# vga_sync_receiver

**vga_sync_receiver: supply network**

Drawn at 4 px/µm. Pins as bars on the die edge.
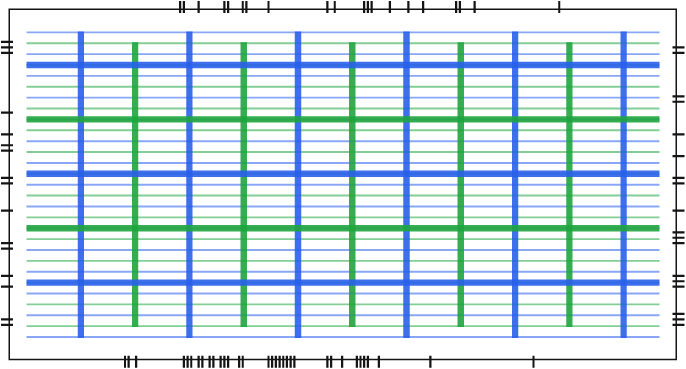

===== src/rtl/vga_sync_receiver.sv =====
// VGA sync receiver: recovers pixel position, line/frame totals and a timing lock
// from an incoming Hsync_n/Vsync_n stream. Define VGA_ERR_COUNT_EN to build the error counter.

module vga_sync_receiver #(
  parameter int DW      = 12,
  parameter int H_SYNC  = 96,
  parameter int H_BP    = 48,
  parameter int H_ACT   = 640,
  parameter int H_TOTAL = 800,
  parameter int V_SYNC  = 2,
  parameter int V_BP    = 33,
  parameter int V_ACT   = 480,
  parameter int V_TOTAL = 525
) (
  input  logic          clk,
  input  logic          rst,
  input  logic [DW-1:0] pixelIn,
  input  logic          Hsync_n,
  input  logic          Vsync_n,
  output logic [DW-1:0] pixelOut,
  output logic          de,
  output logic [9:0]    posX,
  output logic [9:0]    posY,
  output logic          frameStart,
  output logic [9:0]    hTotal,
  output logic [9:0]    vTotal,
  output logic          locked,
  output logic [15:0]   errCount
);

  localparam logic [9:0] SAT     = 10'd1023;
  localparam logic [9:0] H_START = 10'(H_SYNC + H_BP);
  localparam logic [9:0] H_END   = 10'(H_SYNC + H_BP + H_ACT);
  localparam logic [9:0] V_START = 10'(V_SYNC + V_BP);
  localparam logic [9:0] V_END   = 10'(V_SYNC + V_BP + V_ACT);
  localparam logic [9:0] H_TOT   = 10'(H_TOTAL);
  localparam logic [9:0] V_TOT   = 10'(V_TOTAL);
  localparam logic [9:0] H_SW    = 10'(H_SYNC);
  localparam logic [9:0] V_SW    = 10'(V_SYNC);

  logic [DW-1:0] pix_s1_q, pix_s1_d, pix_out_q, pix_out_d;
  logic          hs_s1_q, hs_s1_d, vs_s1_q, vs_s1_d;
  logic          hs_prev_q, hs_prev_d, vs_prev_q, vs_prev_d;
  logic [9:0]    hcount_q, hcount_d, vcount_q, vcount_d;
  logic          h_armed_q, h_armed_d, v_armed_q, v_armed_d;
  logic          de_q, de_d, frame_start_q, frame_start_d;
  logic [9:0]    pos_x_q, pos_x_d, pos_y_q, pos_y_d;
  logic [9:0]    h_total_q, h_total_d, v_total_q, v_total_d;
  logic          frame_clean_q, frame_clean_d, locked_q, locked_d;
  logic [1:0]    good_frames_q, good_frames_d;

  logic hs_fall, hs_rise, vs_fall, vs_rise;
  logic h_line_done, v_frame_done, visible, timing_err;

  always_comb begin
    pix_s1_d  = pixelIn;
    hs_s1_d   = Hsync_n;
    vs_s1_d   = Vsync_n;
    hs_prev_d = hs_s1_q;
    vs_prev_d = vs_s1_q;

    hs_fall = hs_prev_q & ~hs_s1_q;
    hs_rise = ~hs_prev_q & hs_s1_q;
    vs_fall = vs_prev_q & ~vs_s1_q;
    vs_rise = ~vs_prev_q & vs_s1_q;

    hcount_d = hcount_q;
    if (hs_fall)              hcount_d = '0;
    else if (hcount_q != SAT) hcount_d = hcount_q + 10'd1;

    vcount_d = vcount_q;
    if (vs_fall)                          vcount_d = '0;
    else if (hs_fall && vcount_q != SAT)  vcount_d = vcount_q + 10'd1;

    // Totals and widths are only trusted once a full reference edge has been seen since reset.
    h_armed_d    = h_armed_q | hs_fall;
    v_armed_d    = v_armed_q | vs_fall;
    h_line_done  = hs_fall & h_armed_q & (hcount_q != SAT);
    v_frame_done = vs_fall & v_armed_q & (vcount_q != SAT);
    h_total_d    = h_line_done  ? hcount_q + 10'd1 : h_total_q;
    v_total_d    = v_frame_done ? vcount_q + 10'd1 : v_total_q;

    timing_err = (h_line_done && (hcount_q + 10'd1 != H_TOT))
              || (h_armed_q && !hs_fall && hcount_q == SAT - 10'd1)
              || (hs_rise && h_armed_q && hcount_d != H_SW)
              || (v_frame_done && (vcount_q + 10'd1 != V_TOT))
              || (v_armed_q && !vs_fall && hs_fall && vcount_q == SAT - 10'd1)
              || (vs_rise && v_armed_q && vcount_d != V_SW);

    visible = (hcount_d >= H_START) && (hcount_d < H_END)
           && (vcount_d >= V_START) && (vcount_d < V_END);
    pix_out_d     = visible ? pix_s1_q : '0;
    de_d          = visible;
    pos_x_d       = visible ? hcount_d - H_START : pos_x_q;
    pos_y_d       = visible ? vcount_d - V_START : pos_y_q;
    frame_start_d = visible && (hcount_d == H_START) && (vcount_d == V_START);

    // An error on the Vsync edge itself belongs to the frame that just ended.
    frame_clean_d = vs_fall | (frame_clean_q & ~timing_err);
    good_frames_d = good_frames_q;
    if (timing_err)
      good_frames_d = '0;
    else if (vs_fall && v_armed_q && frame_clean_q && good_frames_q != 2'd2)
      good_frames_d = good_frames_q + 2'd1;
    locked_d = (good_frames_d == 2'd2);
  end

  always_ff @(posedge clk or posedge rst) begin
    if (rst) begin
      pix_s1_q      <= '0;
      hs_s1_q       <= 1'b1;
      vs_s1_q       <= 1'b1;
      hs_prev_q     <= 1'b1;
      vs_prev_q     <= 1'b1;
      hcount_q      <= SAT;
      vcount_q      <= SAT;
      h_armed_q     <= 1'b0;
      v_armed_q     <= 1'b0;
      pix_out_q     <= '0;
      de_q          <= 1'b0;
      pos_x_q       <= '0;
      pos_y_q       <= '0;
      frame_start_q <= 1'b0;
      h_total_q     <= '0;
      v_total_q     <= '0;
      frame_clean_q <= 1'b0;
      good_frames_q <= '0;
      locked_q      <= 1'b0;
    end else begin
      pix_s1_q      <= pix_s1_d;
      hs_s1_q       <= hs_s1_d;
      vs_s1_q       <= vs_s1_d;
      hs_prev_q     <= hs_prev_d;
      vs_prev_q     <= vs_prev_d;
      hcount_q      <= hcount_d;
      vcount_q      <= vcount_d;
      h_armed_q     <= h_armed_d;
      v_armed_q     <= v_armed_d;
      pix_out_q     <= pix_out_d;
      de_q          <= de_d;
      pos_x_q       <= pos_x_d;
      pos_y_q       <= pos_y_d;
      frame_start_q <= frame_start_d;
      h_total_q     <= h_total_d;
      v_total_q     <= v_total_d;
      frame_clean_q <= frame_clean_d;
      good_frames_q <= good_frames_d;
      locked_q      <= locked_d;
    end
  end

`ifdef VGA_ERR_COUNT_EN
  logic [15:0] err_count_q, err_count_d;

  always_comb begin
    err_count_d = err_count_q;
    if (timing_err && err_count_q != 16'hFFFF) err_count_d = err_count_q + 16'd1;
  end

  always_ff @(posedge clk or posedge rst) begin
    if (rst) err_count_q <= '0;
    else     err_count_q <= err_count_d;
  end

  assign errCount = err_count_q;
`else
  assign errCount = '0;
`endif

  assign pixelOut   = pix_out_q;
  assign de         = de_q;
  assign posX       = pos_x_q;
  assign posY       = pos_y_q;
  assign frameStart = frame_start_q;
  assign hTotal     = h_total_q;
  assign vTotal     = v_total_q;
  assign locked     = locked_q;

endmodule


===== config.mk =====
export PLATFORM = sky130hd
export DESIGN_NAME = vga_sync_receiver
export DESIGN_NICKNAME = d
export VERILOG_FILES = /design/src/rtl/vga_sync_receiver.sv
export SDC_FILE = /design/constraint.sdc
export NUM_CORES = 1
export LEC_CHECK = 0
export CAP_MARGIN = 20
export CORE_ASPECT_RATIO = 0.5
export CORE_MARGIN = 4
export CORE_UTILIZATION = 39
export CTS_CLUSTER_SIZE = 16
export DETAILED_ROUTE_END_ITERATION = 8
export PLACE_DENSITY = 0.68
export SYNTH_ARGS = -nofsm -noshare
export SYNTH_HDL_FRONTEND = slang
export SYNTH_SLANG_ARGS = --single-unit

===== constraint.sdc =====
create_clock -name clk -period 4.6 [get_ports clk]
set_clock_uncertainty 0.2 [all_clocks]
set_input_delay 0.92 -clock clk [delete_from_list [all_inputs] [get_ports clk]]
set_output_delay 0.92 -clock clk [all_outputs]
set_load 0.01 [all_outputs]

# piso_serializer

$ cat src/rtl/piso_serializer.sv
// Parallel-in/serial-out transmitter: valid/ready word in, MSB-first bit stream out.
// Define PISO_SERIALIZER_PARITY_EN to append an even-parity bit after each word.
module piso_serializer #(
   parameter int WIDTH = 8
) (
   input  logic             clk,
   input  logic             rst,
   input  logic [WIDTH-1:0] data_i,
   input  logic             valid_i,
   output logic             ready_o,
   output logic             sdata_o,
   output logic             svalid_o,
   output logic             slast_o,
   output logic             busy_o
);

`ifdef PISO_SERIALIZER_PARITY_EN
   localparam int N = WIDTH + 1;
`else
   localparam int N = WIDTH;
`endif
   localparam int CW = $clog2(WIDTH + 1);
   localparam logic [CW-1:0] LOAD_COUNT = CW'(N - 1);

   typedef enum logic {IDLE, SHIFT} state_t;

   state_t         r_state;
   state_t         w_stateNext;
   logic [N-1:0]   r_shift;
   logic [N-1:0]   w_shiftNext;
   logic [N-1:0]   w_loadWord;
   logic [CW-1:0]  r_count;
   logic [CW-1:0]  w_countNext;
   logic           w_lastBit;
   logic           w_accept;

`ifdef PISO_SERIALIZER_PARITY_EN
   assign w_loadWord = {data_i, ^data_i};
`else
   assign w_loadWord = data_i;
`endif

   assign w_lastBit = (r_state == SHIFT) && (r_count == '0);
   assign ready_o   = (r_state == IDLE) || w_lastBit;
   assign w_accept  = valid_i && ready_o;

   assign sdata_o  = r_shift[N-1];
   assign svalid_o = (r_state == SHIFT);
   assign busy_o   = svalid_o;
   assign slast_o  = w_lastBit;

   always_ff @(posedge clk or posedge rst) begin
      if (rst) begin
         r_state <= IDLE;
         r_shift <= '0;
         r_count <= '0;
      end else begin
         r_state <= w_stateNext;
         r_shift <= w_shiftNext;
         r_count <= w_countNext;
      end
   end

   // The final shift of a frame leaves the register all-zero, so sdata_o idles low.
   always_comb begin
      w_stateNext = r_state;
      w_shiftNext = r_shift;
      w_countNext = r_count;
      case (r_state)
         IDLE: begin
            if (w_accept) begin
               w_shiftNext = w_loadWord;
               w_countNext = LOAD_COUNT;
               w_stateNext = SHIFT;
            end
         end
         SHIFT: begin
            if (w_accept) begin
               w_shiftNext = w_loadWord;
               w_countNext = LOAD_COUNT;
            end else if (r_count == '0) begin
               w_shiftNext = {r_shift[N-2:0], 1'b0};
               w_stateNext = IDLE;
            end else begin
               w_shiftNext = {r_shift[N-2:0], 1'b0};
               w_countNext = r_count - CW'(1);
            end
         end
         default: begin
            w_stateNext = IDLE;
         end
      endcase
   end

endmodule
$ cat config.mk
export PLATFORM = sky130hd
export DESIGN_NAME = piso_serializer
export DESIGN_NICKNAME = d
export VERILOG_FILES = /design/src/rtl/piso_serializer.sv
export SDC_FILE = /design/constraint.sdc
export NUM_CORES = 1
export LEC_CHECK = 0
export CORE_MARGIN = 2
export CORE_UTILIZATION = 51
export CTS_BUF_LIST = sky130_fd_sc_hd__clkbuf_16
export DETAILED_ROUTE_END_ITERATION = 12
export HOLD_SLACK_MARGIN = 0.06
export PLACE_DENSITY = 0.81
export SYNTH_ARGS = -nofsm -noshare
export SYNTH_HDL_FRONTEND = slang
export SYNTH_SLANG_ARGS = --single-unit
$ cat constraint.sdc
create_clock -name clk -period 3.6 [get_ports clk]
set_input_delay 0.72 -clock clk [delete_from_list [all_inputs] [get_ports clk]]
set_output_delay 0.72 -clock clk [all_outputs]
set_load 0.05 [all_outputs]
# ps2_scancode_ctrl

File: config.mk
export PLATFORM = sky130hd
export DESIGN_NAME = ps2_scancode_ctrl
export DESIGN_NICKNAME = d
export VERILOG_FILES = /design/src/rtl/ps2_pkg.sv /design/src/rtl/ps2_event_fifo.sv /design/src/rtl/ps2_scancode_ctrl.sv
export SDC_FILE = /design/constraint.sdc
export NUM_CORES = 1
export LEC_CHECK = 0
export CAP_MARGIN = 20
export CORE_UTILIZATION = 33
export DETAILED_ROUTE_END_ITERATION = 16
export GPL_ROUTABILITY_DRIVEN = 0
export SETUP_SLACK_MARGIN = 0.3
export SYNTH_ARGS = -nofsm -noshare
export SYNTH_HDL_FRONTEND = slang
export SYNTH_SLANG_ARGS = --single-unit
File: constraint.sdc
create_clock -name clk -period 3.75 [get_ports clk]
set_input_delay 0.9375 -clock clk [delete_from_list [all_inputs] [get_ports clk]]
set_output_delay 0.9375 -clock clk [all_outputs]
set_load 0.02 [all_outputs]
File: src/rtl/ps2_pkg.sv
// Shared types and constants for the PS/2 Set-2 scancode sequencer.
package ps2_pkg;
  typedef enum logic [1:0] {IDLE, EXT, BRK, EXT_BRK} ps2_state_t;

  typedef struct packed {
    logic       ext;
    logic       brk;
    logic [7:0] code;
  } ps2_event_t;

  localparam logic [7:0] PS2_EXT  = 8'hE0;
  localparam logic [7:0] PS2_BRK  = 8'hF0;
  localparam logic [7:0] PS2_ERR0 = 8'h00;
  localparam logic [7:0] PS2_ERR1 = 8'hFF;
endpackage

File: src/rtl/ps2_event_fifo.sv
// Small key-event FIFO; head is zero while empty so idle outputs read as 0.
module ps2_event_fifo
  import ps2_pkg::*;
#(
  parameter int FIFO_DEPTH = 4
) (
  input  logic       clk,
  input  logic       rst,
  input  logic       push,
  input  ps2_event_t push_ev,
  input  logic       pop,
  output ps2_event_t head,
  output logic       full,
  output logic       empty
);
  localparam int AW = $clog2(FIFO_DEPTH);

  ps2_event_t      mem [FIFO_DEPTH];
  logic [AW-1:0]   wr_ptr, rd_ptr;
  logic [AW:0]     count;
  logic            do_push, do_pop;

  assign empty   = (count == '0);
  assign full    = (count == (AW+1)'(FIFO_DEPTH));
  assign do_pop  = pop && !empty;
  // A pop in the same cycle frees a slot, so a full FIFO still accepts.
  assign do_push = push && (!full || do_pop);
  assign head    = empty ? '0 : mem[rd_ptr];

  always_ff @(posedge clk) begin
    if (do_push) mem[wr_ptr] <= push_ev;
  end

  always_ff @(posedge clk) begin
    if (!rst) begin
      wr_ptr <= '0;
      rd_ptr <= '0;
      count  <= '0;
    end else begin
      if (do_push) wr_ptr <= wr_ptr + 1'b1;
      if (do_pop)  rd_ptr <= rd_ptr + 1'b1;
      case ({do_push, do_pop})
        2'b10:   count <= count + 1'b1;
        2'b01:   count <= count - 1'b1;
        default: count <= count;
      endcase
    end
  end
endmodule

File: src/rtl/ps2_scancode_ctrl.sv
// PS/2 Set-2 byte sequencer: E0/F0 prefix FSM, prefix watchdog, event FIFO.
// Define PS2_REPEAT_FILTER_EN to suppress typematic repeats of the held key.
module ps2_scancode_ctrl
  import ps2_pkg::*;
#(
  parameter int FIFO_DEPTH     = 4,
  parameter int TIMEOUT_CYCLES = 50000
) (
  input  logic       clk,
  input  logic       rst,
  input  logic [7:0] scancode,
  input  logic       valid,
  output logic       ev_valid,
  input  logic       ev_ready,
  output logic [7:0] ev_code,
  output logic       ev_ext,
  output logic       ev_brk,
  output logic       overflow,
  input  logic       clr_overflow,
  output logic       err
);
  localparam int WW = $clog2(TIMEOUT_CYCLES);
  localparam logic [WW-1:0] WD_MAX = WW'(TIMEOUT_CYCLES - 1);

  ps2_state_t    state_q, state_d;
  logic [WW-1:0] wdog_q;
  logic          err_q, err_d, ovf_q;
  logic          push_req, push, timeout, full, empty, pop, drop;
  ps2_event_t    push_ev, head;

  assign timeout = !valid && (state_q != IDLE) && (wdog_q == WD_MAX);

  always_comb begin
    state_d  = state_q;
    push_req = 1'b0;
    push_ev  = '0;
    err_d    = 1'b0;
    if (valid) begin
      if (scancode == PS2_ERR0 || scancode == PS2_ERR1) begin
        state_d = IDLE;
        err_d   = 1'b1;
      end else if (scancode == PS2_EXT) begin
        state_d = (state_q == IDLE || state_q == EXT) ? EXT : EXT_BRK;
      end else if (scancode == PS2_BRK) begin
        state_d = (state_q == IDLE || state_q == BRK) ? BRK : EXT_BRK;
      end else begin
        push_req = 1'b1;
        push_ev  = '{ext:  (state_q == EXT || state_q == EXT_BRK),
                     brk:  (state_q == BRK || state_q == EXT_BRK),
                     code: scancode};
        state_d  = IDLE;
      end
    end else if (timeout) begin
      state_d = IDLE;
      err_d   = 1'b1;
    end
  end

`ifdef PS2_REPEAT_FILTER_EN
  logic [8:0] held_q;
  logic       held_v_q, held_hit, is_rep;

  assign held_hit = held_v_q && (held_q == {push_ev.ext, push_ev.code});
  assign is_rep   = push_req && !push_ev.brk && held_hit;
  assign push     = push_req && !is_rep;

  always_ff @(posedge clk) begin
    if (!rst) begin
      held_q   <= '0;
      held_v_q <= 1'b0;
    end else if (push_req) begin
      if (!push_ev.brk && !is_rep) begin
        held_q   <= {push_ev.ext, push_ev.code};
        held_v_q <= 1'b1;
      end else if (push_ev.brk && held_hit) begin
        held_v_q <= 1'b0;
      end
    end
  end
`else
  assign push = push_req;
`endif

  assign pop  = ev_valid && ev_ready;
  assign drop = push && full && !pop;

  always_ff @(posedge clk) begin
    if (!rst) begin
      state_q <= IDLE;
      wdog_q  <= '0;
      err_q   <= 1'b0;
      ovf_q   <= 1'b0;
    end else begin
      state_q <= state_d;
      err_q   <= err_d;
      wdog_q  <= (valid || state_q == IDLE || timeout) ? '0 : wdog_q + 1'b1;
      // A drop in the same cycle as a clear keeps the flag set.
      if (drop)              ovf_q <= 1'b1;
      else if (clr_overflow) ovf_q <= 1'b0;
    end
  end

  ps2_event_fifo #(.FIFO_DEPTH(FIFO_DEPTH)) u_fifo (
    .clk     (clk),
    .rst     (rst),
    .push    (push),
    .push_ev (push_ev),
    .pop     (pop),
    .head    (head),
    .full    (full),
    .empty   (empty)
  );

  assign ev_valid = !empty;
  assign ev_code  = head.code;
  assign ev_ext   = head.ext;
  assign ev_brk   = head.brk;
  assign overflow = ovf_q;
  assign err      = err_q;
endmodule

# piso_shift_reg

--- config.mk ---
export PLATFORM = sky130hd
export DESIGN_NAME = piso_shift_reg
export DESIGN_NICKNAME = d
export VERILOG_FILES = /design/src/rtl/piso_shift_reg.sv
export SDC_FILE = /design/constraint.sdc
export NUM_CORES = 1
export LEC_CHECK = 0
export CAP_MARGIN = 5
export CORE_MARGIN = 4
export CORE_UTILIZATION = 47
export CTS_BUF_LIST = sky130_fd_sc_hd__clkbuf_16
export CTS_CLUSTER_DIAMETER = 60
export DETAILED_ROUTE_END_ITERATION = 6
export HOLD_SLACK_MARGIN = 0.12
export PLACE_DENSITY = 0.82
export SYNTH_ARGS = -nofsm -noshare
export SYNTH_HDL_FRONTEND = slang
export SYNTH_SLANG_ARGS = --single-unit
--- constraint.sdc ---
create_clock -name in_Clk -period 1.65 [get_ports in_Clk]
set_clock_uncertainty 0.15 [all_clocks]
set_input_delay 0.4125 -clock in_Clk [delete_from_list [all_inputs] [get_ports in_Clk]]
set_output_delay 0.4125 -clock in_Clk [all_outputs]
set_load 0.02 [all_outputs]
--- src/rtl/piso_shift_reg.sv ---
// ---------------------------------------------------------------------------------------------
// piso_shift_reg
//   Parallel-in, serial-out shift register. A DATA_WIDTH word is captured on a load handshake
//   (in_Load & out_ready) and then emitted one bit per enabled cycle (in_En & out_bit_valid).
//   A three-state FSM (idle, shift, done) plus a bits-remaining counter sequence each word.
//
//   Build option: define PISO_LSB_FIRST_EN to transmit LSB-first (shift right, 0 filled at the
//   MSB). Left undefined, the word goes out MSB-first (shift left, 0 filled at bit 0).
//
// Ports
//   in_Clk         clock, rising edge
//   in_Rst         asynchronous active-high reset
//   in_Load        load request, honoured only while out_ready
//   in_data        parallel word to transmit
//   in_En          shift enable, consumes the presented bit while out_bit_valid
//   out_ready      high only when idle
//   out_shift_out  current serial bit (register output)
//   out_bit_valid  high while a bit is presented
//   out_done       one-cycle pulse after the last bit is consumed
// ---------------------------------------------------------------------------------------------
module piso_shift_reg #(
  parameter int unsigned DATA_WIDTH = 24
) (
  input  logic                  in_Clk,
  input  logic                  in_Rst,
  input  logic                  in_Load,
  input  logic [DATA_WIDTH-1:0] in_data,
  input  logic                  in_En,
  output logic                  out_ready,
  output logic                  out_shift_out,
  output logic                  out_bit_valid,
  output logic                  out_done
);

  localparam int unsigned CNT_WIDTH = $clog2(DATA_WIDTH + 1);
  localparam logic [CNT_WIDTH-1:0] CntLoad = CNT_WIDTH'(DATA_WIDTH);
  localparam logic [CNT_WIDTH-1:0] CntOne  = CNT_WIDTH'(1);

  typedef enum logic [1:0] {
    StIdle,
    StShift,
    StDone
  } state_e;

  state_e                  state_q, state_d;
  logic [DATA_WIDTH-1:0]   sreg_q, sreg_d;
  logic [CNT_WIDTH-1:0]    cnt_q, cnt_d;
  logic                    ready_q, ready_d;
  logic                    valid_q, valid_d;
  logic                    done_q, done_d;

  always_comb begin
    state_d = state_q;
    sreg_d  = sreg_q;
    cnt_d   = cnt_q;

    unique case (state_q)
      StIdle: begin
        if (in_Load) begin
          sreg_d  = in_data;
          cnt_d   = CntLoad;
          state_d = StShift;
        end
      end
      StShift: begin
        // in_Load is deliberately ignored here: a busy word is never overwritten.
        if (in_En) begin
`ifdef PISO_LSB_FIRST_EN
          sreg_d = sreg_q >> 1;
`else
          sreg_d = sreg_q << 1;
`endif
          cnt_d = cnt_q - CntOne;
          if (cnt_q == CntOne) begin
            state_d = StDone;
          end
        end
      end
      StDone: begin
        state_d = StIdle;
      end
      default: begin
        state_d = StIdle;
      end
    endcase

    // Status outputs are registered: decode them from the next state.
    ready_d = (state_d == StIdle);
    valid_d = (state_d == StShift);
    done_d  = (state_d == StDone);
  end

  always_ff @(posedge in_Clk or posedge in_Rst) begin
    if (in_Rst) begin
      state_q <= StIdle;
      sreg_q  <= '0;
      cnt_q   <= '0;
      ready_q <= 1'b1;
      valid_q <= 1'b0;
      done_q  <= 1'b0;
    end else begin
      state_q <= state_d;
      sreg_q  <= sreg_d;
      cnt_q   <= cnt_d;
      ready_q <= ready_d;
      valid_q <= valid_d;
      done_q  <= done_d;
    end
  end

  assign out_ready     = ready_q;
  assign out_bit_valid = valid_q;
  assign out_done      = done_q;

  // The shift register is zero outside a word, so the serial bit is 0 when not valid.
`ifdef PISO_LSB_FIRST_EN
  assign out_shift_out = sreg_q[0];
`else
  assign out_shift_out = sreg_q[DATA_WIDTH-1];
`endif

endmodule

# tdm_demultiplexer_flat

===== src/rtl/tdm_demultiplexer_if.sv =====
// tdm_demultiplexer_if: bus between a word-serial TDM source and the demultiplexer.
//   din/din_valid/sof : incoming channel word, its qualifier and the start-of-frame mark
//   dout              : last complete frame, channel k at [k*WIDTH +: WIDTH]
//   frame_valid       : one-cycle pulse when dout has just been updated
//   frame_err         : one-cycle pulse on a framing error
//   locked            : level, high while aligned to the frame structure
//   frame_cnt         : completed-frame count, wraps 255 -> 0
// master = stream source / frame consumer, slave = demultiplexer.
interface tdm_demultiplexer_if #(
    parameter int CHANNELS = 4,
    parameter int WIDTH    = 8
);
    logic [WIDTH-1:0]          din;
    logic                      din_valid;
    logic                      sof;
    logic [CHANNELS*WIDTH-1:0] dout;
    logic                      frame_valid;
    logic                      frame_err;
    logic                      locked;
    logic [7:0]                frame_cnt;

    modport master (
        output din, din_valid, sof,
        input  dout, frame_valid, frame_err, locked, frame_cnt
    );

    modport slave (
        input  din, din_valid, sof,
        output dout, frame_valid, frame_err, locked, frame_cnt
    );
endinterface


===== src/rtl/tdm_demultiplexer.sv =====
// tdm_demultiplexer: restores CHANNELS interleaved channel words into a parallel frame.
//   clk   : rising-edge clock
//   rst_n : asynchronous active-low reset
//   bus   : tdm_demultiplexer_if.slave (stream in, frame/status out)
// Channels 0..CHANNELS-2 are held in a shadow bank; the final word goes straight
// into dout together with the shadow bank, so dout only changes on a full frame.
module tdm_demultiplexer #(
    parameter int CHANNELS = 4,
    parameter int WIDTH    = 8
) (
    input  logic                  clk,
    input  logic                  rst_n,
    tdm_demultiplexer_if.slave    bus
);
    localparam int unsigned IW = $clog2(CHANNELS);
    localparam logic [IW-1:0] LAST = IW'(CHANNELS - 1);

    typedef enum logic {HUNT, COLLECT} state_t;

    state_t                    state, state_next;
    logic [IW-1:0]             idx, idx_next;
    logic [WIDTH-1:0]          shadow [CHANNELS-1];
    logic [CHANNELS*WIDTH-1:0] dout_q;
    logic                      frame_valid_q, frame_err_q, locked_q;
    logic [7:0]                frame_cnt_q;

    logic                      shadow_wr;
    logic [IW-1:0]             wr_idx;
    logic                      complete;
    logic                      err_next;
    logic                      locked_next;

    always_ff @(posedge clk or negedge rst_n) begin
        if (!rst_n) begin
            state <= HUNT;
            idx   <= '0;
        end else begin
            state <= state_next;
            idx   <= idx_next;
        end
    end

    always_comb begin
        state_next  = state;
        idx_next    = idx;
        shadow_wr   = 1'b0;
        complete    = 1'b0;
        err_next    = 1'b0;
        locked_next = locked_q;
        // sof always restarts at channel 0; otherwise write at the running index
        wr_idx      = bus.sof ? '0 : idx;
        if (bus.din_valid) begin
            unique case (state)
                HUNT: begin
                    if (bus.sof) begin
                        shadow_wr  = 1'b1;
                        idx_next   = IW'(1);
                        state_next = COLLECT;
                    end else if (locked_q) begin
                        err_next    = 1'b1;
                        locked_next = 1'b0;
                    end
                end
                COLLECT: begin
                    if (bus.sof) begin
                        shadow_wr   = 1'b1;
                        idx_next    = IW'(1);
                        err_next    = 1'b1;
                        locked_next = 1'b0;
                    end else if (idx == LAST) begin
                        complete    = 1'b1;
                        idx_next    = '0;
                        locked_next = 1'b1;
                        state_next  = HUNT;
                    end else begin
                        shadow_wr = 1'b1;
                        idx_next  = idx + IW'(1);
                    end
                end
                default: state_next = HUNT;
            endcase
        end
    end

    always_ff @(posedge clk or negedge rst_n) begin
        if (!rst_n) begin
            for (int unsigned k = 0; k < CHANNELS - 1; k++) shadow[k] <= '0;
            dout_q        <= '0;
            frame_valid_q <= 1'b0;
            frame_err_q   <= 1'b0;
            locked_q      <= 1'b0;
            frame_cnt_q   <= '0;
        end else begin
            for (int unsigned k = 0; k < CHANNELS - 1; k++) begin
                if (shadow_wr && wr_idx == IW'(k)) shadow[k] <= bus.din;
            end
            if (complete) begin
                for (int unsigned k = 0; k < CHANNELS - 1; k++) begin
                    dout_q[k*WIDTH +: WIDTH] <= shadow[k];
                end
                dout_q[(CHANNELS-1)*WIDTH +: WIDTH] <= bus.din;
                frame_cnt_q <= frame_cnt_q + 8'd1;
            end
            frame_valid_q <= complete;
            frame_err_q   <= err_next;
            locked_q      <= locked_next;
        end
    end

    assign bus.dout        = dout_q;
    assign bus.frame_valid = frame_valid_q;
    assign bus.frame_err   = frame_err_q;
    assign bus.locked      = locked_q;
    assign bus.frame_cnt   = frame_cnt_q;
endmodule


===== src/flat_wrapper.sv =====
// flat-port wrapper written by rule: the top's interface ports become plain ports
module tdm_demultiplexer_flat 
#(
    parameter int CHANNELS = 4,
    parameter int WIDTH    = 8
)
  (clk, rst_n, bus_din, bus_din_valid, bus_sof, bus_dout, bus_frame_valid, bus_frame_err, bus_locked, bus_frame_cnt);
  tdm_demultiplexer_if #(.CHANNELS(CHANNELS), .WIDTH(WIDTH)) bus_i ();
  input  logic clk;
  input  logic rst_n;
  input wire logic [$bits(bus_i.din)-1:0] bus_din;
  input wire logic [$bits(bus_i.din_valid)-1:0] bus_din_valid;
  input wire logic [$bits(bus_i.sof)-1:0] bus_sof;
  output wire logic [$bits(bus_i.dout)-1:0] bus_dout;
  output wire logic [$bits(bus_i.frame_valid)-1:0] bus_frame_valid;
  output wire logic [$bits(bus_i.frame_err)-1:0] bus_frame_err;
  output wire logic [$bits(bus_i.locked)-1:0] bus_locked;
  output wire logic [$bits(bus_i.frame_cnt)-1:0] bus_frame_cnt;
  assign bus_i.din = bus_din;
  assign bus_i.din_valid = bus_din_valid;
  assign bus_i.sof = bus_sof;
  assign bus_dout = bus_i.dout;
  assign bus_frame_valid = bus_i.frame_valid;
  assign bus_frame_err = bus_i.frame_err;
  assign bus_locked = bus_i.locked;
  assign bus_frame_cnt = bus_i.frame_cnt;
  tdm_demultiplexer #(.CHANNELS(CHANNELS), .WIDTH(WIDTH)) u_core (.clk(clk), .rst_n(rst_n), .bus(bus_i));
endmodule

===== config.mk =====
export PLATFORM = sky130hd
export DESIGN_NAME = tdm_demultiplexer_flat
export DESIGN_NICKNAME = d
export VERILOG_FILES = /design/src/rtl/tdm_demultiplexer_if.sv /design/src/rtl/tdm_demultiplexer.sv /design/src/flat_wrapper.sv
export SDC_FILE = /design/constraint.sdc
export NUM_CORES = 1
export LEC_CHECK = 0
export ABC_AREA = 1
export CAP_MARGIN = 20
export CORE_UTILIZATION = 30
export CTS_CLUSTER_DIAMETER = 200
export CTS_CLUSTER_SIZE = 8
export DETAILED_ROUTE_END_ITERATION = 16
export PLACE_DENSITY_LB_ADDON = 0.25
export SKIP_CTS_REPAIR_TIMING = 1
export SLEW_MARGIN = 20
export SYNTH_ARGS = -nofsm -noshare
export SYNTH_HDL_FRONTEND = slang
export SYNTH_SLANG_ARGS = --single-unit

===== constraint.sdc =====
create_clock -name clk -period 2.25 [get_ports clk]
set_input_delay 0.3375 -clock clk [delete_from_list [all_inputs] [get_ports clk]]
set_output_delay 0.3375 -clock clk [all_outputs]
set_load 0.02 [all_outputs]


## Gallery

Wire density map.
picture 1
Drawn at 4 px/µm. 19 x 19 tiles, from dark purple (low) to yellow (high), scaled to the fullest tile. Values are wire area over tile area, all layers added.
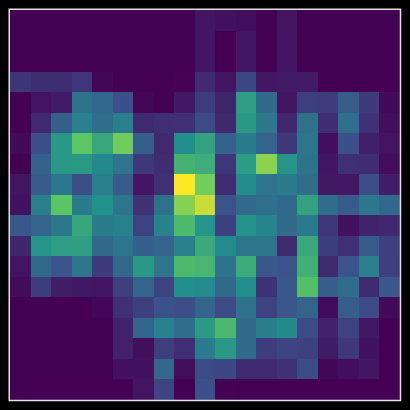
picture 2
Drawn at 6 px/µm. 14 x 14 tiles, from dark purple (low) to yellow (high), scaled to the fullest tile. Values are wire area over tile area, all layers added.
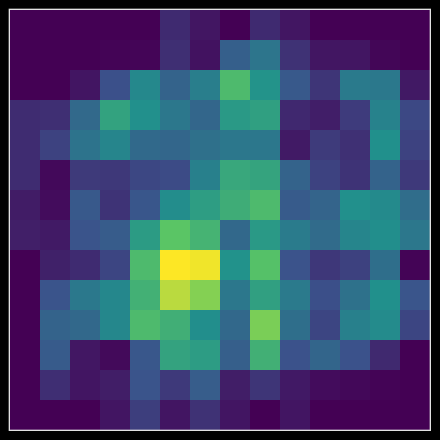
picture 3
Drawn at 10 px/µm. 8 x 8 tiles, from dark purple (low) to yellow (high), scaled to the fullest tile. Values are wire area over tile area, all layers added.
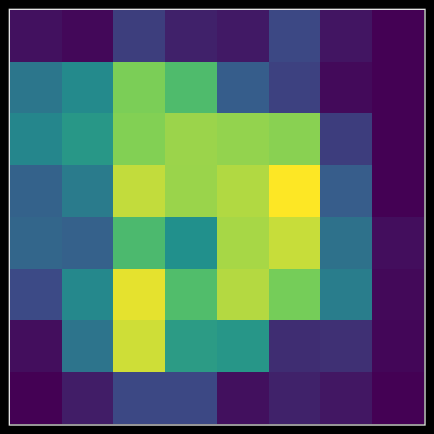
picture 4
Drawn at 3 px/µm. 33 x 17 tiles, from dark purple (low) to yellow (high), scaled to the fullest tile. Values are wire area over tile area, all layers added.
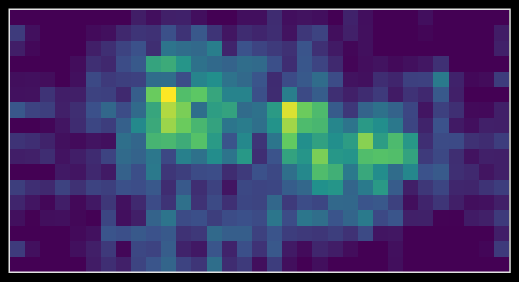
picture 5
Drawn at 4 px/µm. 20 x 20 tiles, from dark purple (low) to yellow (high), scaled to the fullest tile. Values are wire area over tile area, all layers added.
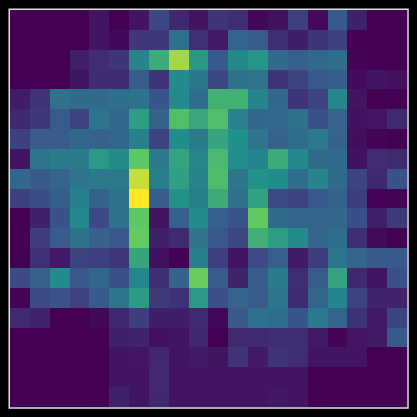
ps2_scancode_ctrl: picture 1
piso_shift_reg: picture 2
vga_sync_receiver: picture 4
tdm_demultiplexer_flat: picture 5
piso_serializer: picture 3
The one with the largest die is picture 4.
The one with the smallest die is picture 3.

**piso_serializer: sizing map**

Drawn at 6 px/µm.
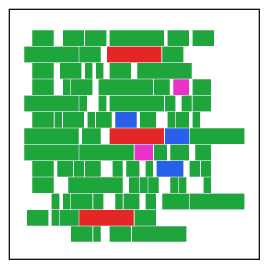
[green] _0 and _1 cells | cells: 79 | share: 91%
[magenta] _3 and _4 cells | cells: 2 | share: 2.3%
[blue] _2 cells | cells: 3 | share: 3.4%
[red] _6 and larger | cells: 3 | share: 3.4%

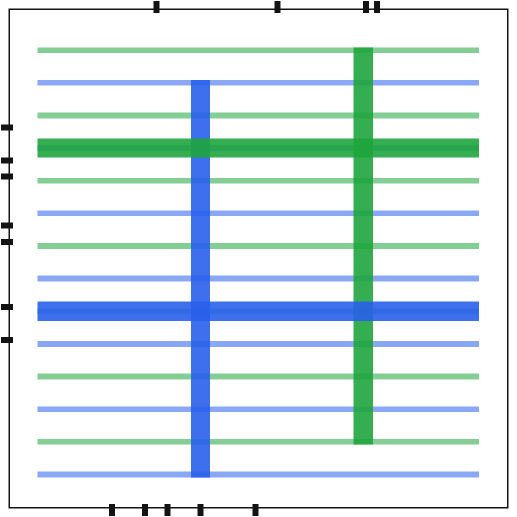
**Above:** piso_serializer (supply network).
Drawn at 12 px/µm. Pins as bars on the die edge.
[green] VDD
[blue] VSS
met5 straps: 2
met1 rails: 14
rows: 13

==> run summary, piso_serializer <==
Entry: Yosys synthesis followed by OpenROAD place and route.

Power and ir drop:
- The run puts the overall power of the completed layout at 850.3 µW.
- The run puts the power consumed by the clock network at approximately 210 µW.
- Net switching is roughly 39% of the power.
- The run puts the power consumed by sequential cells at 274 µW.
- Per report_power, the top consumer among the power groups is combinational logic.

Route:
- The run gives the final routed wirelength across all metal layers as approximately 1.5 mm.
- The run puts the via count normalized by instance count at approximately 5.5.
- The routed design shows a wire length per standard cell of ~14 µm.

Timing:
- For the final database, setup skew stands at 0.0006136 ns.

Cells and area:
- The run gives the number of ordinary and repair buffers in the finished layout as 16.
- The run puts the number of nets in the layout at 100.
- The run gives the final instance count without filler cells as 102.
- After routing the design area is a little over 900 µm².
- The layout contains a multi-input combinational cell count of about 43.
- The layout report lists the combined flip-flop and latch area as around 330 µm².

Clock network:
- The cell sitting at the root of the clock tree is a clkbuf_16.
- The run puts the quantity of hold-fixing buffers added after cts at 0.
- The run gives the number of gates given a new drive strength after cts as 0.
- TritonCTS built the clock tree.

Status:
- The run finished with clean final reports.

GRT:
- The run puts the maximum number of pins on one net before global-route repair at 17.
- The run puts the number of global-route vias before repair at 588.
- The run gives the wire length of the first global-routing pass as approximately 2.6 mm.

Synth:
- The run puts the async set-or-reset flop fraction in the synthesized netlist at 100.0%.
- After synthesis the cells add up to 714.4 µm².
- The biggest area contributor in the post-synthesis netlist is dfrtp_1.
- The run gives the main logic family after synthesis as AND-OR/OR-AND gates.

Die:
- The run gives the die area as approximately 0.0017 mm².
- The run puts the y dimension of the die at 41.43 µm.

Worst setup path:
- The critical path crosses 6 cells after its start point.

Worst hold path:
- Along the worst hold path, the cell count comes to 1.
-- piso_serializer: state kept, by name (all words and copies together), names as in the netlist --
name,flops
busy_o,1
r_count,4
r_shift,8
-- piso_serializer: routing by layer --
metal / vias up / global-route usage (%) / part of all wire [%]
li1: 286 / - / -
met2: 10 / 31.87 / 48
met3: 5 / 5.217 / 2.5
met4: 0 / 9.677 / 2.1
met1: 265 / 24.01 / 47
met5: - / 0 / 0
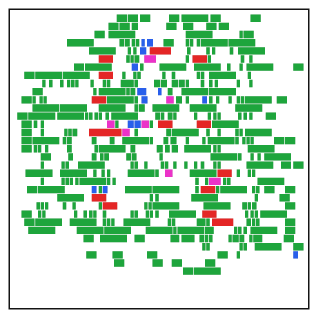
**Above:** tdm_demultiplexer_flat (sizing map).
Drawn at 3 px/µm.
[blue] _2 cells | cells: 13 | share: 3.3%
[magenta] _3 and _4 cells | cells: 7 | share: 1.8%
[red] _6 and larger | cells: 14 | share: 3.6%
[green] _0 and _1 cells | cells: 355 | share: 91%

==> run summary, tdm_demultiplexer_flat <==
Entry: Yosys synthesis followed by OpenROAD place and route.

Cells and area:
- The run puts the clock network area share at under 10%.
- Per the layout area report, the combinational gate area comes to around 1000 µm².
- For this run, the script counts the antenna cells in the layout as 0.
- The run gives the number of nets in the layout as between 300 and 400.
- Per the layout area report, the combinational fraction of cell area is a little over a quarter.

Synth:
- The run gives the number of enable flip-flop cells as 0.
- Of all cell types, the one taking the most synthesized area is dfrtp_1.

Worst setup path:
- The timing report gives the biggest stage delay along the critical path as around 0.44 ns.
- In this run the worst path has a maximum fanout of 20.

Status:
- The flow ran to the end, and the final reports show no timing, DRC or antenna violations.

Route:
- The run gives the via count normalized by instance count as approximately 4.5.

Worst hold path:
- The run gives the startpoint of the lowest-slack hold path as u_core.shadow[17]$_DFFE_PN0P_.

Clock network:
- The run puts the CTS sink count at 70.

GRT:
- The run puts the number of global-route vias before repair at around 2200.

Die:
- Per the OpenROAD floorplan log, the width of the die is 99.30 µm.
- The run gives the die area as 0.009860 mm².
-- tdm_demultiplexer_flat: sequential cells by signal, indices dropped and copies added (netlist names) --
| signal | flops |
|---|---|
| u_core.shadow | 24 |
| u_core.state | 1 |
| u_core.bus.frame_valid | 1 |
| u_core.bus.frame_err | 1 |
| u_core.idx | 2 |
| u_core.bus.frame_cnt | 8 |
| u_core.bus.dout | 32 |
| u_core.bus.locked | 1 |
-- tdm_demultiplexer_flat: layer usage --
metal,vias up,track usage [%],share of wire [%]
met5,-,0,0
met4,0,5.430,1.2
met3,9,3.935,3.7
met2,46,22.38,46
met1,1091,19.10,49
li1,1125,-,-
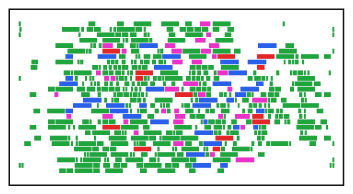
**Above:** vga_sync_receiver (sizing map).
Drawn at 2 px/µm.
[magenta] _3 and _4 cells | cells: 36 | share: 6.7%
[blue] _2 cells | cells: 36 | share: 6.7%
[green] _0 and _1 cells | cells: 452 | share: 84%
[red] _6 and larger | cells: 13 | share: 2.4%

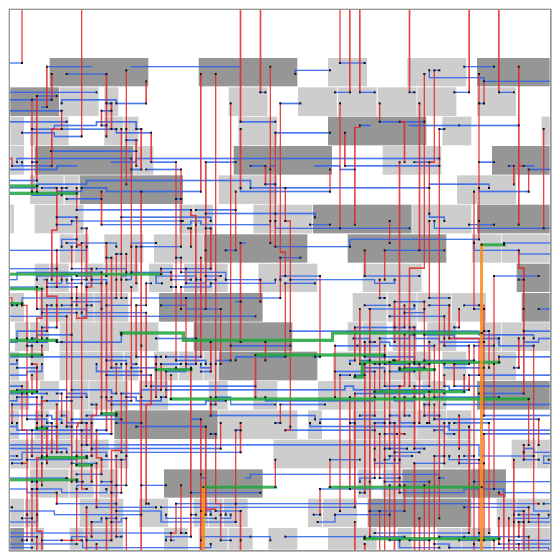
**Above:** vga_sync_receiver (layout detail).
Region (58, 36) to (108, 86) µm. Cells in gray, sequential cells in the stronger gray; small squares are vias.
[blue] metal 1
[green] metal 3
[orange] metal 4
[red] metal 2
most frequent: nor2_1 (16), dfrtp_1 (13)
cells with their middle in the window: 150
sequential cells in the window: 20
netlist names of flops here include: posY (5), hTotal (3), hcount_q (3)

## Picture notes: 'supply network' of vga_sync_receiver
[green] VDD
[blue] VSS
met1 rails: 29
met4 straps: 11
met5 straps: 5
rows: 28

==> run summary, vga_sync_receiver <==
Entry: Yosys synthesis followed by OpenROAD place and route.

Status:
- The flow ran to the end, and the final reports show no timing, DRC or antenna violations.

Worst setup path:
- The critical path goes through ha_1, nand3_2, o31ai_4, xnor2_1, or2_2, inv_1, ha_1, nor4_1, o2bb2ai_1, o22ai_4, buf_4, mux2_4.

Die:
- For reference, the placement row count at floorplan is 28.

Power and ir drop:
- The run gives the sequential fraction of design power as around 48%.
- The run puts the net switching fraction of the power at 28.99%.

Clock network:
- The run gives the clock tree from TritonCTS as built.

Route:
- The run gives the residual DRC count as 0.
- Wire segments on met3 add up to 706 µm in the final route.
- Per the detail_route report, the via count comes to 3555.
- The run puts the final routed wirelength across all metal layers at between 10 and 15 mm.

Synth:
- Sorting the synthesized cells by area gives the leading types as dfrtp_1, dfstp_2, mux2_4.
- The run gives the number of enable flip-flop cells as 0.
- The run gives the async set-or-reset flop fraction in the synthesized netlist as 100.0%.
- The most frequently used library cell after synthesis is dfrtp_1.

GRT:
- The run gives the maximum number of pins on one net before global-route repair as 35.
[vga_sync_receiver: final cells by class]
type / count / area (µm²) / share of cell area, %
multi-input cells: 316 / 2143 / 35.87
inverters: 27 / 103.9 / 1.738
flip-flops and latches: 96 / 2432 / 40.71
well taps: 165 / 206.4 / 3.455
repair buffers: 82 / 790.8 / 13.24
clock buffers: 9 / 225.2 / 3.770
clock inverters: 7 / 72.57 / 1.215
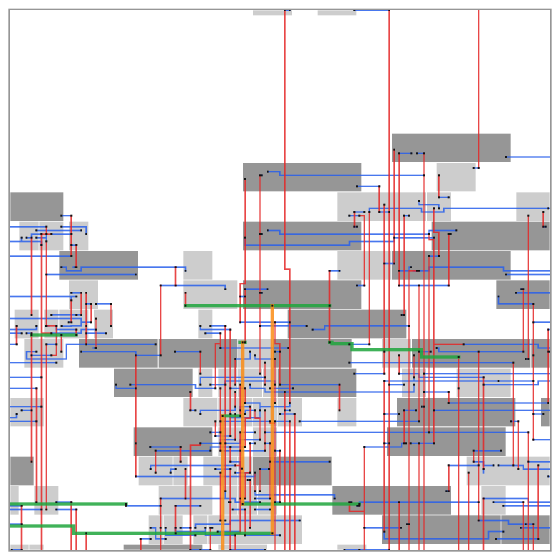
**Above:** ps2_scancode_ctrl (layout detail).
Region (24, 43) to (74, 93) µm. Cells in gray, sequential cells in the stronger gray; small squares are vias.
[orange] metal 4
[red] metal 2
[blue] metal 1
[green] metal 3
most frequent: edfxtp_1 (12), dfxtp_1 (9)
netlist names of flops here include: u_fifo.mem (12), wdog_q (3), u_fifo.count (2)
cells with their middle in the window: 69
sequential cells in the window: 21

==> run summary, ps2_scancode_ctrl <==
Entry: Yosys synthesis followed by OpenROAD place and route.

Power and ir drop:
- The run puts the power density over the cells at slightly below 600 mW/mm².
- The run gives the combinational fraction of design power as between 20% and 30%.
- The biggest slice of the total power is consumed by sequential cells.
- In the power breakdown, the internal column shows 1.478 mW.

Status:
- The run finished with clean final reports.

GRT:
- The first global-routing pass estimated 9.114 mm of wire.

Cells and area:
- The run gives the synthesis-to-finish area growth as 19.28%.
- Per the layout report, the design carries 823 filler cells.
- The post-route utilization of the core is recorded as ~40%.
- The area taken by multi-input combinational cells is reported as around 0.0012 mm².
- The run puts the final cell area excluding filler cells at 0.003585 mm².

Route:
- Signal nets in the final route climb as high as met4.
- The script parses the final routing iteration and logs DRC violations as 0.
- The run puts the amount of wire on met2 after detailed routing at 2.692 mm.

Clock network:
- The run puts the clock buffer count from CTS at 9.
- The run gives the deepest level of the CTS H-tree as 3.
- The run gives the quantity of hold-fixing buffers added after cts as 0.

Worst setup path:
- The largest individual stage delay along the critical path comes from the cell or4_1.
- The run gives the top cell family by delay on the critical path as simple AND/OR/NAND/NOR gates.
- STA classifies the critical path startpoint as a primary input.
- The run gives the maximum cell stage delay along the critical path as ~0.60 ns.
- Listed in order, past its start point the critical path passes clkdlybuf4s50_1, or4_1, o311ai_1, a21oi_2, inv_1, ha_1, inv_1, fa_1, xor2_1, or3_1, a21oi_1.
- STA reports a reg2reg setup slack of 1.42 ns.

Synth:
- The run puts the async set-or-reset flop fraction in the synthesized netlist at 0%.
- Summed over its instances, the top area cell type makes up about two fifths of the synthesized netlist area.
ps2_scancode_ctrl: registers in the layout, indices dropped and copies added, names as in the netlist, named ones only:
register       flops
state_q            2
u_fifo.wr_ptr      2
overflow           1
wdog_q            16
err                1
u_fifo.rd_ptr      2
u_fifo.count       3
u_fifo.mem        40
ps2_scancode_ctrl: area by class of cell:
cell class / instances / area share [%]
clock buffers: 9 / 3.456
clock inverters: 6 / 1.815
inverters: 12 / 1.257
multi-input cells: 153 / 32.39
flip-flops and latches: 69 / 49.70
well taps: 108 / 3.770
repair buffers: 28 / 7.609
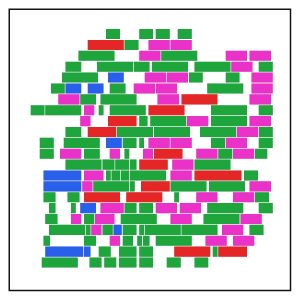
**Above:** piso_shift_reg (sizing map).
Drawn at 4 px/µm.
[red] _6 and larger | cells: 13 | share: 7.7%
[green] _0 and _1 cells | cells: 99 | share: 59%
[magenta] _3 and _4 cells | cells: 47 | share: 28%
[blue] _2 cells | cells: 10 | share: 5.9%

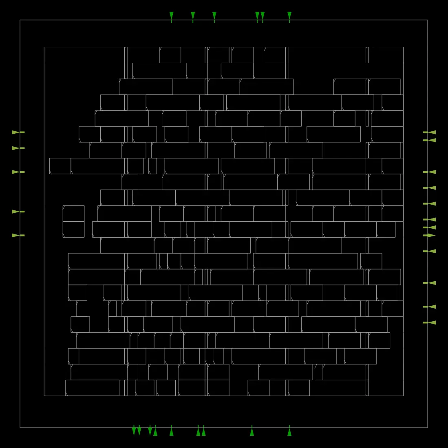
**Above:** piso_shift_reg (placement view).
number of non-filler instances in the completed layout: 217
num sequential: 34
number of filler cells placed in the layout: 266
Layout Utilization: 67.84%

==> run summary, piso_shift_reg <==
Entry: Yosys synthesis followed by OpenROAD place and route.

Clock network:
- The run puts the CTS sink count at 34.
- Looking at the clock tree report, the maximum root-to-sink buffer count equals 2.
- TritonCTS built the clock tree.
- The run puts the clock input transition at the sequential cells of the worst setup and hold paths at 0.05 ns.
- The run puts the number of gates given a new drive strength after cts at 8.
- The run puts the quantity of hold-fixing buffers added after cts at 0.
- After clock tree synthesis, the setup repair step added 2 buffers.
- The root buffer cell chosen for the clock tree is clkbuf_16.

Synth:
- The run gives the number of nets at floorplan as ~150.
- The run gives the flip-flop cell with the highest count after synthesis as dfrtp_1.
- The run puts the synthesized cell area at approximately 0.0018 mm².
- Yosys reports the multiplexer fraction of the synthesized area as between 30 and 40%.
- After Yosys synthesis, and, or, nand and nor cells account for 5.274% of the synthesized area.
- Sorting the synthesized cells by how often they occur yields mux2_4, dfrtp_1, mux2_2.
- The run gives the share of the synthesized netlist area taken by xor and xnor gates as 0%.
- By instance count, the leading cell after synthesis is mux2_4.
- The run puts the area fraction in full adders, half adders and majority gates at 1.388%.

Timing:
- Dividing the final minimum period by the clock period gives 100.6%.
- The run puts the setup slack of the critical path after layout at -0.009367 ns.
- The run puts the minimum clock period after layout at roughly 1.7 ns.
- The end-of-flow timing check tallies setup violations at 7.
- The run gives the sum of negative setup slack as -0.04825 ns.
- The flow reports an fmax of ~600 MHz.

GRT:
- After global routing the overflow that remains totals 0.

Worst setup path:
- The run gives the top cell family by delay on the critical path as flip-flops.
- The run gives the startpoint of the most critical register-to-register path as state_q[0]$_DFF_PP0_.

Cells and area:
- The registers reported with the highest flop counts are sreg_q x24, cnt_q x5, state_q x2.
- The run gives the synthesis-to-finish area growth as 38.79%.
- Among logic cells in the layout, the one with the most instances is mux2_4.
- The run puts the number of flip-flops in the largest register at 24.
- The library cells used most frequently in the layout, excluding fill and tap cells, are mux2_4, dfrtp_1, clkdlybuf4s50_1.

Power and ir drop:
- Total power for the finished layout comes to ~4.5 mW.
- The run gives the net switching power as between 1 and 1.5 mW.
- In this run, the clock network consumes 18.9% of the power.

Route:
- The run puts the number of nets with antenna violations after routing at 0.

Status:
- The run finished, with violations left.
- The final reports fail on setup timing.

Die:
- According to the floorplan log, the row count is 22.
- In the floorplan report the effective utilization is 48.88%.
- The run puts the y dimension of the die at between 60 and 70 µm.

Placement:
- The run puts the instance area after placement at 0.002267 mm².

Worst hold path:
- According to the hold report, the worst path is of the primary input to async pin type.
piso_shift_reg: routing by layer:
metal | up-vias | global-route usage (%)
met5 | - | 0
met4 | 0 | 7.660
met3 | 8 | 5.324
met2 | 28 | 24.97
met1 | 541 | 17.95
li1 | 522 | -
piso_shift_reg: layout make-up:
class / count / share of cell area [%]
Tap cell: 48 / 2.400
Multi-Input combinational cell: 76 / 35.95
Timing Repair Buffer: 47 / 21.45
Sequential cell: 34 / 34.15
Inverter: 4 / 0.6000
Clock buffer: 5 / 5.000
Clock inverter: 3 / 0.4500

# score_bcd_tracker

`src/rtl/score_pkg.sv`:
```
// score_pkg: game state encodings, BCD digit width and the saturating
// arithmetic helpers shared by the score tracker and its BCD converter.
package score_pkg;

  typedef enum logic [2:0] {
    IDLE       = 3'b000,
    GAME_START = 3'b001,
    GAME_CLEAR = 3'b010,
    GAME_FAIL  = 3'b011
  } game_state_e;

  localparam int BCD_DIGIT_W = 4;

  // Upper clamp used after an addition; the caller hands in the unclamped sum.
  function automatic int unsigned clamp_max(input int unsigned value, input int unsigned ceil_val);
    return (value > ceil_val) ? ceil_val : value;
  endfunction

  // Subtraction that stops at zero instead of wrapping.
  function automatic int unsigned floor_sub(input int unsigned a, input int unsigned b);
    return (a > b) ? (a - b) : 0;
  endfunction

endpackage

```
`src/rtl/bin2bcd_seq.sv`:
```
// bin2bcd_seq: sequential double-dabble (shift-add-3) binary to BCD converter.
// One shift per cycle: SCORE_W cycles in SHIFT plus one cycle in DONE, so the
// converter is busy for SCORE_W+1 cycles after a start. bcd is only meaningful
// while done is high.
module bin2bcd_seq #(
  parameter int SCORE_W = 7,
  parameter int DIGITS  = 2
) (
  input  logic                                     i_Clk,
  input  logic                                     i_Rst,
  input  logic                                     start,
  input  logic [SCORE_W-1:0]                       bin,
  output logic                                     busy,
  output logic                                     done,
  output logic [score_pkg::BCD_DIGIT_W*DIGITS-1:0] bcd
);

  localparam int DW    = score_pkg::BCD_DIGIT_W;
  localparam int BCD_W = DW * DIGITS;
  localparam int CNT_W = $clog2(SCORE_W + 1);

  typedef enum logic [1:0] {
    IDLE  = 2'b00,
    SHIFT = 2'b01,
    DONE  = 2'b10
  } conv_state_e;

  conv_state_e              state_reg, state_next;
  logic [SCORE_W-1:0]       bin_reg;
  logic [BCD_W-1:0]         bcd_reg;
  logic [BCD_W-1:0]         adj;
  logic [BCD_W+SCORE_W-1:0] shifted;
  logic [CNT_W-1:0]         cnt_reg;

  // Add 3 to every digit of 5 or more so the following shift carries correctly.
  genvar gi;
  generate
    for (gi = 0; gi < DIGITS; gi++) begin : g_adj
      assign adj[gi*DW +: DW] = (bcd_reg[gi*DW +: DW] >= 4'd5) ?
                                (bcd_reg[gi*DW +: DW] + 4'd3) : bcd_reg[gi*DW +: DW];
    end
  endgenerate

  // The binary MSB shifts into digit 0 of the BCD accumulator.
  assign shifted = {adj, bin_reg} << 1;

  // State register.
  always_ff @(posedge i_Clk or negedge i_Rst) begin
    if (!i_Rst) state_reg <= IDLE;
    else        state_reg <= state_next;
  end

  // Next-state logic: start -> SCORE_W shifts -> one DONE cycle -> IDLE.
  always_comb begin
    state_next = state_reg;
    case (state_reg)
      IDLE:    if (start) state_next = SHIFT;
      SHIFT:   if (cnt_reg == CNT_W'(SCORE_W - 1)) state_next = DONE;
      DONE:    state_next = IDLE;
      default: state_next = IDLE;
    endcase
  end

  // Datapath: load on start, then one shift-add-3 step per SHIFT cycle.
  always_ff @(posedge i_Clk or negedge i_Rst) begin
    if (!i_Rst) begin
      bin_reg <= '0;
      bcd_reg <= '0;
      cnt_reg <= '0;
    end else begin
      case (state_reg)
        IDLE: begin
          if (start) begin
            bin_reg <= bin;
            bcd_reg <= '0;
            cnt_reg <= '0;
          end
        end
        SHIFT: begin
          bcd_reg <= shifted[BCD_W+SCORE_W-1:SCORE_W];
          bin_reg <= shifted[SCORE_W-1:0];
          cnt_reg <= cnt_reg + CNT_W'(1);
        end
        default: ;
      endcase
    end
  end

  assign busy = (state_reg != IDLE);
  assign done = (state_reg == DONE);
  assign bcd  = bcd_reg;

endmodule

```
`src/rtl/score_bcd_tracker.sv`:
```
// score_bcd_tracker: binary game score with hit bonus, miss penalty, floor and
// saturation, streak counting, and a BCD copy for the 7-segment driver.
// Optional: define SCORE_HIGH_SCORE_EN to keep the best finished-game score on
// o_HighScore; otherwise o_HighScore is tied to zero.
module score_bcd_tracker
  import score_pkg::*;
#(
  parameter int DIGITS     = 2,
  parameter int SCORE_W    = 7,
  parameter int MAX_SCORE  = 99,
  parameter int PENALTY    = 1,
  parameter int STREAK_LEN = 3,
  parameter int BONUS      = 2
) (
  input  logic                              i_Clk,
  input  logic                              i_Rst,
  input  logic [2:0]                        i_State,
  input  logic                              i_Sec1Tick,
  input  logic                              i_Comparison,
  input  logic                              i_Clear,
  output logic [SCORE_W-1:0]                o_Score,
  output logic [BCD_DIGIT_W*DIGITS-1:0]     o_ScoreBcd,
  output logic                              o_BcdValid,
  output logic [$clog2(STREAK_LEN+1)-1:0]   o_Streak,
  output logic                              o_Sat,
  output logic [SCORE_W-1:0]                o_HighScore
);

  localparam int STREAK_W = $clog2(STREAK_LEN + 1);
  localparam int BCD_W    = BCD_DIGIT_W * DIGITS;
  localparam logic [SCORE_W:0] HIT_INC   = (SCORE_W+1)'(1);
  localparam logic [SCORE_W:0] BONUS_INC = (SCORE_W+1)'(1 + BONUS);

  logic [SCORE_W-1:0]  score_reg, score_next;
  logic [STREAK_W-1:0] streak_reg, streak_next;
  logic [2:0]          prev_state_reg;
  logic [SCORE_W:0]    sum_w;
  logic                clear, score_event, streak_done, chg;
  logic                conv_start, conv_busy, conv_done;
  logic [BCD_W-1:0]    conv_bcd, bcd_reg;
  logic                bcd_valid_reg, pending_reg;

  // A fresh game (IDLE -> GAME_START) clears just like an explicit clear.
  assign clear       = i_Clear || ((prev_state_reg == IDLE) && (i_State == GAME_START));
  assign score_event = (i_State == GAME_START) && i_Sec1Tick;
  assign streak_done = (streak_reg == STREAK_W'(STREAK_LEN - 1));
  // One spare bit so the sum cannot wrap before it is clamped.
  assign sum_w       = {1'b0, score_reg} + (streak_done ? BONUS_INC : HIT_INC);

  // Next score/streak: clear beats a scoring event; other states freeze both.
  always_comb begin
    score_next  = score_reg;
    streak_next = streak_reg;
    if (clear) begin
      score_next  = '0;
      streak_next = '0;
    end else if (score_event) begin
      if (i_Comparison) begin
        score_next  = SCORE_W'(clamp_max(32'(sum_w), MAX_SCORE));
        streak_next = streak_done ? '0 : (streak_reg + STREAK_W'(1));
      end else begin
        score_next  = SCORE_W'(floor_sub(32'(score_reg), PENALTY));
        streak_next = '0;
      end
    end
  end

  // Score, streak and previous-state registers.
  always_ff @(posedge i_Clk or negedge i_Rst) begin
    if (!i_Rst) begin
      score_reg      <= '0;
      streak_reg     <= '0;
      prev_state_reg <= IDLE;
    end else begin
      score_reg      <= score_next;
      streak_reg     <= streak_next;
      prev_state_reg <= i_State;
    end
  end

  // Conversion launches on the same edge the score changes, using the new
  // value; a change while the converter is busy is remembered and relaunched
  // from the then-current score once the converter returns to idle.
  assign chg        = (score_next != score_reg);
  assign conv_start = (chg || pending_reg) && !conv_busy;

  bin2bcd_seq #(
    .SCORE_W (SCORE_W),
    .DIGITS  (DIGITS)
  ) u_bin2bcd (
    .i_Clk (i_Clk),
    .i_Rst (i_Rst),
    .start (conv_start),
    .bin   (score_next),
    .busy  (conv_busy),
    .done  (conv_done),
    .bcd   (conv_bcd)
  );

  // Publish only conversions that no later score change has overtaken; the
  // visible BCD holds its last good value while a conversion is outstanding.
  always_ff @(posedge i_Clk or negedge i_Rst) begin
    if (!i_Rst) begin
      pending_reg   <= 1'b0;
      bcd_valid_reg <= 1'b1;
      bcd_reg       <= '0;
    end else begin
      if (conv_start)   pending_reg <= 1'b0;
      else if (chg)     pending_reg <= 1'b1;

      if (chg) begin
        bcd_valid_reg <= 1'b0;
      end else if (conv_done && !pending_reg) begin
        bcd_valid_reg <= 1'b1;
        bcd_reg       <= conv_bcd;
      end
    end
  end

  assign o_Score    = score_reg;
  assign o_Streak   = streak_reg;
  assign o_ScoreBcd = bcd_reg;
  assign o_BcdValid = bcd_valid_reg;
  assign o_Sat      = (score_reg == SCORE_W'(MAX_SCORE));

`ifdef SCORE_HIGH_SCORE_EN
  logic [SCORE_W-1:0] high_score_reg;
  logic               game_over_entry;

  assign game_over_entry = ((i_State == GAME_CLEAR) || (i_State == GAME_FAIL)) &&
                           (i_State != prev_state_reg);

  // Keep the best score seen on entry to a finished-game state; survives clears.
  always_ff @(posedge i_Clk or negedge i_Rst) begin
    if (!i_Rst)                                            high_score_reg <= '0;
    else if (game_over_entry && (score_reg > high_score_reg)) high_score_reg <= score_reg;
  end

  assign o_HighScore = high_score_reg;
`else
  assign o_HighScore = '0;
`endif

endmodule

```
`config.mk`:
```
export PLATFORM = sky130hd
export DESIGN_NAME = score_bcd_tracker
export DESIGN_NICKNAME = d
export VERILOG_FILES = /design/src/rtl/score_pkg.sv /design/src/rtl/bin2bcd_seq.sv /design/src/rtl/score_bcd_tracker.sv
export SDC_FILE = /design/constraint.sdc
export NUM_CORES = 1
export LEC_CHECK = 0
export CAP_MARGIN = 40
export CORE_ASPECT_RATIO = 1.1
export CORE_UTILIZATION = 55
export CTS_CLUSTER_SIZE = 24
export DETAILED_ROUTE_END_ITERATION = 6
export PLACE_DENSITY = 0.79
export SYNTH_ARGS = -nofsm -noshare
export SYNTH_HDL_FRONTEND = slang
export SYNTH_SLANG_ARGS = --single-unit
export TNS_END_PERCENT = 20
```
`constraint.sdc`:
```
create_clock -name i_Clk -period 4.1 [get_ports i_Clk]
set_input_delay 0.615 -clock i_Clk [delete_from_list [all_inputs] [get_ports i_Clk]]
set_output_delay 0.615 -clock i_Clk [all_outputs]
set_load 0.02 [all_outputs]
```
# reg_bank_wr_decode

**src/rtl/reg_bank_wr_decode.sv**
```systemverilog
// 8-entry register bank with a one-hot write decoder, two bypassed read ports,
// a sticky per-entry valid bitmap and an accepted-write counter.
module reg_bank_wr_decode #(
  parameter int unsigned WIDTH   = 16,
  parameter bit          ZERO_R0 = 1'b1
) (
  input  logic             clk,
  input  logic             rst_n,
  input  logic             wr_en_i,
  input  logic [2:0]       wr_addr_i,
  input  logic [WIDTH-1:0] wr_data_i,
  input  logic [2:0]       rd_addr_a_i,
  input  logic [2:0]       rd_addr_b_i,
  output logic [WIDTH-1:0] rd_data_a_o,
  output logic [WIDTH-1:0] rd_data_b_o,
  output logic [7:0]       valid_map_o,
  output logic             wr_done_o,
  output logic [7:0]       wr_count_o
);

  localparam logic [7:0] R0Mask = ZERO_R0 ? 8'h01 : 8'h00;

  logic [7:0]       dec;
  logic [7:0]       wr_sel;
  logic             wr_accept;
  logic [WIDTH-1:0] mem_q [8];
  logic [WIDTH-1:0] mem_d [8];
  logic [7:0]       valid_q, valid_d;
  logic             done_q, done_d;
  logic [7:0]       count_q, count_d;
  logic [2:0]       rd_addr [2];
  logic [WIDTH-1:0] rd_data [2];

  // Gating by rst_n keeps a write presented during reset from bypassing or landing.
  always_comb begin
    dec = '0;
    if (wr_en_i) dec[wr_addr_i] = 1'b1;
    wr_sel    = rst_n ? (dec & ~R0Mask) : 8'h00;
    wr_accept = |wr_sel;
  end

  always_comb begin
    for (int i = 0; i < 8; i++) begin
      mem_d[i] = wr_sel[i] ? wr_data_i : mem_q[i];
    end
    valid_d = valid_q | wr_sel;
    done_d  = wr_accept;
    count_d = count_q + {7'd0, wr_accept};
  end

  always_ff @(posedge clk or negedge rst_n) begin
    if (!rst_n) begin
      for (int i = 0; i < 8; i++) begin
        mem_q[i] <= '0;
      end
      valid_q <= R0Mask;
      done_q  <= 1'b0;
      count_q <= 8'h00;
    end else begin
      for (int i = 0; i < 8; i++) begin
        mem_q[i] <= mem_d[i];
      end
      valid_q <= valid_d;
      done_q  <= done_d;
      count_q <= count_d;
    end
  end

  assign rd_addr[0] = rd_addr_a_i;
  assign rd_addr[1] = rd_addr_b_i;

  always_comb begin
    for (int p = 0; p < 2; p++) begin
      rd_data[p] = mem_q[rd_addr[p]];
      if (wr_accept && (wr_addr_i == rd_addr[p])) rd_data[p] = wr_data_i;
      if (ZERO_R0 && (rd_addr[p] == 3'd0)) rd_data[p] = '0;
    end
  end

  assign rd_data_a_o = rd_data[0];
  assign rd_data_b_o = rd_data[1];
  assign valid_map_o = valid_q;
  assign wr_done_o   = done_q;
  assign wr_count_o  = count_q;

endmodule

```
**config.mk**
```make
export PLATFORM = sky130hd
export DESIGN_NAME = reg_bank_wr_decode
export DESIGN_NICKNAME = d
export VERILOG_FILES = /design/src/rtl/reg_bank_wr_decode.sv
export SDC_FILE = /design/constraint.sdc
export NUM_CORES = 1
export LEC_CHECK = 0
export CORE_ASPECT_RATIO = 1.1
export CORE_MARGIN = 2
export CORE_UTILIZATION = 35
export DETAILED_ROUTE_END_ITERATION = 16
export PLACE_DENSITY = 0.52
export SLEW_MARGIN = 10
export SYNTH_ARGS = -nofsm -noshare
export SYNTH_HDL_FRONTEND = slang
export SYNTH_SLANG_ARGS = --single-unit
```
**constraint.sdc**
```tcl
create_clock -name clk -period 2.7 [get_ports clk]
set_input_delay 0.54 -clock clk [delete_from_list [all_inputs] [get_ports clk]]
set_output_delay 0.54 -clock clk [all_outputs]
set_load 0.005 [all_outputs]
```
# fetch_sequencer

$ cat src/rtl/fetch_sequencer.sv
// Instruction-fetch controller: owns the pc, drives the ROM address and presents
// one captured instruction at a time over a valid/ready handshake.
// Optional breakpoint support is enabled by defining FETCH_SEQ_BKPT_EN.
module fetch_sequencer #(
  parameter int unsigned PROG_LEN = 64
) (
  input  logic       clk,
  input  logic       rst,
  input  logic       start,
  input  logic       step,
  input  logic       halt_req,
  output logic [7:0] rom_addr,
  input  logic [7:0] rom_data,
  output logic [7:0] instr,
  output logic [7:0] instr_pc,
  output logic       instr_valid,
  input  logic       instr_ready,
  input  logic       redirect_valid,
  input  logic [7:0] redirect_target,
  output logic       running,
`ifdef FETCH_SEQ_BKPT_EN
  input  logic       bp_en,
  input  logic [7:0] bp_addr,
  output logic       bp_hit,
`endif
  output logic       done
);

  localparam logic [7:0] LAST_PC = 8'(PROG_LEN - 1);

  typedef enum logic [1:0] {
    S_HALT = 2'd0,
    S_RUN  = 2'd1,
    S_STEP = 2'd2
  } state_t;

  state_t     state_q, state_d;
  logic [7:0] pc_q, pc_d;
  logic [7:0] instr_q, instr_d;
  logic [7:0] instr_pc_q, instr_pc_d;
  logic       instr_valid_q, instr_valid_d;
  logic       running_q, running_d;
  logic       wrap_q, wrap_d;
  logic       done_q, done_d;
  logic       slot_free;
  logic       fetch;
`ifdef FETCH_SEQ_BKPT_EN
  logic       skip_bp_q, skip_bp_d;
  logic       bp_hit_q, bp_hit_d;
`endif

  always_ff @(posedge clk) begin
    if (rst) begin
      state_q       <= S_HALT;
      pc_q          <= 8'd0;
      instr_q       <= 8'd0;
      instr_pc_q    <= 8'd0;
      instr_valid_q <= 1'b0;
      running_q     <= 1'b0;
      wrap_q        <= 1'b0;
      done_q        <= 1'b0;
`ifdef FETCH_SEQ_BKPT_EN
      skip_bp_q     <= 1'b0;
      bp_hit_q      <= 1'b0;
`endif
    end else begin
      state_q       <= state_d;
      pc_q          <= pc_d;
      instr_q       <= instr_d;
      instr_pc_q    <= instr_pc_d;
      instr_valid_q <= instr_valid_d;
      running_q     <= running_d;
      wrap_q        <= wrap_d;
      done_q        <= done_d;
`ifdef FETCH_SEQ_BKPT_EN
      skip_bp_q     <= skip_bp_d;
      bp_hit_q      <= bp_hit_d;
`endif
    end
  end

  // Control priority: redirect, halt_req, start, step, then fetch.
  always_comb begin
    state_d       = state_q;
    pc_d          = pc_q;
    instr_d       = instr_q;
    instr_pc_d    = instr_pc_q;
    instr_valid_d = instr_valid_q;
    wrap_d        = 1'b0;
    done_d        = wrap_q;
    fetch         = 1'b0;
    slot_free     = !instr_valid_q || instr_ready;
`ifdef FETCH_SEQ_BKPT_EN
    skip_bp_d     = skip_bp_q;
    bp_hit_d      = 1'b0;
`endif

    if (instr_valid_q && instr_ready) instr_valid_d = 1'b0;

    if (redirect_valid) begin
      pc_d          = (32'(redirect_target) >= PROG_LEN) ? 8'd0 : redirect_target;
      instr_valid_d = 1'b0;
`ifdef FETCH_SEQ_BKPT_EN
      skip_bp_d     = 1'b0;
`endif
    end else if (halt_req) begin
      state_d = S_HALT;
    end else begin
      case (state_q)
        S_HALT: begin
          if (start) begin
            state_d = S_RUN;
`ifdef FETCH_SEQ_BKPT_EN
            skip_bp_d = 1'b1;
`endif
          end else if (step) begin
            state_d = S_STEP;
`ifdef FETCH_SEQ_BKPT_EN
            skip_bp_d = 1'b1;
`endif
          end
        end
        S_RUN, S_STEP: begin
          if (slot_free) begin
`ifdef FETCH_SEQ_BKPT_EN
            if (state_q == S_RUN && bp_en && pc_q == bp_addr && !skip_bp_q) begin
              state_d  = S_HALT;
              bp_hit_d = 1'b1;
            end else begin
              fetch = 1'b1;
            end
`else
            fetch = 1'b1;
`endif
          end
        end
        default: state_d = S_HALT;
      endcase
    end

    if (fetch) begin
      instr_d       = rom_data;
      instr_pc_d    = pc_q;
      instr_valid_d = 1'b1;
`ifdef FETCH_SEQ_BKPT_EN
      skip_bp_d     = 1'b0;
`endif
      if (state_q == S_STEP) state_d = S_HALT;
      if (pc_q == LAST_PC) begin
        pc_d    = 8'd0;
        wrap_d  = 1'b1;
        state_d = S_HALT;
      end else begin
        pc_d = pc_q + 8'd1;
      end
    end

    running_d = (state_d != S_HALT);
  end

  assign rom_addr    = pc_q;
  assign instr       = instr_q;
  assign instr_pc    = instr_pc_q;
  assign instr_valid = instr_valid_q;
  assign running     = running_q;
  assign done        = done_q;
`ifdef FETCH_SEQ_BKPT_EN
  assign bp_hit      = bp_hit_q;
`endif

endmodule

$ cat config.mk
export PLATFORM = sky130hd
export DESIGN_NAME = fetch_sequencer
export DESIGN_NICKNAME = d
export VERILOG_FILES = /design/src/rtl/fetch_sequencer.sv
export SDC_FILE = /design/constraint.sdc
export NUM_CORES = 1
export LEC_CHECK = 0
export ABC_AREA = 0
export CAP_MARGIN = 20
export CORE_MARGIN = 2
export CORE_UTILIZATION = 46
export CTS_CLUSTER_DIAMETER = 80
export DETAILED_ROUTE_END_ITERATION = 16
export MAX_ROUTING_LAYER = met4
export PLACE_DENSITY = 0.84
export SETUP_SLACK_MARGIN = 0.1
export SYNTH_ARGS = -nofsm -noshare
export SYNTH_HDL_FRONTEND = slang
export SYNTH_SLANG_ARGS = --single-unit
$ cat constraint.sdc
create_clock -name clk -period 4.9 [get_ports clk]
set_input_delay 0.49 -clock clk [delete_from_list [all_inputs] [get_ports clk]]
set_output_delay 0.49 -clock clk [all_outputs]
set_load 0.01 [all_outputs]
# wb_stage

[config.mk]
export PLATFORM = sky130hd
export DESIGN_NAME = wb_stage
export DESIGN_NICKNAME = d
export VERILOG_FILES = /design/src/rtl/wb_stage.sv
export SDC_FILE = /design/constraint.sdc
export NUM_CORES = 1
export LEC_CHECK = 0
export CAP_MARGIN = 40
export CORE_MARGIN = 2
export CORE_UTILIZATION = 40
export DETAILED_ROUTE_END_ITERATION = 7
export PLACE_DENSITY = 0.74
export SETUP_SLACK_MARGIN = 0.02
export SYNTH_ARGS = -nofsm -noshare
export SYNTH_HDL_FRONTEND = slang
export SYNTH_SLANG_ARGS = --single-unit
export TNS_END_PERCENT = 100
[constraint.sdc]
create_clock -name clk_i -period 3.3 [get_ports clk_i]
set_input_delay 0.33 -clock clk_i [delete_from_list [all_inputs] [get_ports clk_i]]
set_output_delay 0.33 -clock clk_i [all_outputs]
set_load 0.02 [all_outputs]
[src/rtl/wb_stage.sv]
// Write-back stage: retires ALU results directly and waits for data-memory
// responses on loads, extracting and extending the addressed byte/half/word.
module wb_stage #(
    parameter int TIMEOUT = 16
) (
    input  logic        clk_i,
    input  logic        reset_i,
    input  logic        valid_i,
    output logic        ready_o,
    input  logic [4:0]  rd_addr_i,
    input  logic        rd_we_i,
    input  logic        is_load_i,
    input  logic [2:0]  funct3_i,
    input  logic [31:0] alu_result_i,
    input  logic        dmem_rvalid_i,
    input  logic [31:0] dmem_rdata_i,
    output logic [4:0]  w_addr_o,
    output logic        we_o,
    output logic [31:0] wdata_o,
    output logic        retire_o,
    output logic        load_err_o
);

    typedef enum logic {
        IDLE     = 1'b0,
        WAIT_MEM = 1'b1
    } state_t;

    localparam logic [7:0] CNT_LAST = 8'(TIMEOUT - 1);

    state_t      state_reg, state_next;
    logic [7:0]  cnt_reg, cnt_next;
    logic [4:0]  rd_reg, rd_next;
    logic [2:0]  f3_reg, f3_next;
    logic [1:0]  off_reg, off_next;

    logic [4:0]  w_addr_reg, w_addr_next;
    logic [31:0] wdata_reg, wdata_next;
    logic        we_reg, we_next;
    logic        retire_reg, retire_next;
    logic        err_reg, err_next;

    logic [7:0]  lane [4];
    logic [7:0]  sel_byte;
    logic [15:0] sel_half;
    logic [31:0] load_data;
    logic        load_bad;

    genvar gi;
    generate
        for (gi = 0; gi < 4; gi++) begin : g_lane
            assign lane[gi] = dmem_rdata_i[8*gi +: 8];
        end
    endgenerate

    assign sel_byte = lane[off_reg];
    assign sel_half = off_reg[1] ? dmem_rdata_i[31:16] : dmem_rdata_i[15:0];

    always_comb begin
        load_data = dmem_rdata_i;
        case (f3_reg)
            3'd0:    load_data = {{24{sel_byte[7]}}, sel_byte};
            3'd1:    load_data = {{16{sel_half[15]}}, sel_half};
            3'd4:    load_data = {24'h000000, sel_byte};
            3'd5:    load_data = {16'h0000, sel_half};
            default: load_data = dmem_rdata_i;
        endcase
    end

    // Misaligned half/word accesses and the unused funct3 codes are rejected at accept.
    always_comb begin
        load_bad = 1'b1;
        case (funct3_i)
            3'd0, 3'd4: load_bad = 1'b0;
            3'd1, 3'd5: load_bad = alu_result_i[0];
            3'd2:       load_bad = (alu_result_i[1:0] != 2'b00);
            default:    load_bad = 1'b1;
        endcase
    end

    assign ready_o = (state_reg == IDLE) && !reset_i;

    always_comb begin
        state_next  = state_reg;
        cnt_next    = cnt_reg;
        rd_next     = rd_reg;
        f3_next     = f3_reg;
        off_next    = off_reg;
        w_addr_next = w_addr_reg;
        wdata_next  = wdata_reg;
        we_next     = 1'b0;
        retire_next = 1'b0;
        err_next    = 1'b0;
        case (state_reg)
            IDLE: begin
                if (valid_i) begin
                    if (!is_load_i) begin
                        we_next     = rd_we_i && (rd_addr_i != 5'd0);
                        w_addr_next = rd_addr_i;
                        wdata_next  = alu_result_i;
                        retire_next = 1'b1;
                    end else if (load_bad) begin
                        err_next    = 1'b1;
                        retire_next = 1'b1;
                    end else begin
                        rd_next    = rd_addr_i;
                        f3_next    = funct3_i;
                        off_next   = alu_result_i[1:0];
                        cnt_next   = 8'd0;
                        state_next = WAIT_MEM;
                    end
                end
            end
            WAIT_MEM: begin
                // A response in the last allowed cycle still completes normally.
                if (dmem_rvalid_i) begin
                    we_next     = (rd_reg != 5'd0);
                    w_addr_next = rd_reg;
                    wdata_next  = load_data;
                    retire_next = 1'b1;
                    state_next  = IDLE;
                end else if (cnt_reg == CNT_LAST) begin
                    err_next    = 1'b1;
                    retire_next = 1'b1;
                    state_next  = IDLE;
                end else begin
                    cnt_next = cnt_reg + 8'd1;
                end
            end
            default: state_next = IDLE;
        endcase
    end

    always_ff @(posedge clk_i) begin
        if (reset_i) begin
            state_reg  <= IDLE;
            cnt_reg    <= 8'd0;
            rd_reg     <= 5'd0;
            f3_reg     <= 3'd0;
            off_reg    <= 2'd0;
            w_addr_reg <= 5'd0;
            wdata_reg  <= 32'd0;
            we_reg     <= 1'b0;
            retire_reg <= 1'b0;
            err_reg    <= 1'b0;
        end else begin
            state_reg  <= state_next;
            cnt_reg    <= cnt_next;
            rd_reg     <= rd_next;
            f3_reg     <= f3_next;
            off_reg    <= off_next;
            w_addr_reg <= w_addr_next;
            wdata_reg  <= wdata_next;
            we_reg     <= we_next;
            retire_reg <= retire_next;
            err_reg    <= err_next;
        end
    end

    assign w_addr_o   = w_addr_reg;
    assign wdata_o    = wdata_reg;
    assign we_o       = we_reg;
    assign retire_o   = retire_reg;
    assign load_err_o = err_reg;

endmodule

**wb_stage: sizing map**

Drawn at 3 px/µm.
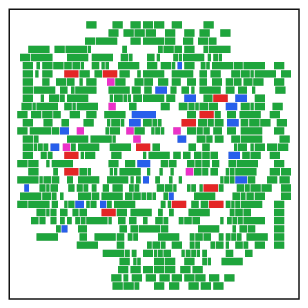
[red] _6 and larger | cells: 12 | share: 2.3%
[magenta] _3 and _4 cells | cells: 8 | share: 1.5%
[green] _0 and _1 cells | cells: 478 | share: 92%
[blue] _2 cells | cells: 20 | share: 3.9%

==> run summary, wb_stage <==
Entry: Yosys synthesis followed by OpenROAD place and route.

Clock network:
- The run puts the quantity of hold-fixing buffers added after cts at 0.
- The run puts the count of buffers added by post-CTS timing repair for setup at 0.

Status:
- The flow ran to the end, and the final reports show no timing, DRC or antenna violations.

Timing:
- After layout, the worst path uses 65.15% of the clock period.
- Looking at the max-slew report, the worst-margin pin has a slew of ~0.9 ns.

Worst hold path:
- Note that the worst hold path type here is primary input to flop.
- The endpoint of the worst hold path is reported as rd_reg[2]$_SDFFE_PP0P_.

Cells and area:
- The run gives the share of cell area taken by flip-flops and latches as 24.71%.
- The run puts the clock network area share at under 10%.

GRT:
- The run gives the global-route met1 utilization as between 20% and 30%.
- The run puts the number of global-route vias before repair at 3328.
- The global routing report lists combined usage of all routing layers as a little under a quarter.
- The run puts the wire length of the first global-routing pass at roughly 16 mm.

Synth:
- The run gives the number of nets at floorplan as 496.
- The run gives the most common cell in the synthesized netlist as a21oi_1.
- Per the synthesis report, the simple-gate share of the synthesized area is 19.56%.
- The run puts the area of the synthesized netlist per yosys stat at between 0.003 and 0.004 mm².
- The run puts the area fraction of the dominant cell type after synthesis at a little over a third.

Run:
- The run gives the max-cap violation count as 0.

Worst setup path:
- For reference, the most critical setup path is categorized as primary input to flop.

Placement:
- The run puts the setup slack at placement at approximately 0.84 ns.
-- wb_stage: power by group --
group | switching [mW] | total, mW | internal (mW)
Clock | 0.282 | 0.610 | 0.328
Combinational | 0.201 | 0.412 | 0.212
Sequential | 0.0261 | 0.776 | 0.750
-- wb_stage: worst max-delay path, stage by stage --
cell and delay (ns):
clkdlybuf4s50_1 0.49, nor3b_1 0.38, a21o_1 0.37, nand2b_1 0.44
o31ai_1 0.37
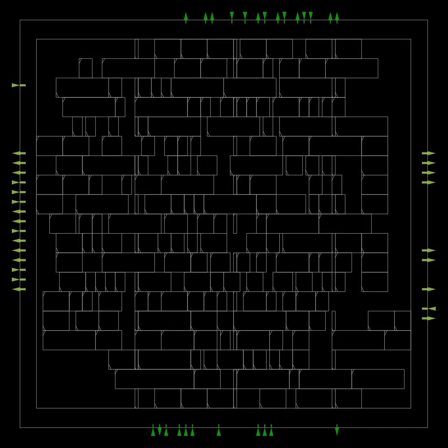
**Above:** fetch_sequencer (placement view).
Layout Utilization: 69.02%
num sequential: 30
floorplan core area: 0.002710 mm²

==> run summary, fetch_sequencer <==
Entry: Yosys synthesis followed by OpenROAD place and route.

Clock network:
- The root buffer cell chosen for the clock tree is clkbuf_4.
- The run gives the number of gates given a new drive strength after cts as 0.

Worst setup path:
- Grouping stages by cell kind, the critical path spends the most delay in simple AND/OR/NAND/NOR gates.
- The run gives the maximum cell stage delay along the critical path as roughly 0.70 ns.
- The number of cells on the worst reg-to-reg path is 6.
- Walking the worst path, the cells encountered are clkdlybuf4s50_1, nand2b_1, nor3b_4, a32oi_1, a211oi_1.
- Looking at the critical path, the single cell with the biggest stage delay is nor3b_4.

Cells and area:
- The run puts the number of ordinary and repair buffers in the finished layout at 49.
- Per the layout report, the design carries 220 filler cells.
- Of the total standard cell area in the layout, the multi-input combinational portion is about 34%.

Timing:
- The run gives the sum of negative setup slack as 0 ns.

Synth:
- The run gives the flip-flop cell with the highest count after synthesis as dfxtp_1.
- The synthesized netlist contains 37 unique library cells.
- Sorting the synthesized cells by how often they occur yields nand2_1, dfxtp_1, a21oi_1.

Route:
- For this block, wires on met1 add up to about 1.4 mm.
- The detailed router reported a total wirelength of between 3 and 4 mm.

Power and ir drop:
- The run puts the leakage power at ~0.64 nW.

Status:
- The run finished with clean final reports.

GRT:
- The run gives the number of global-route vias before repair as ~1200.
- The run gives the total routing usage reported by global routing as 20.80%.

Run:
- Summing over the stages, the warning tally comes to 27.

Worst hold path:
- The run gives the startpoint of the lowest-slack hold path as done_d$_SDFF_PP0_.
[fetch_sequencer: logic make-up after synthesis]
family          Yosys count
flops                    30
xor+xnor                  1
simple gates             67
buf+inv                  11
fa+ha+maj                 3
mux                       1
compound gates           42
[fetch_sequencer: per-stage QoR]
step | instances | setup WS (ns) | cell area (µm²) | power [mW]
CTS | 235 | 2.776 | 1871 | 0.5176
finish | 235 | 2.740 | 1871 | 0.5141
global placement | 228 | 2.525 | 1789 | 0.3146
detailed placement | 228 | 2.430 | 1789 | 0.3166
floorplan | 155 | 3.264 | 1296 | 0.2847
global route | 235 | 2.598 | 1871 | 0.5353
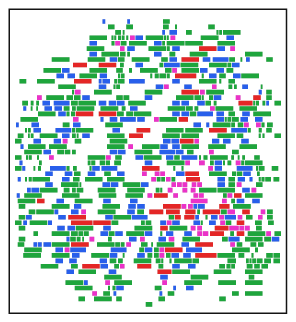
**Above:** reg_bank_wr_decode (sizing map).
Drawn at 2 px/µm.
[blue] _2 cells | cells: 193 | share: 27%
[red] _6 and larger | cells: 46 | share: 6.5%
[green] _0 and _1 cells | cells: 394 | share: 55%
[magenta] _3 and _4 cells | cells: 79 | share: 11%

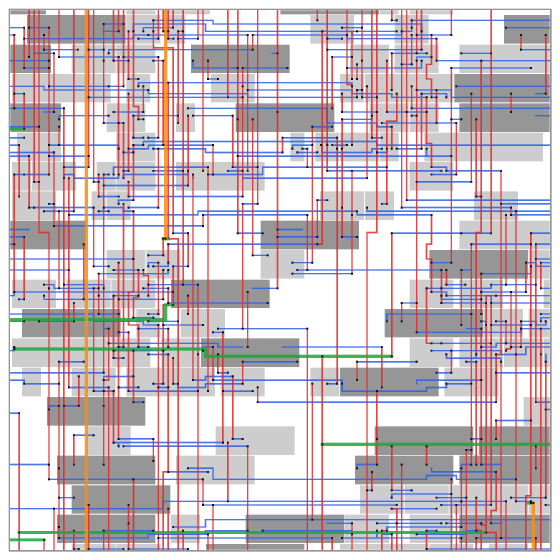
**Above:** reg_bank_wr_decode (layout detail).
Region (44, 81) to (94, 131) µm. Cells in gray, sequential cells in the stronger gray; small squares are vias.
[red] metal 2
[green] metal 3
[orange] metal 4
[blue] metal 1
netlist names of flops here include: mem_q (24)
sequential cells in the window: 24
cells with their middle in the window: 99
most frequent: mux2_2 (27), dfrtp_1 (24), mux2i_1 (12)

==> run summary, reg_bank_wr_decode <==
Entry: Yosys synthesis followed by OpenROAD place and route.

Synth:
- The run puts the number of register bits inferred by synthesis at 128.
- The run puts the number of enable flip-flop cells at 0.
- The run puts the AND-OR/OR-AND share of the synthesized area at between 8 and 9%.
- After synthesis, the mean cell area works out to approximately 12 µm².

GRT:
- The run puts the number of global-route vias before repair at around 5700.

Clock network:
- The run gives the quantity of hold-fixing buffers added after cts as 0.

Power and ir drop:
- The run gives the sequential fraction of design power as 40.5%.
- The run gives the power group with the largest share as sequential cells.

Timing:
- The run gives the ratio of final minimum period to clock period as between 90 and 100%.
- The run gives the worst slew slack as a fraction of its limit as between 30% and 40%.
- The run puts the number of setup violations in the final report at 0.
- The run puts the sum of negative setup slack at 0 ns.

Die:
- During I/O placement, the number of pins put on the boundary was just under 80.
- The run puts the floorplan-stage core utilization at a little over a third.

Cells and area:
- For this run, the number of standard cells in the final layout without fillers is 959.
- The layout report lists the combined flip-flop and latch area as approximately 0.0032 mm².

Worst setup path:
- Max fanout on the critical path was recorded as 5.
- On the critical path the largest part of the delay comes from buffers and inverters.
- STA classifies the critical path endpoint as a primary output.
- The most critical setup path has its startpoint at wr_addr_i[1].

Status:
- The run finished with clean final reports.

Placement:
- The run puts the HPWL reported at the end of detailed placement at 13.51 mm.
- The placement summary gives the final routability congestion estimate as ~0.8.
==> reg_bank_wr_decode: final cells by class <==
cell class / instances / area share [%]
timing repair buffer: 167 / 16.96
tap: 247 / 3.363
clock inverter: 13 / 1.756
clock buffer: 19 / 4.820
multi-input combinational: 385 / 38.24
sequential: 128 / 34.85
==> reg_bank_wr_decode: flip-flops by register name (all words and copies together) (netlist names) <==
register and flops:
mem_q 112, wr_count_o 8, valid_map_o 7, wr_done_o 1
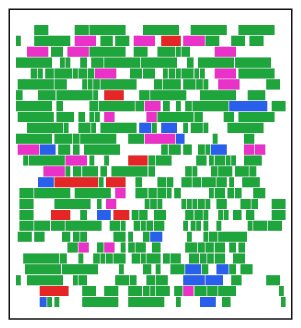
**Above:** score_bcd_tracker (sizing map).
Drawn at 4 px/µm.
[magenta] _3 and _4 cells | cells: 23 | share: 7.1%
[green] _0 and _1 cells | cells: 280 | share: 86%
[red] _6 and larger | cells: 8 | share: 2.5%
[blue] _2 cells | cells: 15 | share: 4.6%

==> run summary, score_bcd_tracker <==
Entry: Yosys synthesis followed by OpenROAD place and route.

Status:
- The flow ran to the end, and the final reports show no timing, DRC or antenna violations.

Cells and area:
- The run gives the final-layout fill cell count as between 300 and 400.
- The run puts the count of multi-input gates at 227.
- The run gives the clock network area share as 3.655%.
- Per the final layout report, the fraction of cells sized above drive strength 1 comes to ~14%.
- The run gives the most common library cell in the layout ignoring fill and taps as dfrtp_1.
- By area, logic gates come first.
- The run puts the synthesis-to-finish area growth at 14.21%.
- The run gives the share of final layout cell area taken by non-clock buffers as a little over a tenth.

Synth:
- The run puts the area of the synthesized netlist per yosys stat at 0.002818 mm².
- The run puts the portion of the post-synthesis area used by sequential elements at roughly 37%.
- The run puts the count of different cell masters after synthesis at slightly below 70.

Timing:
- The run gives the ratio of final minimum period to clock period as slightly below 90%.
- The run gives the slew at the pin closest to its max-slew limit as 0.7139 ns.
- The run gives the count of pins over their slew limit as 0.
- The run gives the number of setup violations in the final report as 0.

Worst setup path:
- The worst setup path is captured at a flop.
- The run puts the setup slack of the worst register-to-register path at ~0.55 ns.
- The run puts the highest fanout seen on the critical path at 9.

Clock network:
- After clock tree synthesis, the flow added hold-fix buffers numbering 0.
- The run gives the latest clock arrival within the worst-skew pair as around 0.3 ns.
- The run gives the CTS sink count as ~42.

Die:
- The run puts the tapcell count at around 56.

Power and ir drop:
- The power report attributes to the sequential group a share of approximately two fifths.
- Cell internal power was estimated by the tool at 906.2 µW.

GRT:
- The initial antenna violation count came to 0.
- The run puts the wire length of the first global-routing pass at roughly 12 mm.

Placement:
- The placement stage leaves a total instance area of 0.003100 mm².
[score_bcd_tracker: synthesized netlist by cell type (all sizes together), types with 2 or more instances]
cell	number
a211oi	2
a21o	5
a21oi	18
a22o	5
a22oi	3
a311oi	2
a31oi	4
a32oi	2
and2	2
and3	4
buf	18
clkbuf	4
dfrtp	41
ha	10
inv	14
mux2	19
mux2i	2
nand2	28
nand2b	5
nand3	12
nand4	3
nand4b	3
nand4bb	2
nor2	22
nor2b	4
nor3	7
nor4	4
o21a	2
o21ai	19
o21bai	3
o22ai	4
o31ai	2
xnor2	3


==> notes/layouts.md <==
Pictures saved along the way, in no particular order.

Where the registers sit.
shot_01.png
Drawn at 6 px/µm.
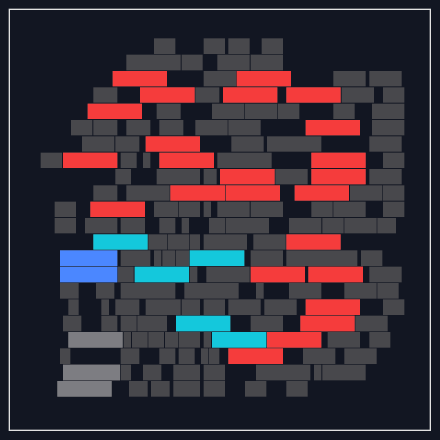
shot_02.png
Drawn at 10 px/µm.
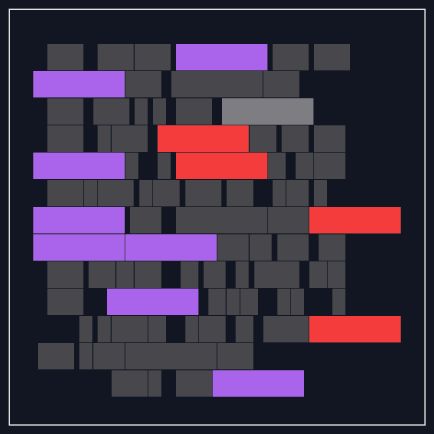
shot_03.png
Drawn at 6 px/µm.
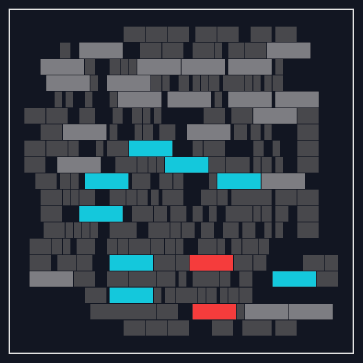
shot_04.png
Drawn at 4 px/µm.
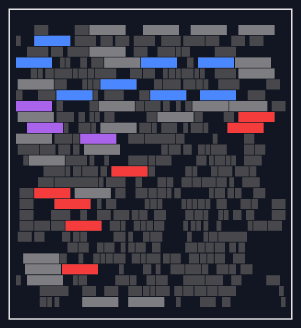
| from | picture |
|---|---|
| fetch_sequencer | shot_03.png |
| score_bcd_tracker | shot_04.png |
| piso_shift_reg | shot_01.png |
| piso_serializer | shot_02.png |


==> gallery <==
Supply network.
(a)
Drawn at 4 px/µm. Pins as bars on the die edge.
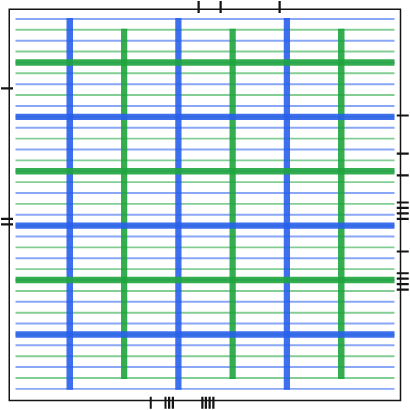
(b)
Drawn at 6 px/µm. Pins as bars on the die edge.
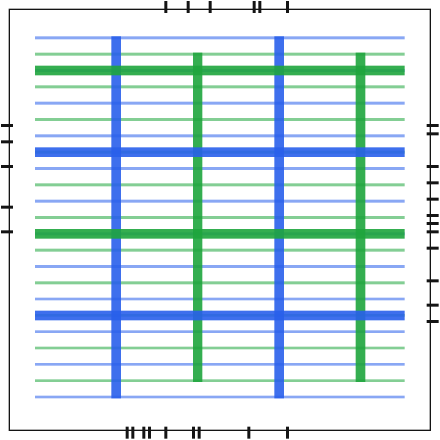
(c)
Drawn at 4 px/µm. Pins as bars on the die edge.
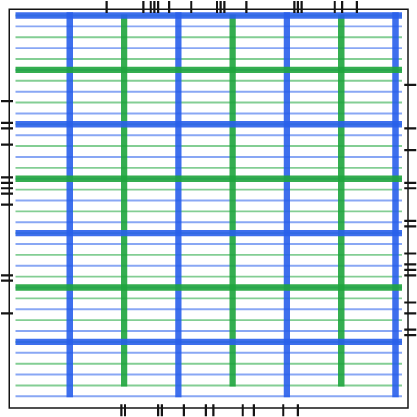
(d)
Drawn at 4 px/µm. Pins as bars on the die edge.
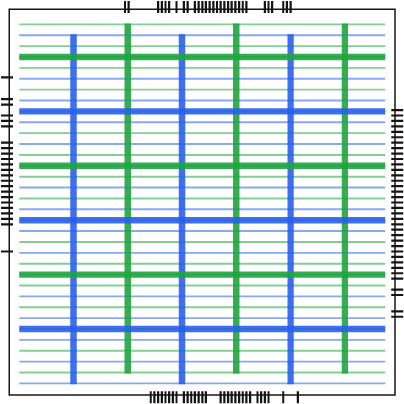
(e)
Drawn at 8 px/µm. Pins as bars on the die edge.
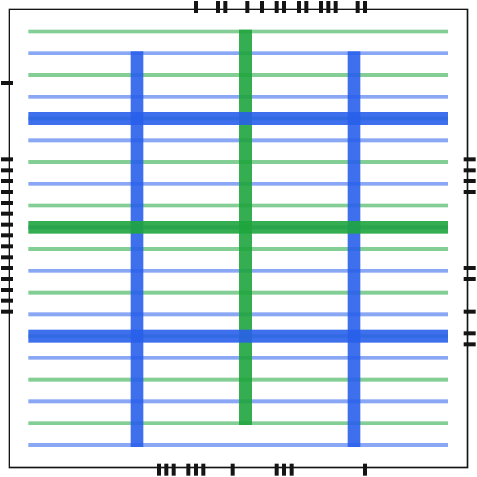
(f)
Drawn at 3 px/µm. Pins as bars on the die edge.
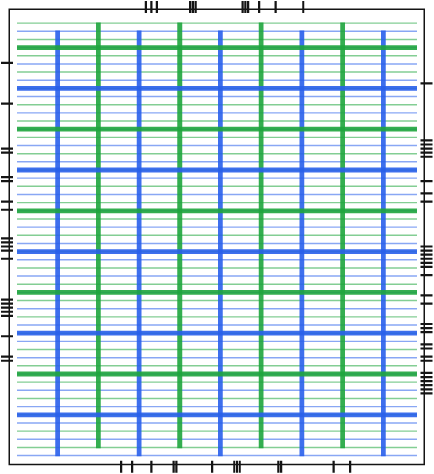
reg_bank_wr_decode is (f).
fetch_sequencer is (e).
piso_shift_reg is (b).
tdm_demultiplexer_flat is (c).
ps2_scancode_ctrl is (a).
wb_stage is (d).

Key to (e):
[blue] VSS
[green] VDD
signal pins: 50
met1 rails: 20
rows: 19
met5 straps: 3
met4 straps: 3

Power figures rest on the tool's default switching activity, not on a simulated workload.
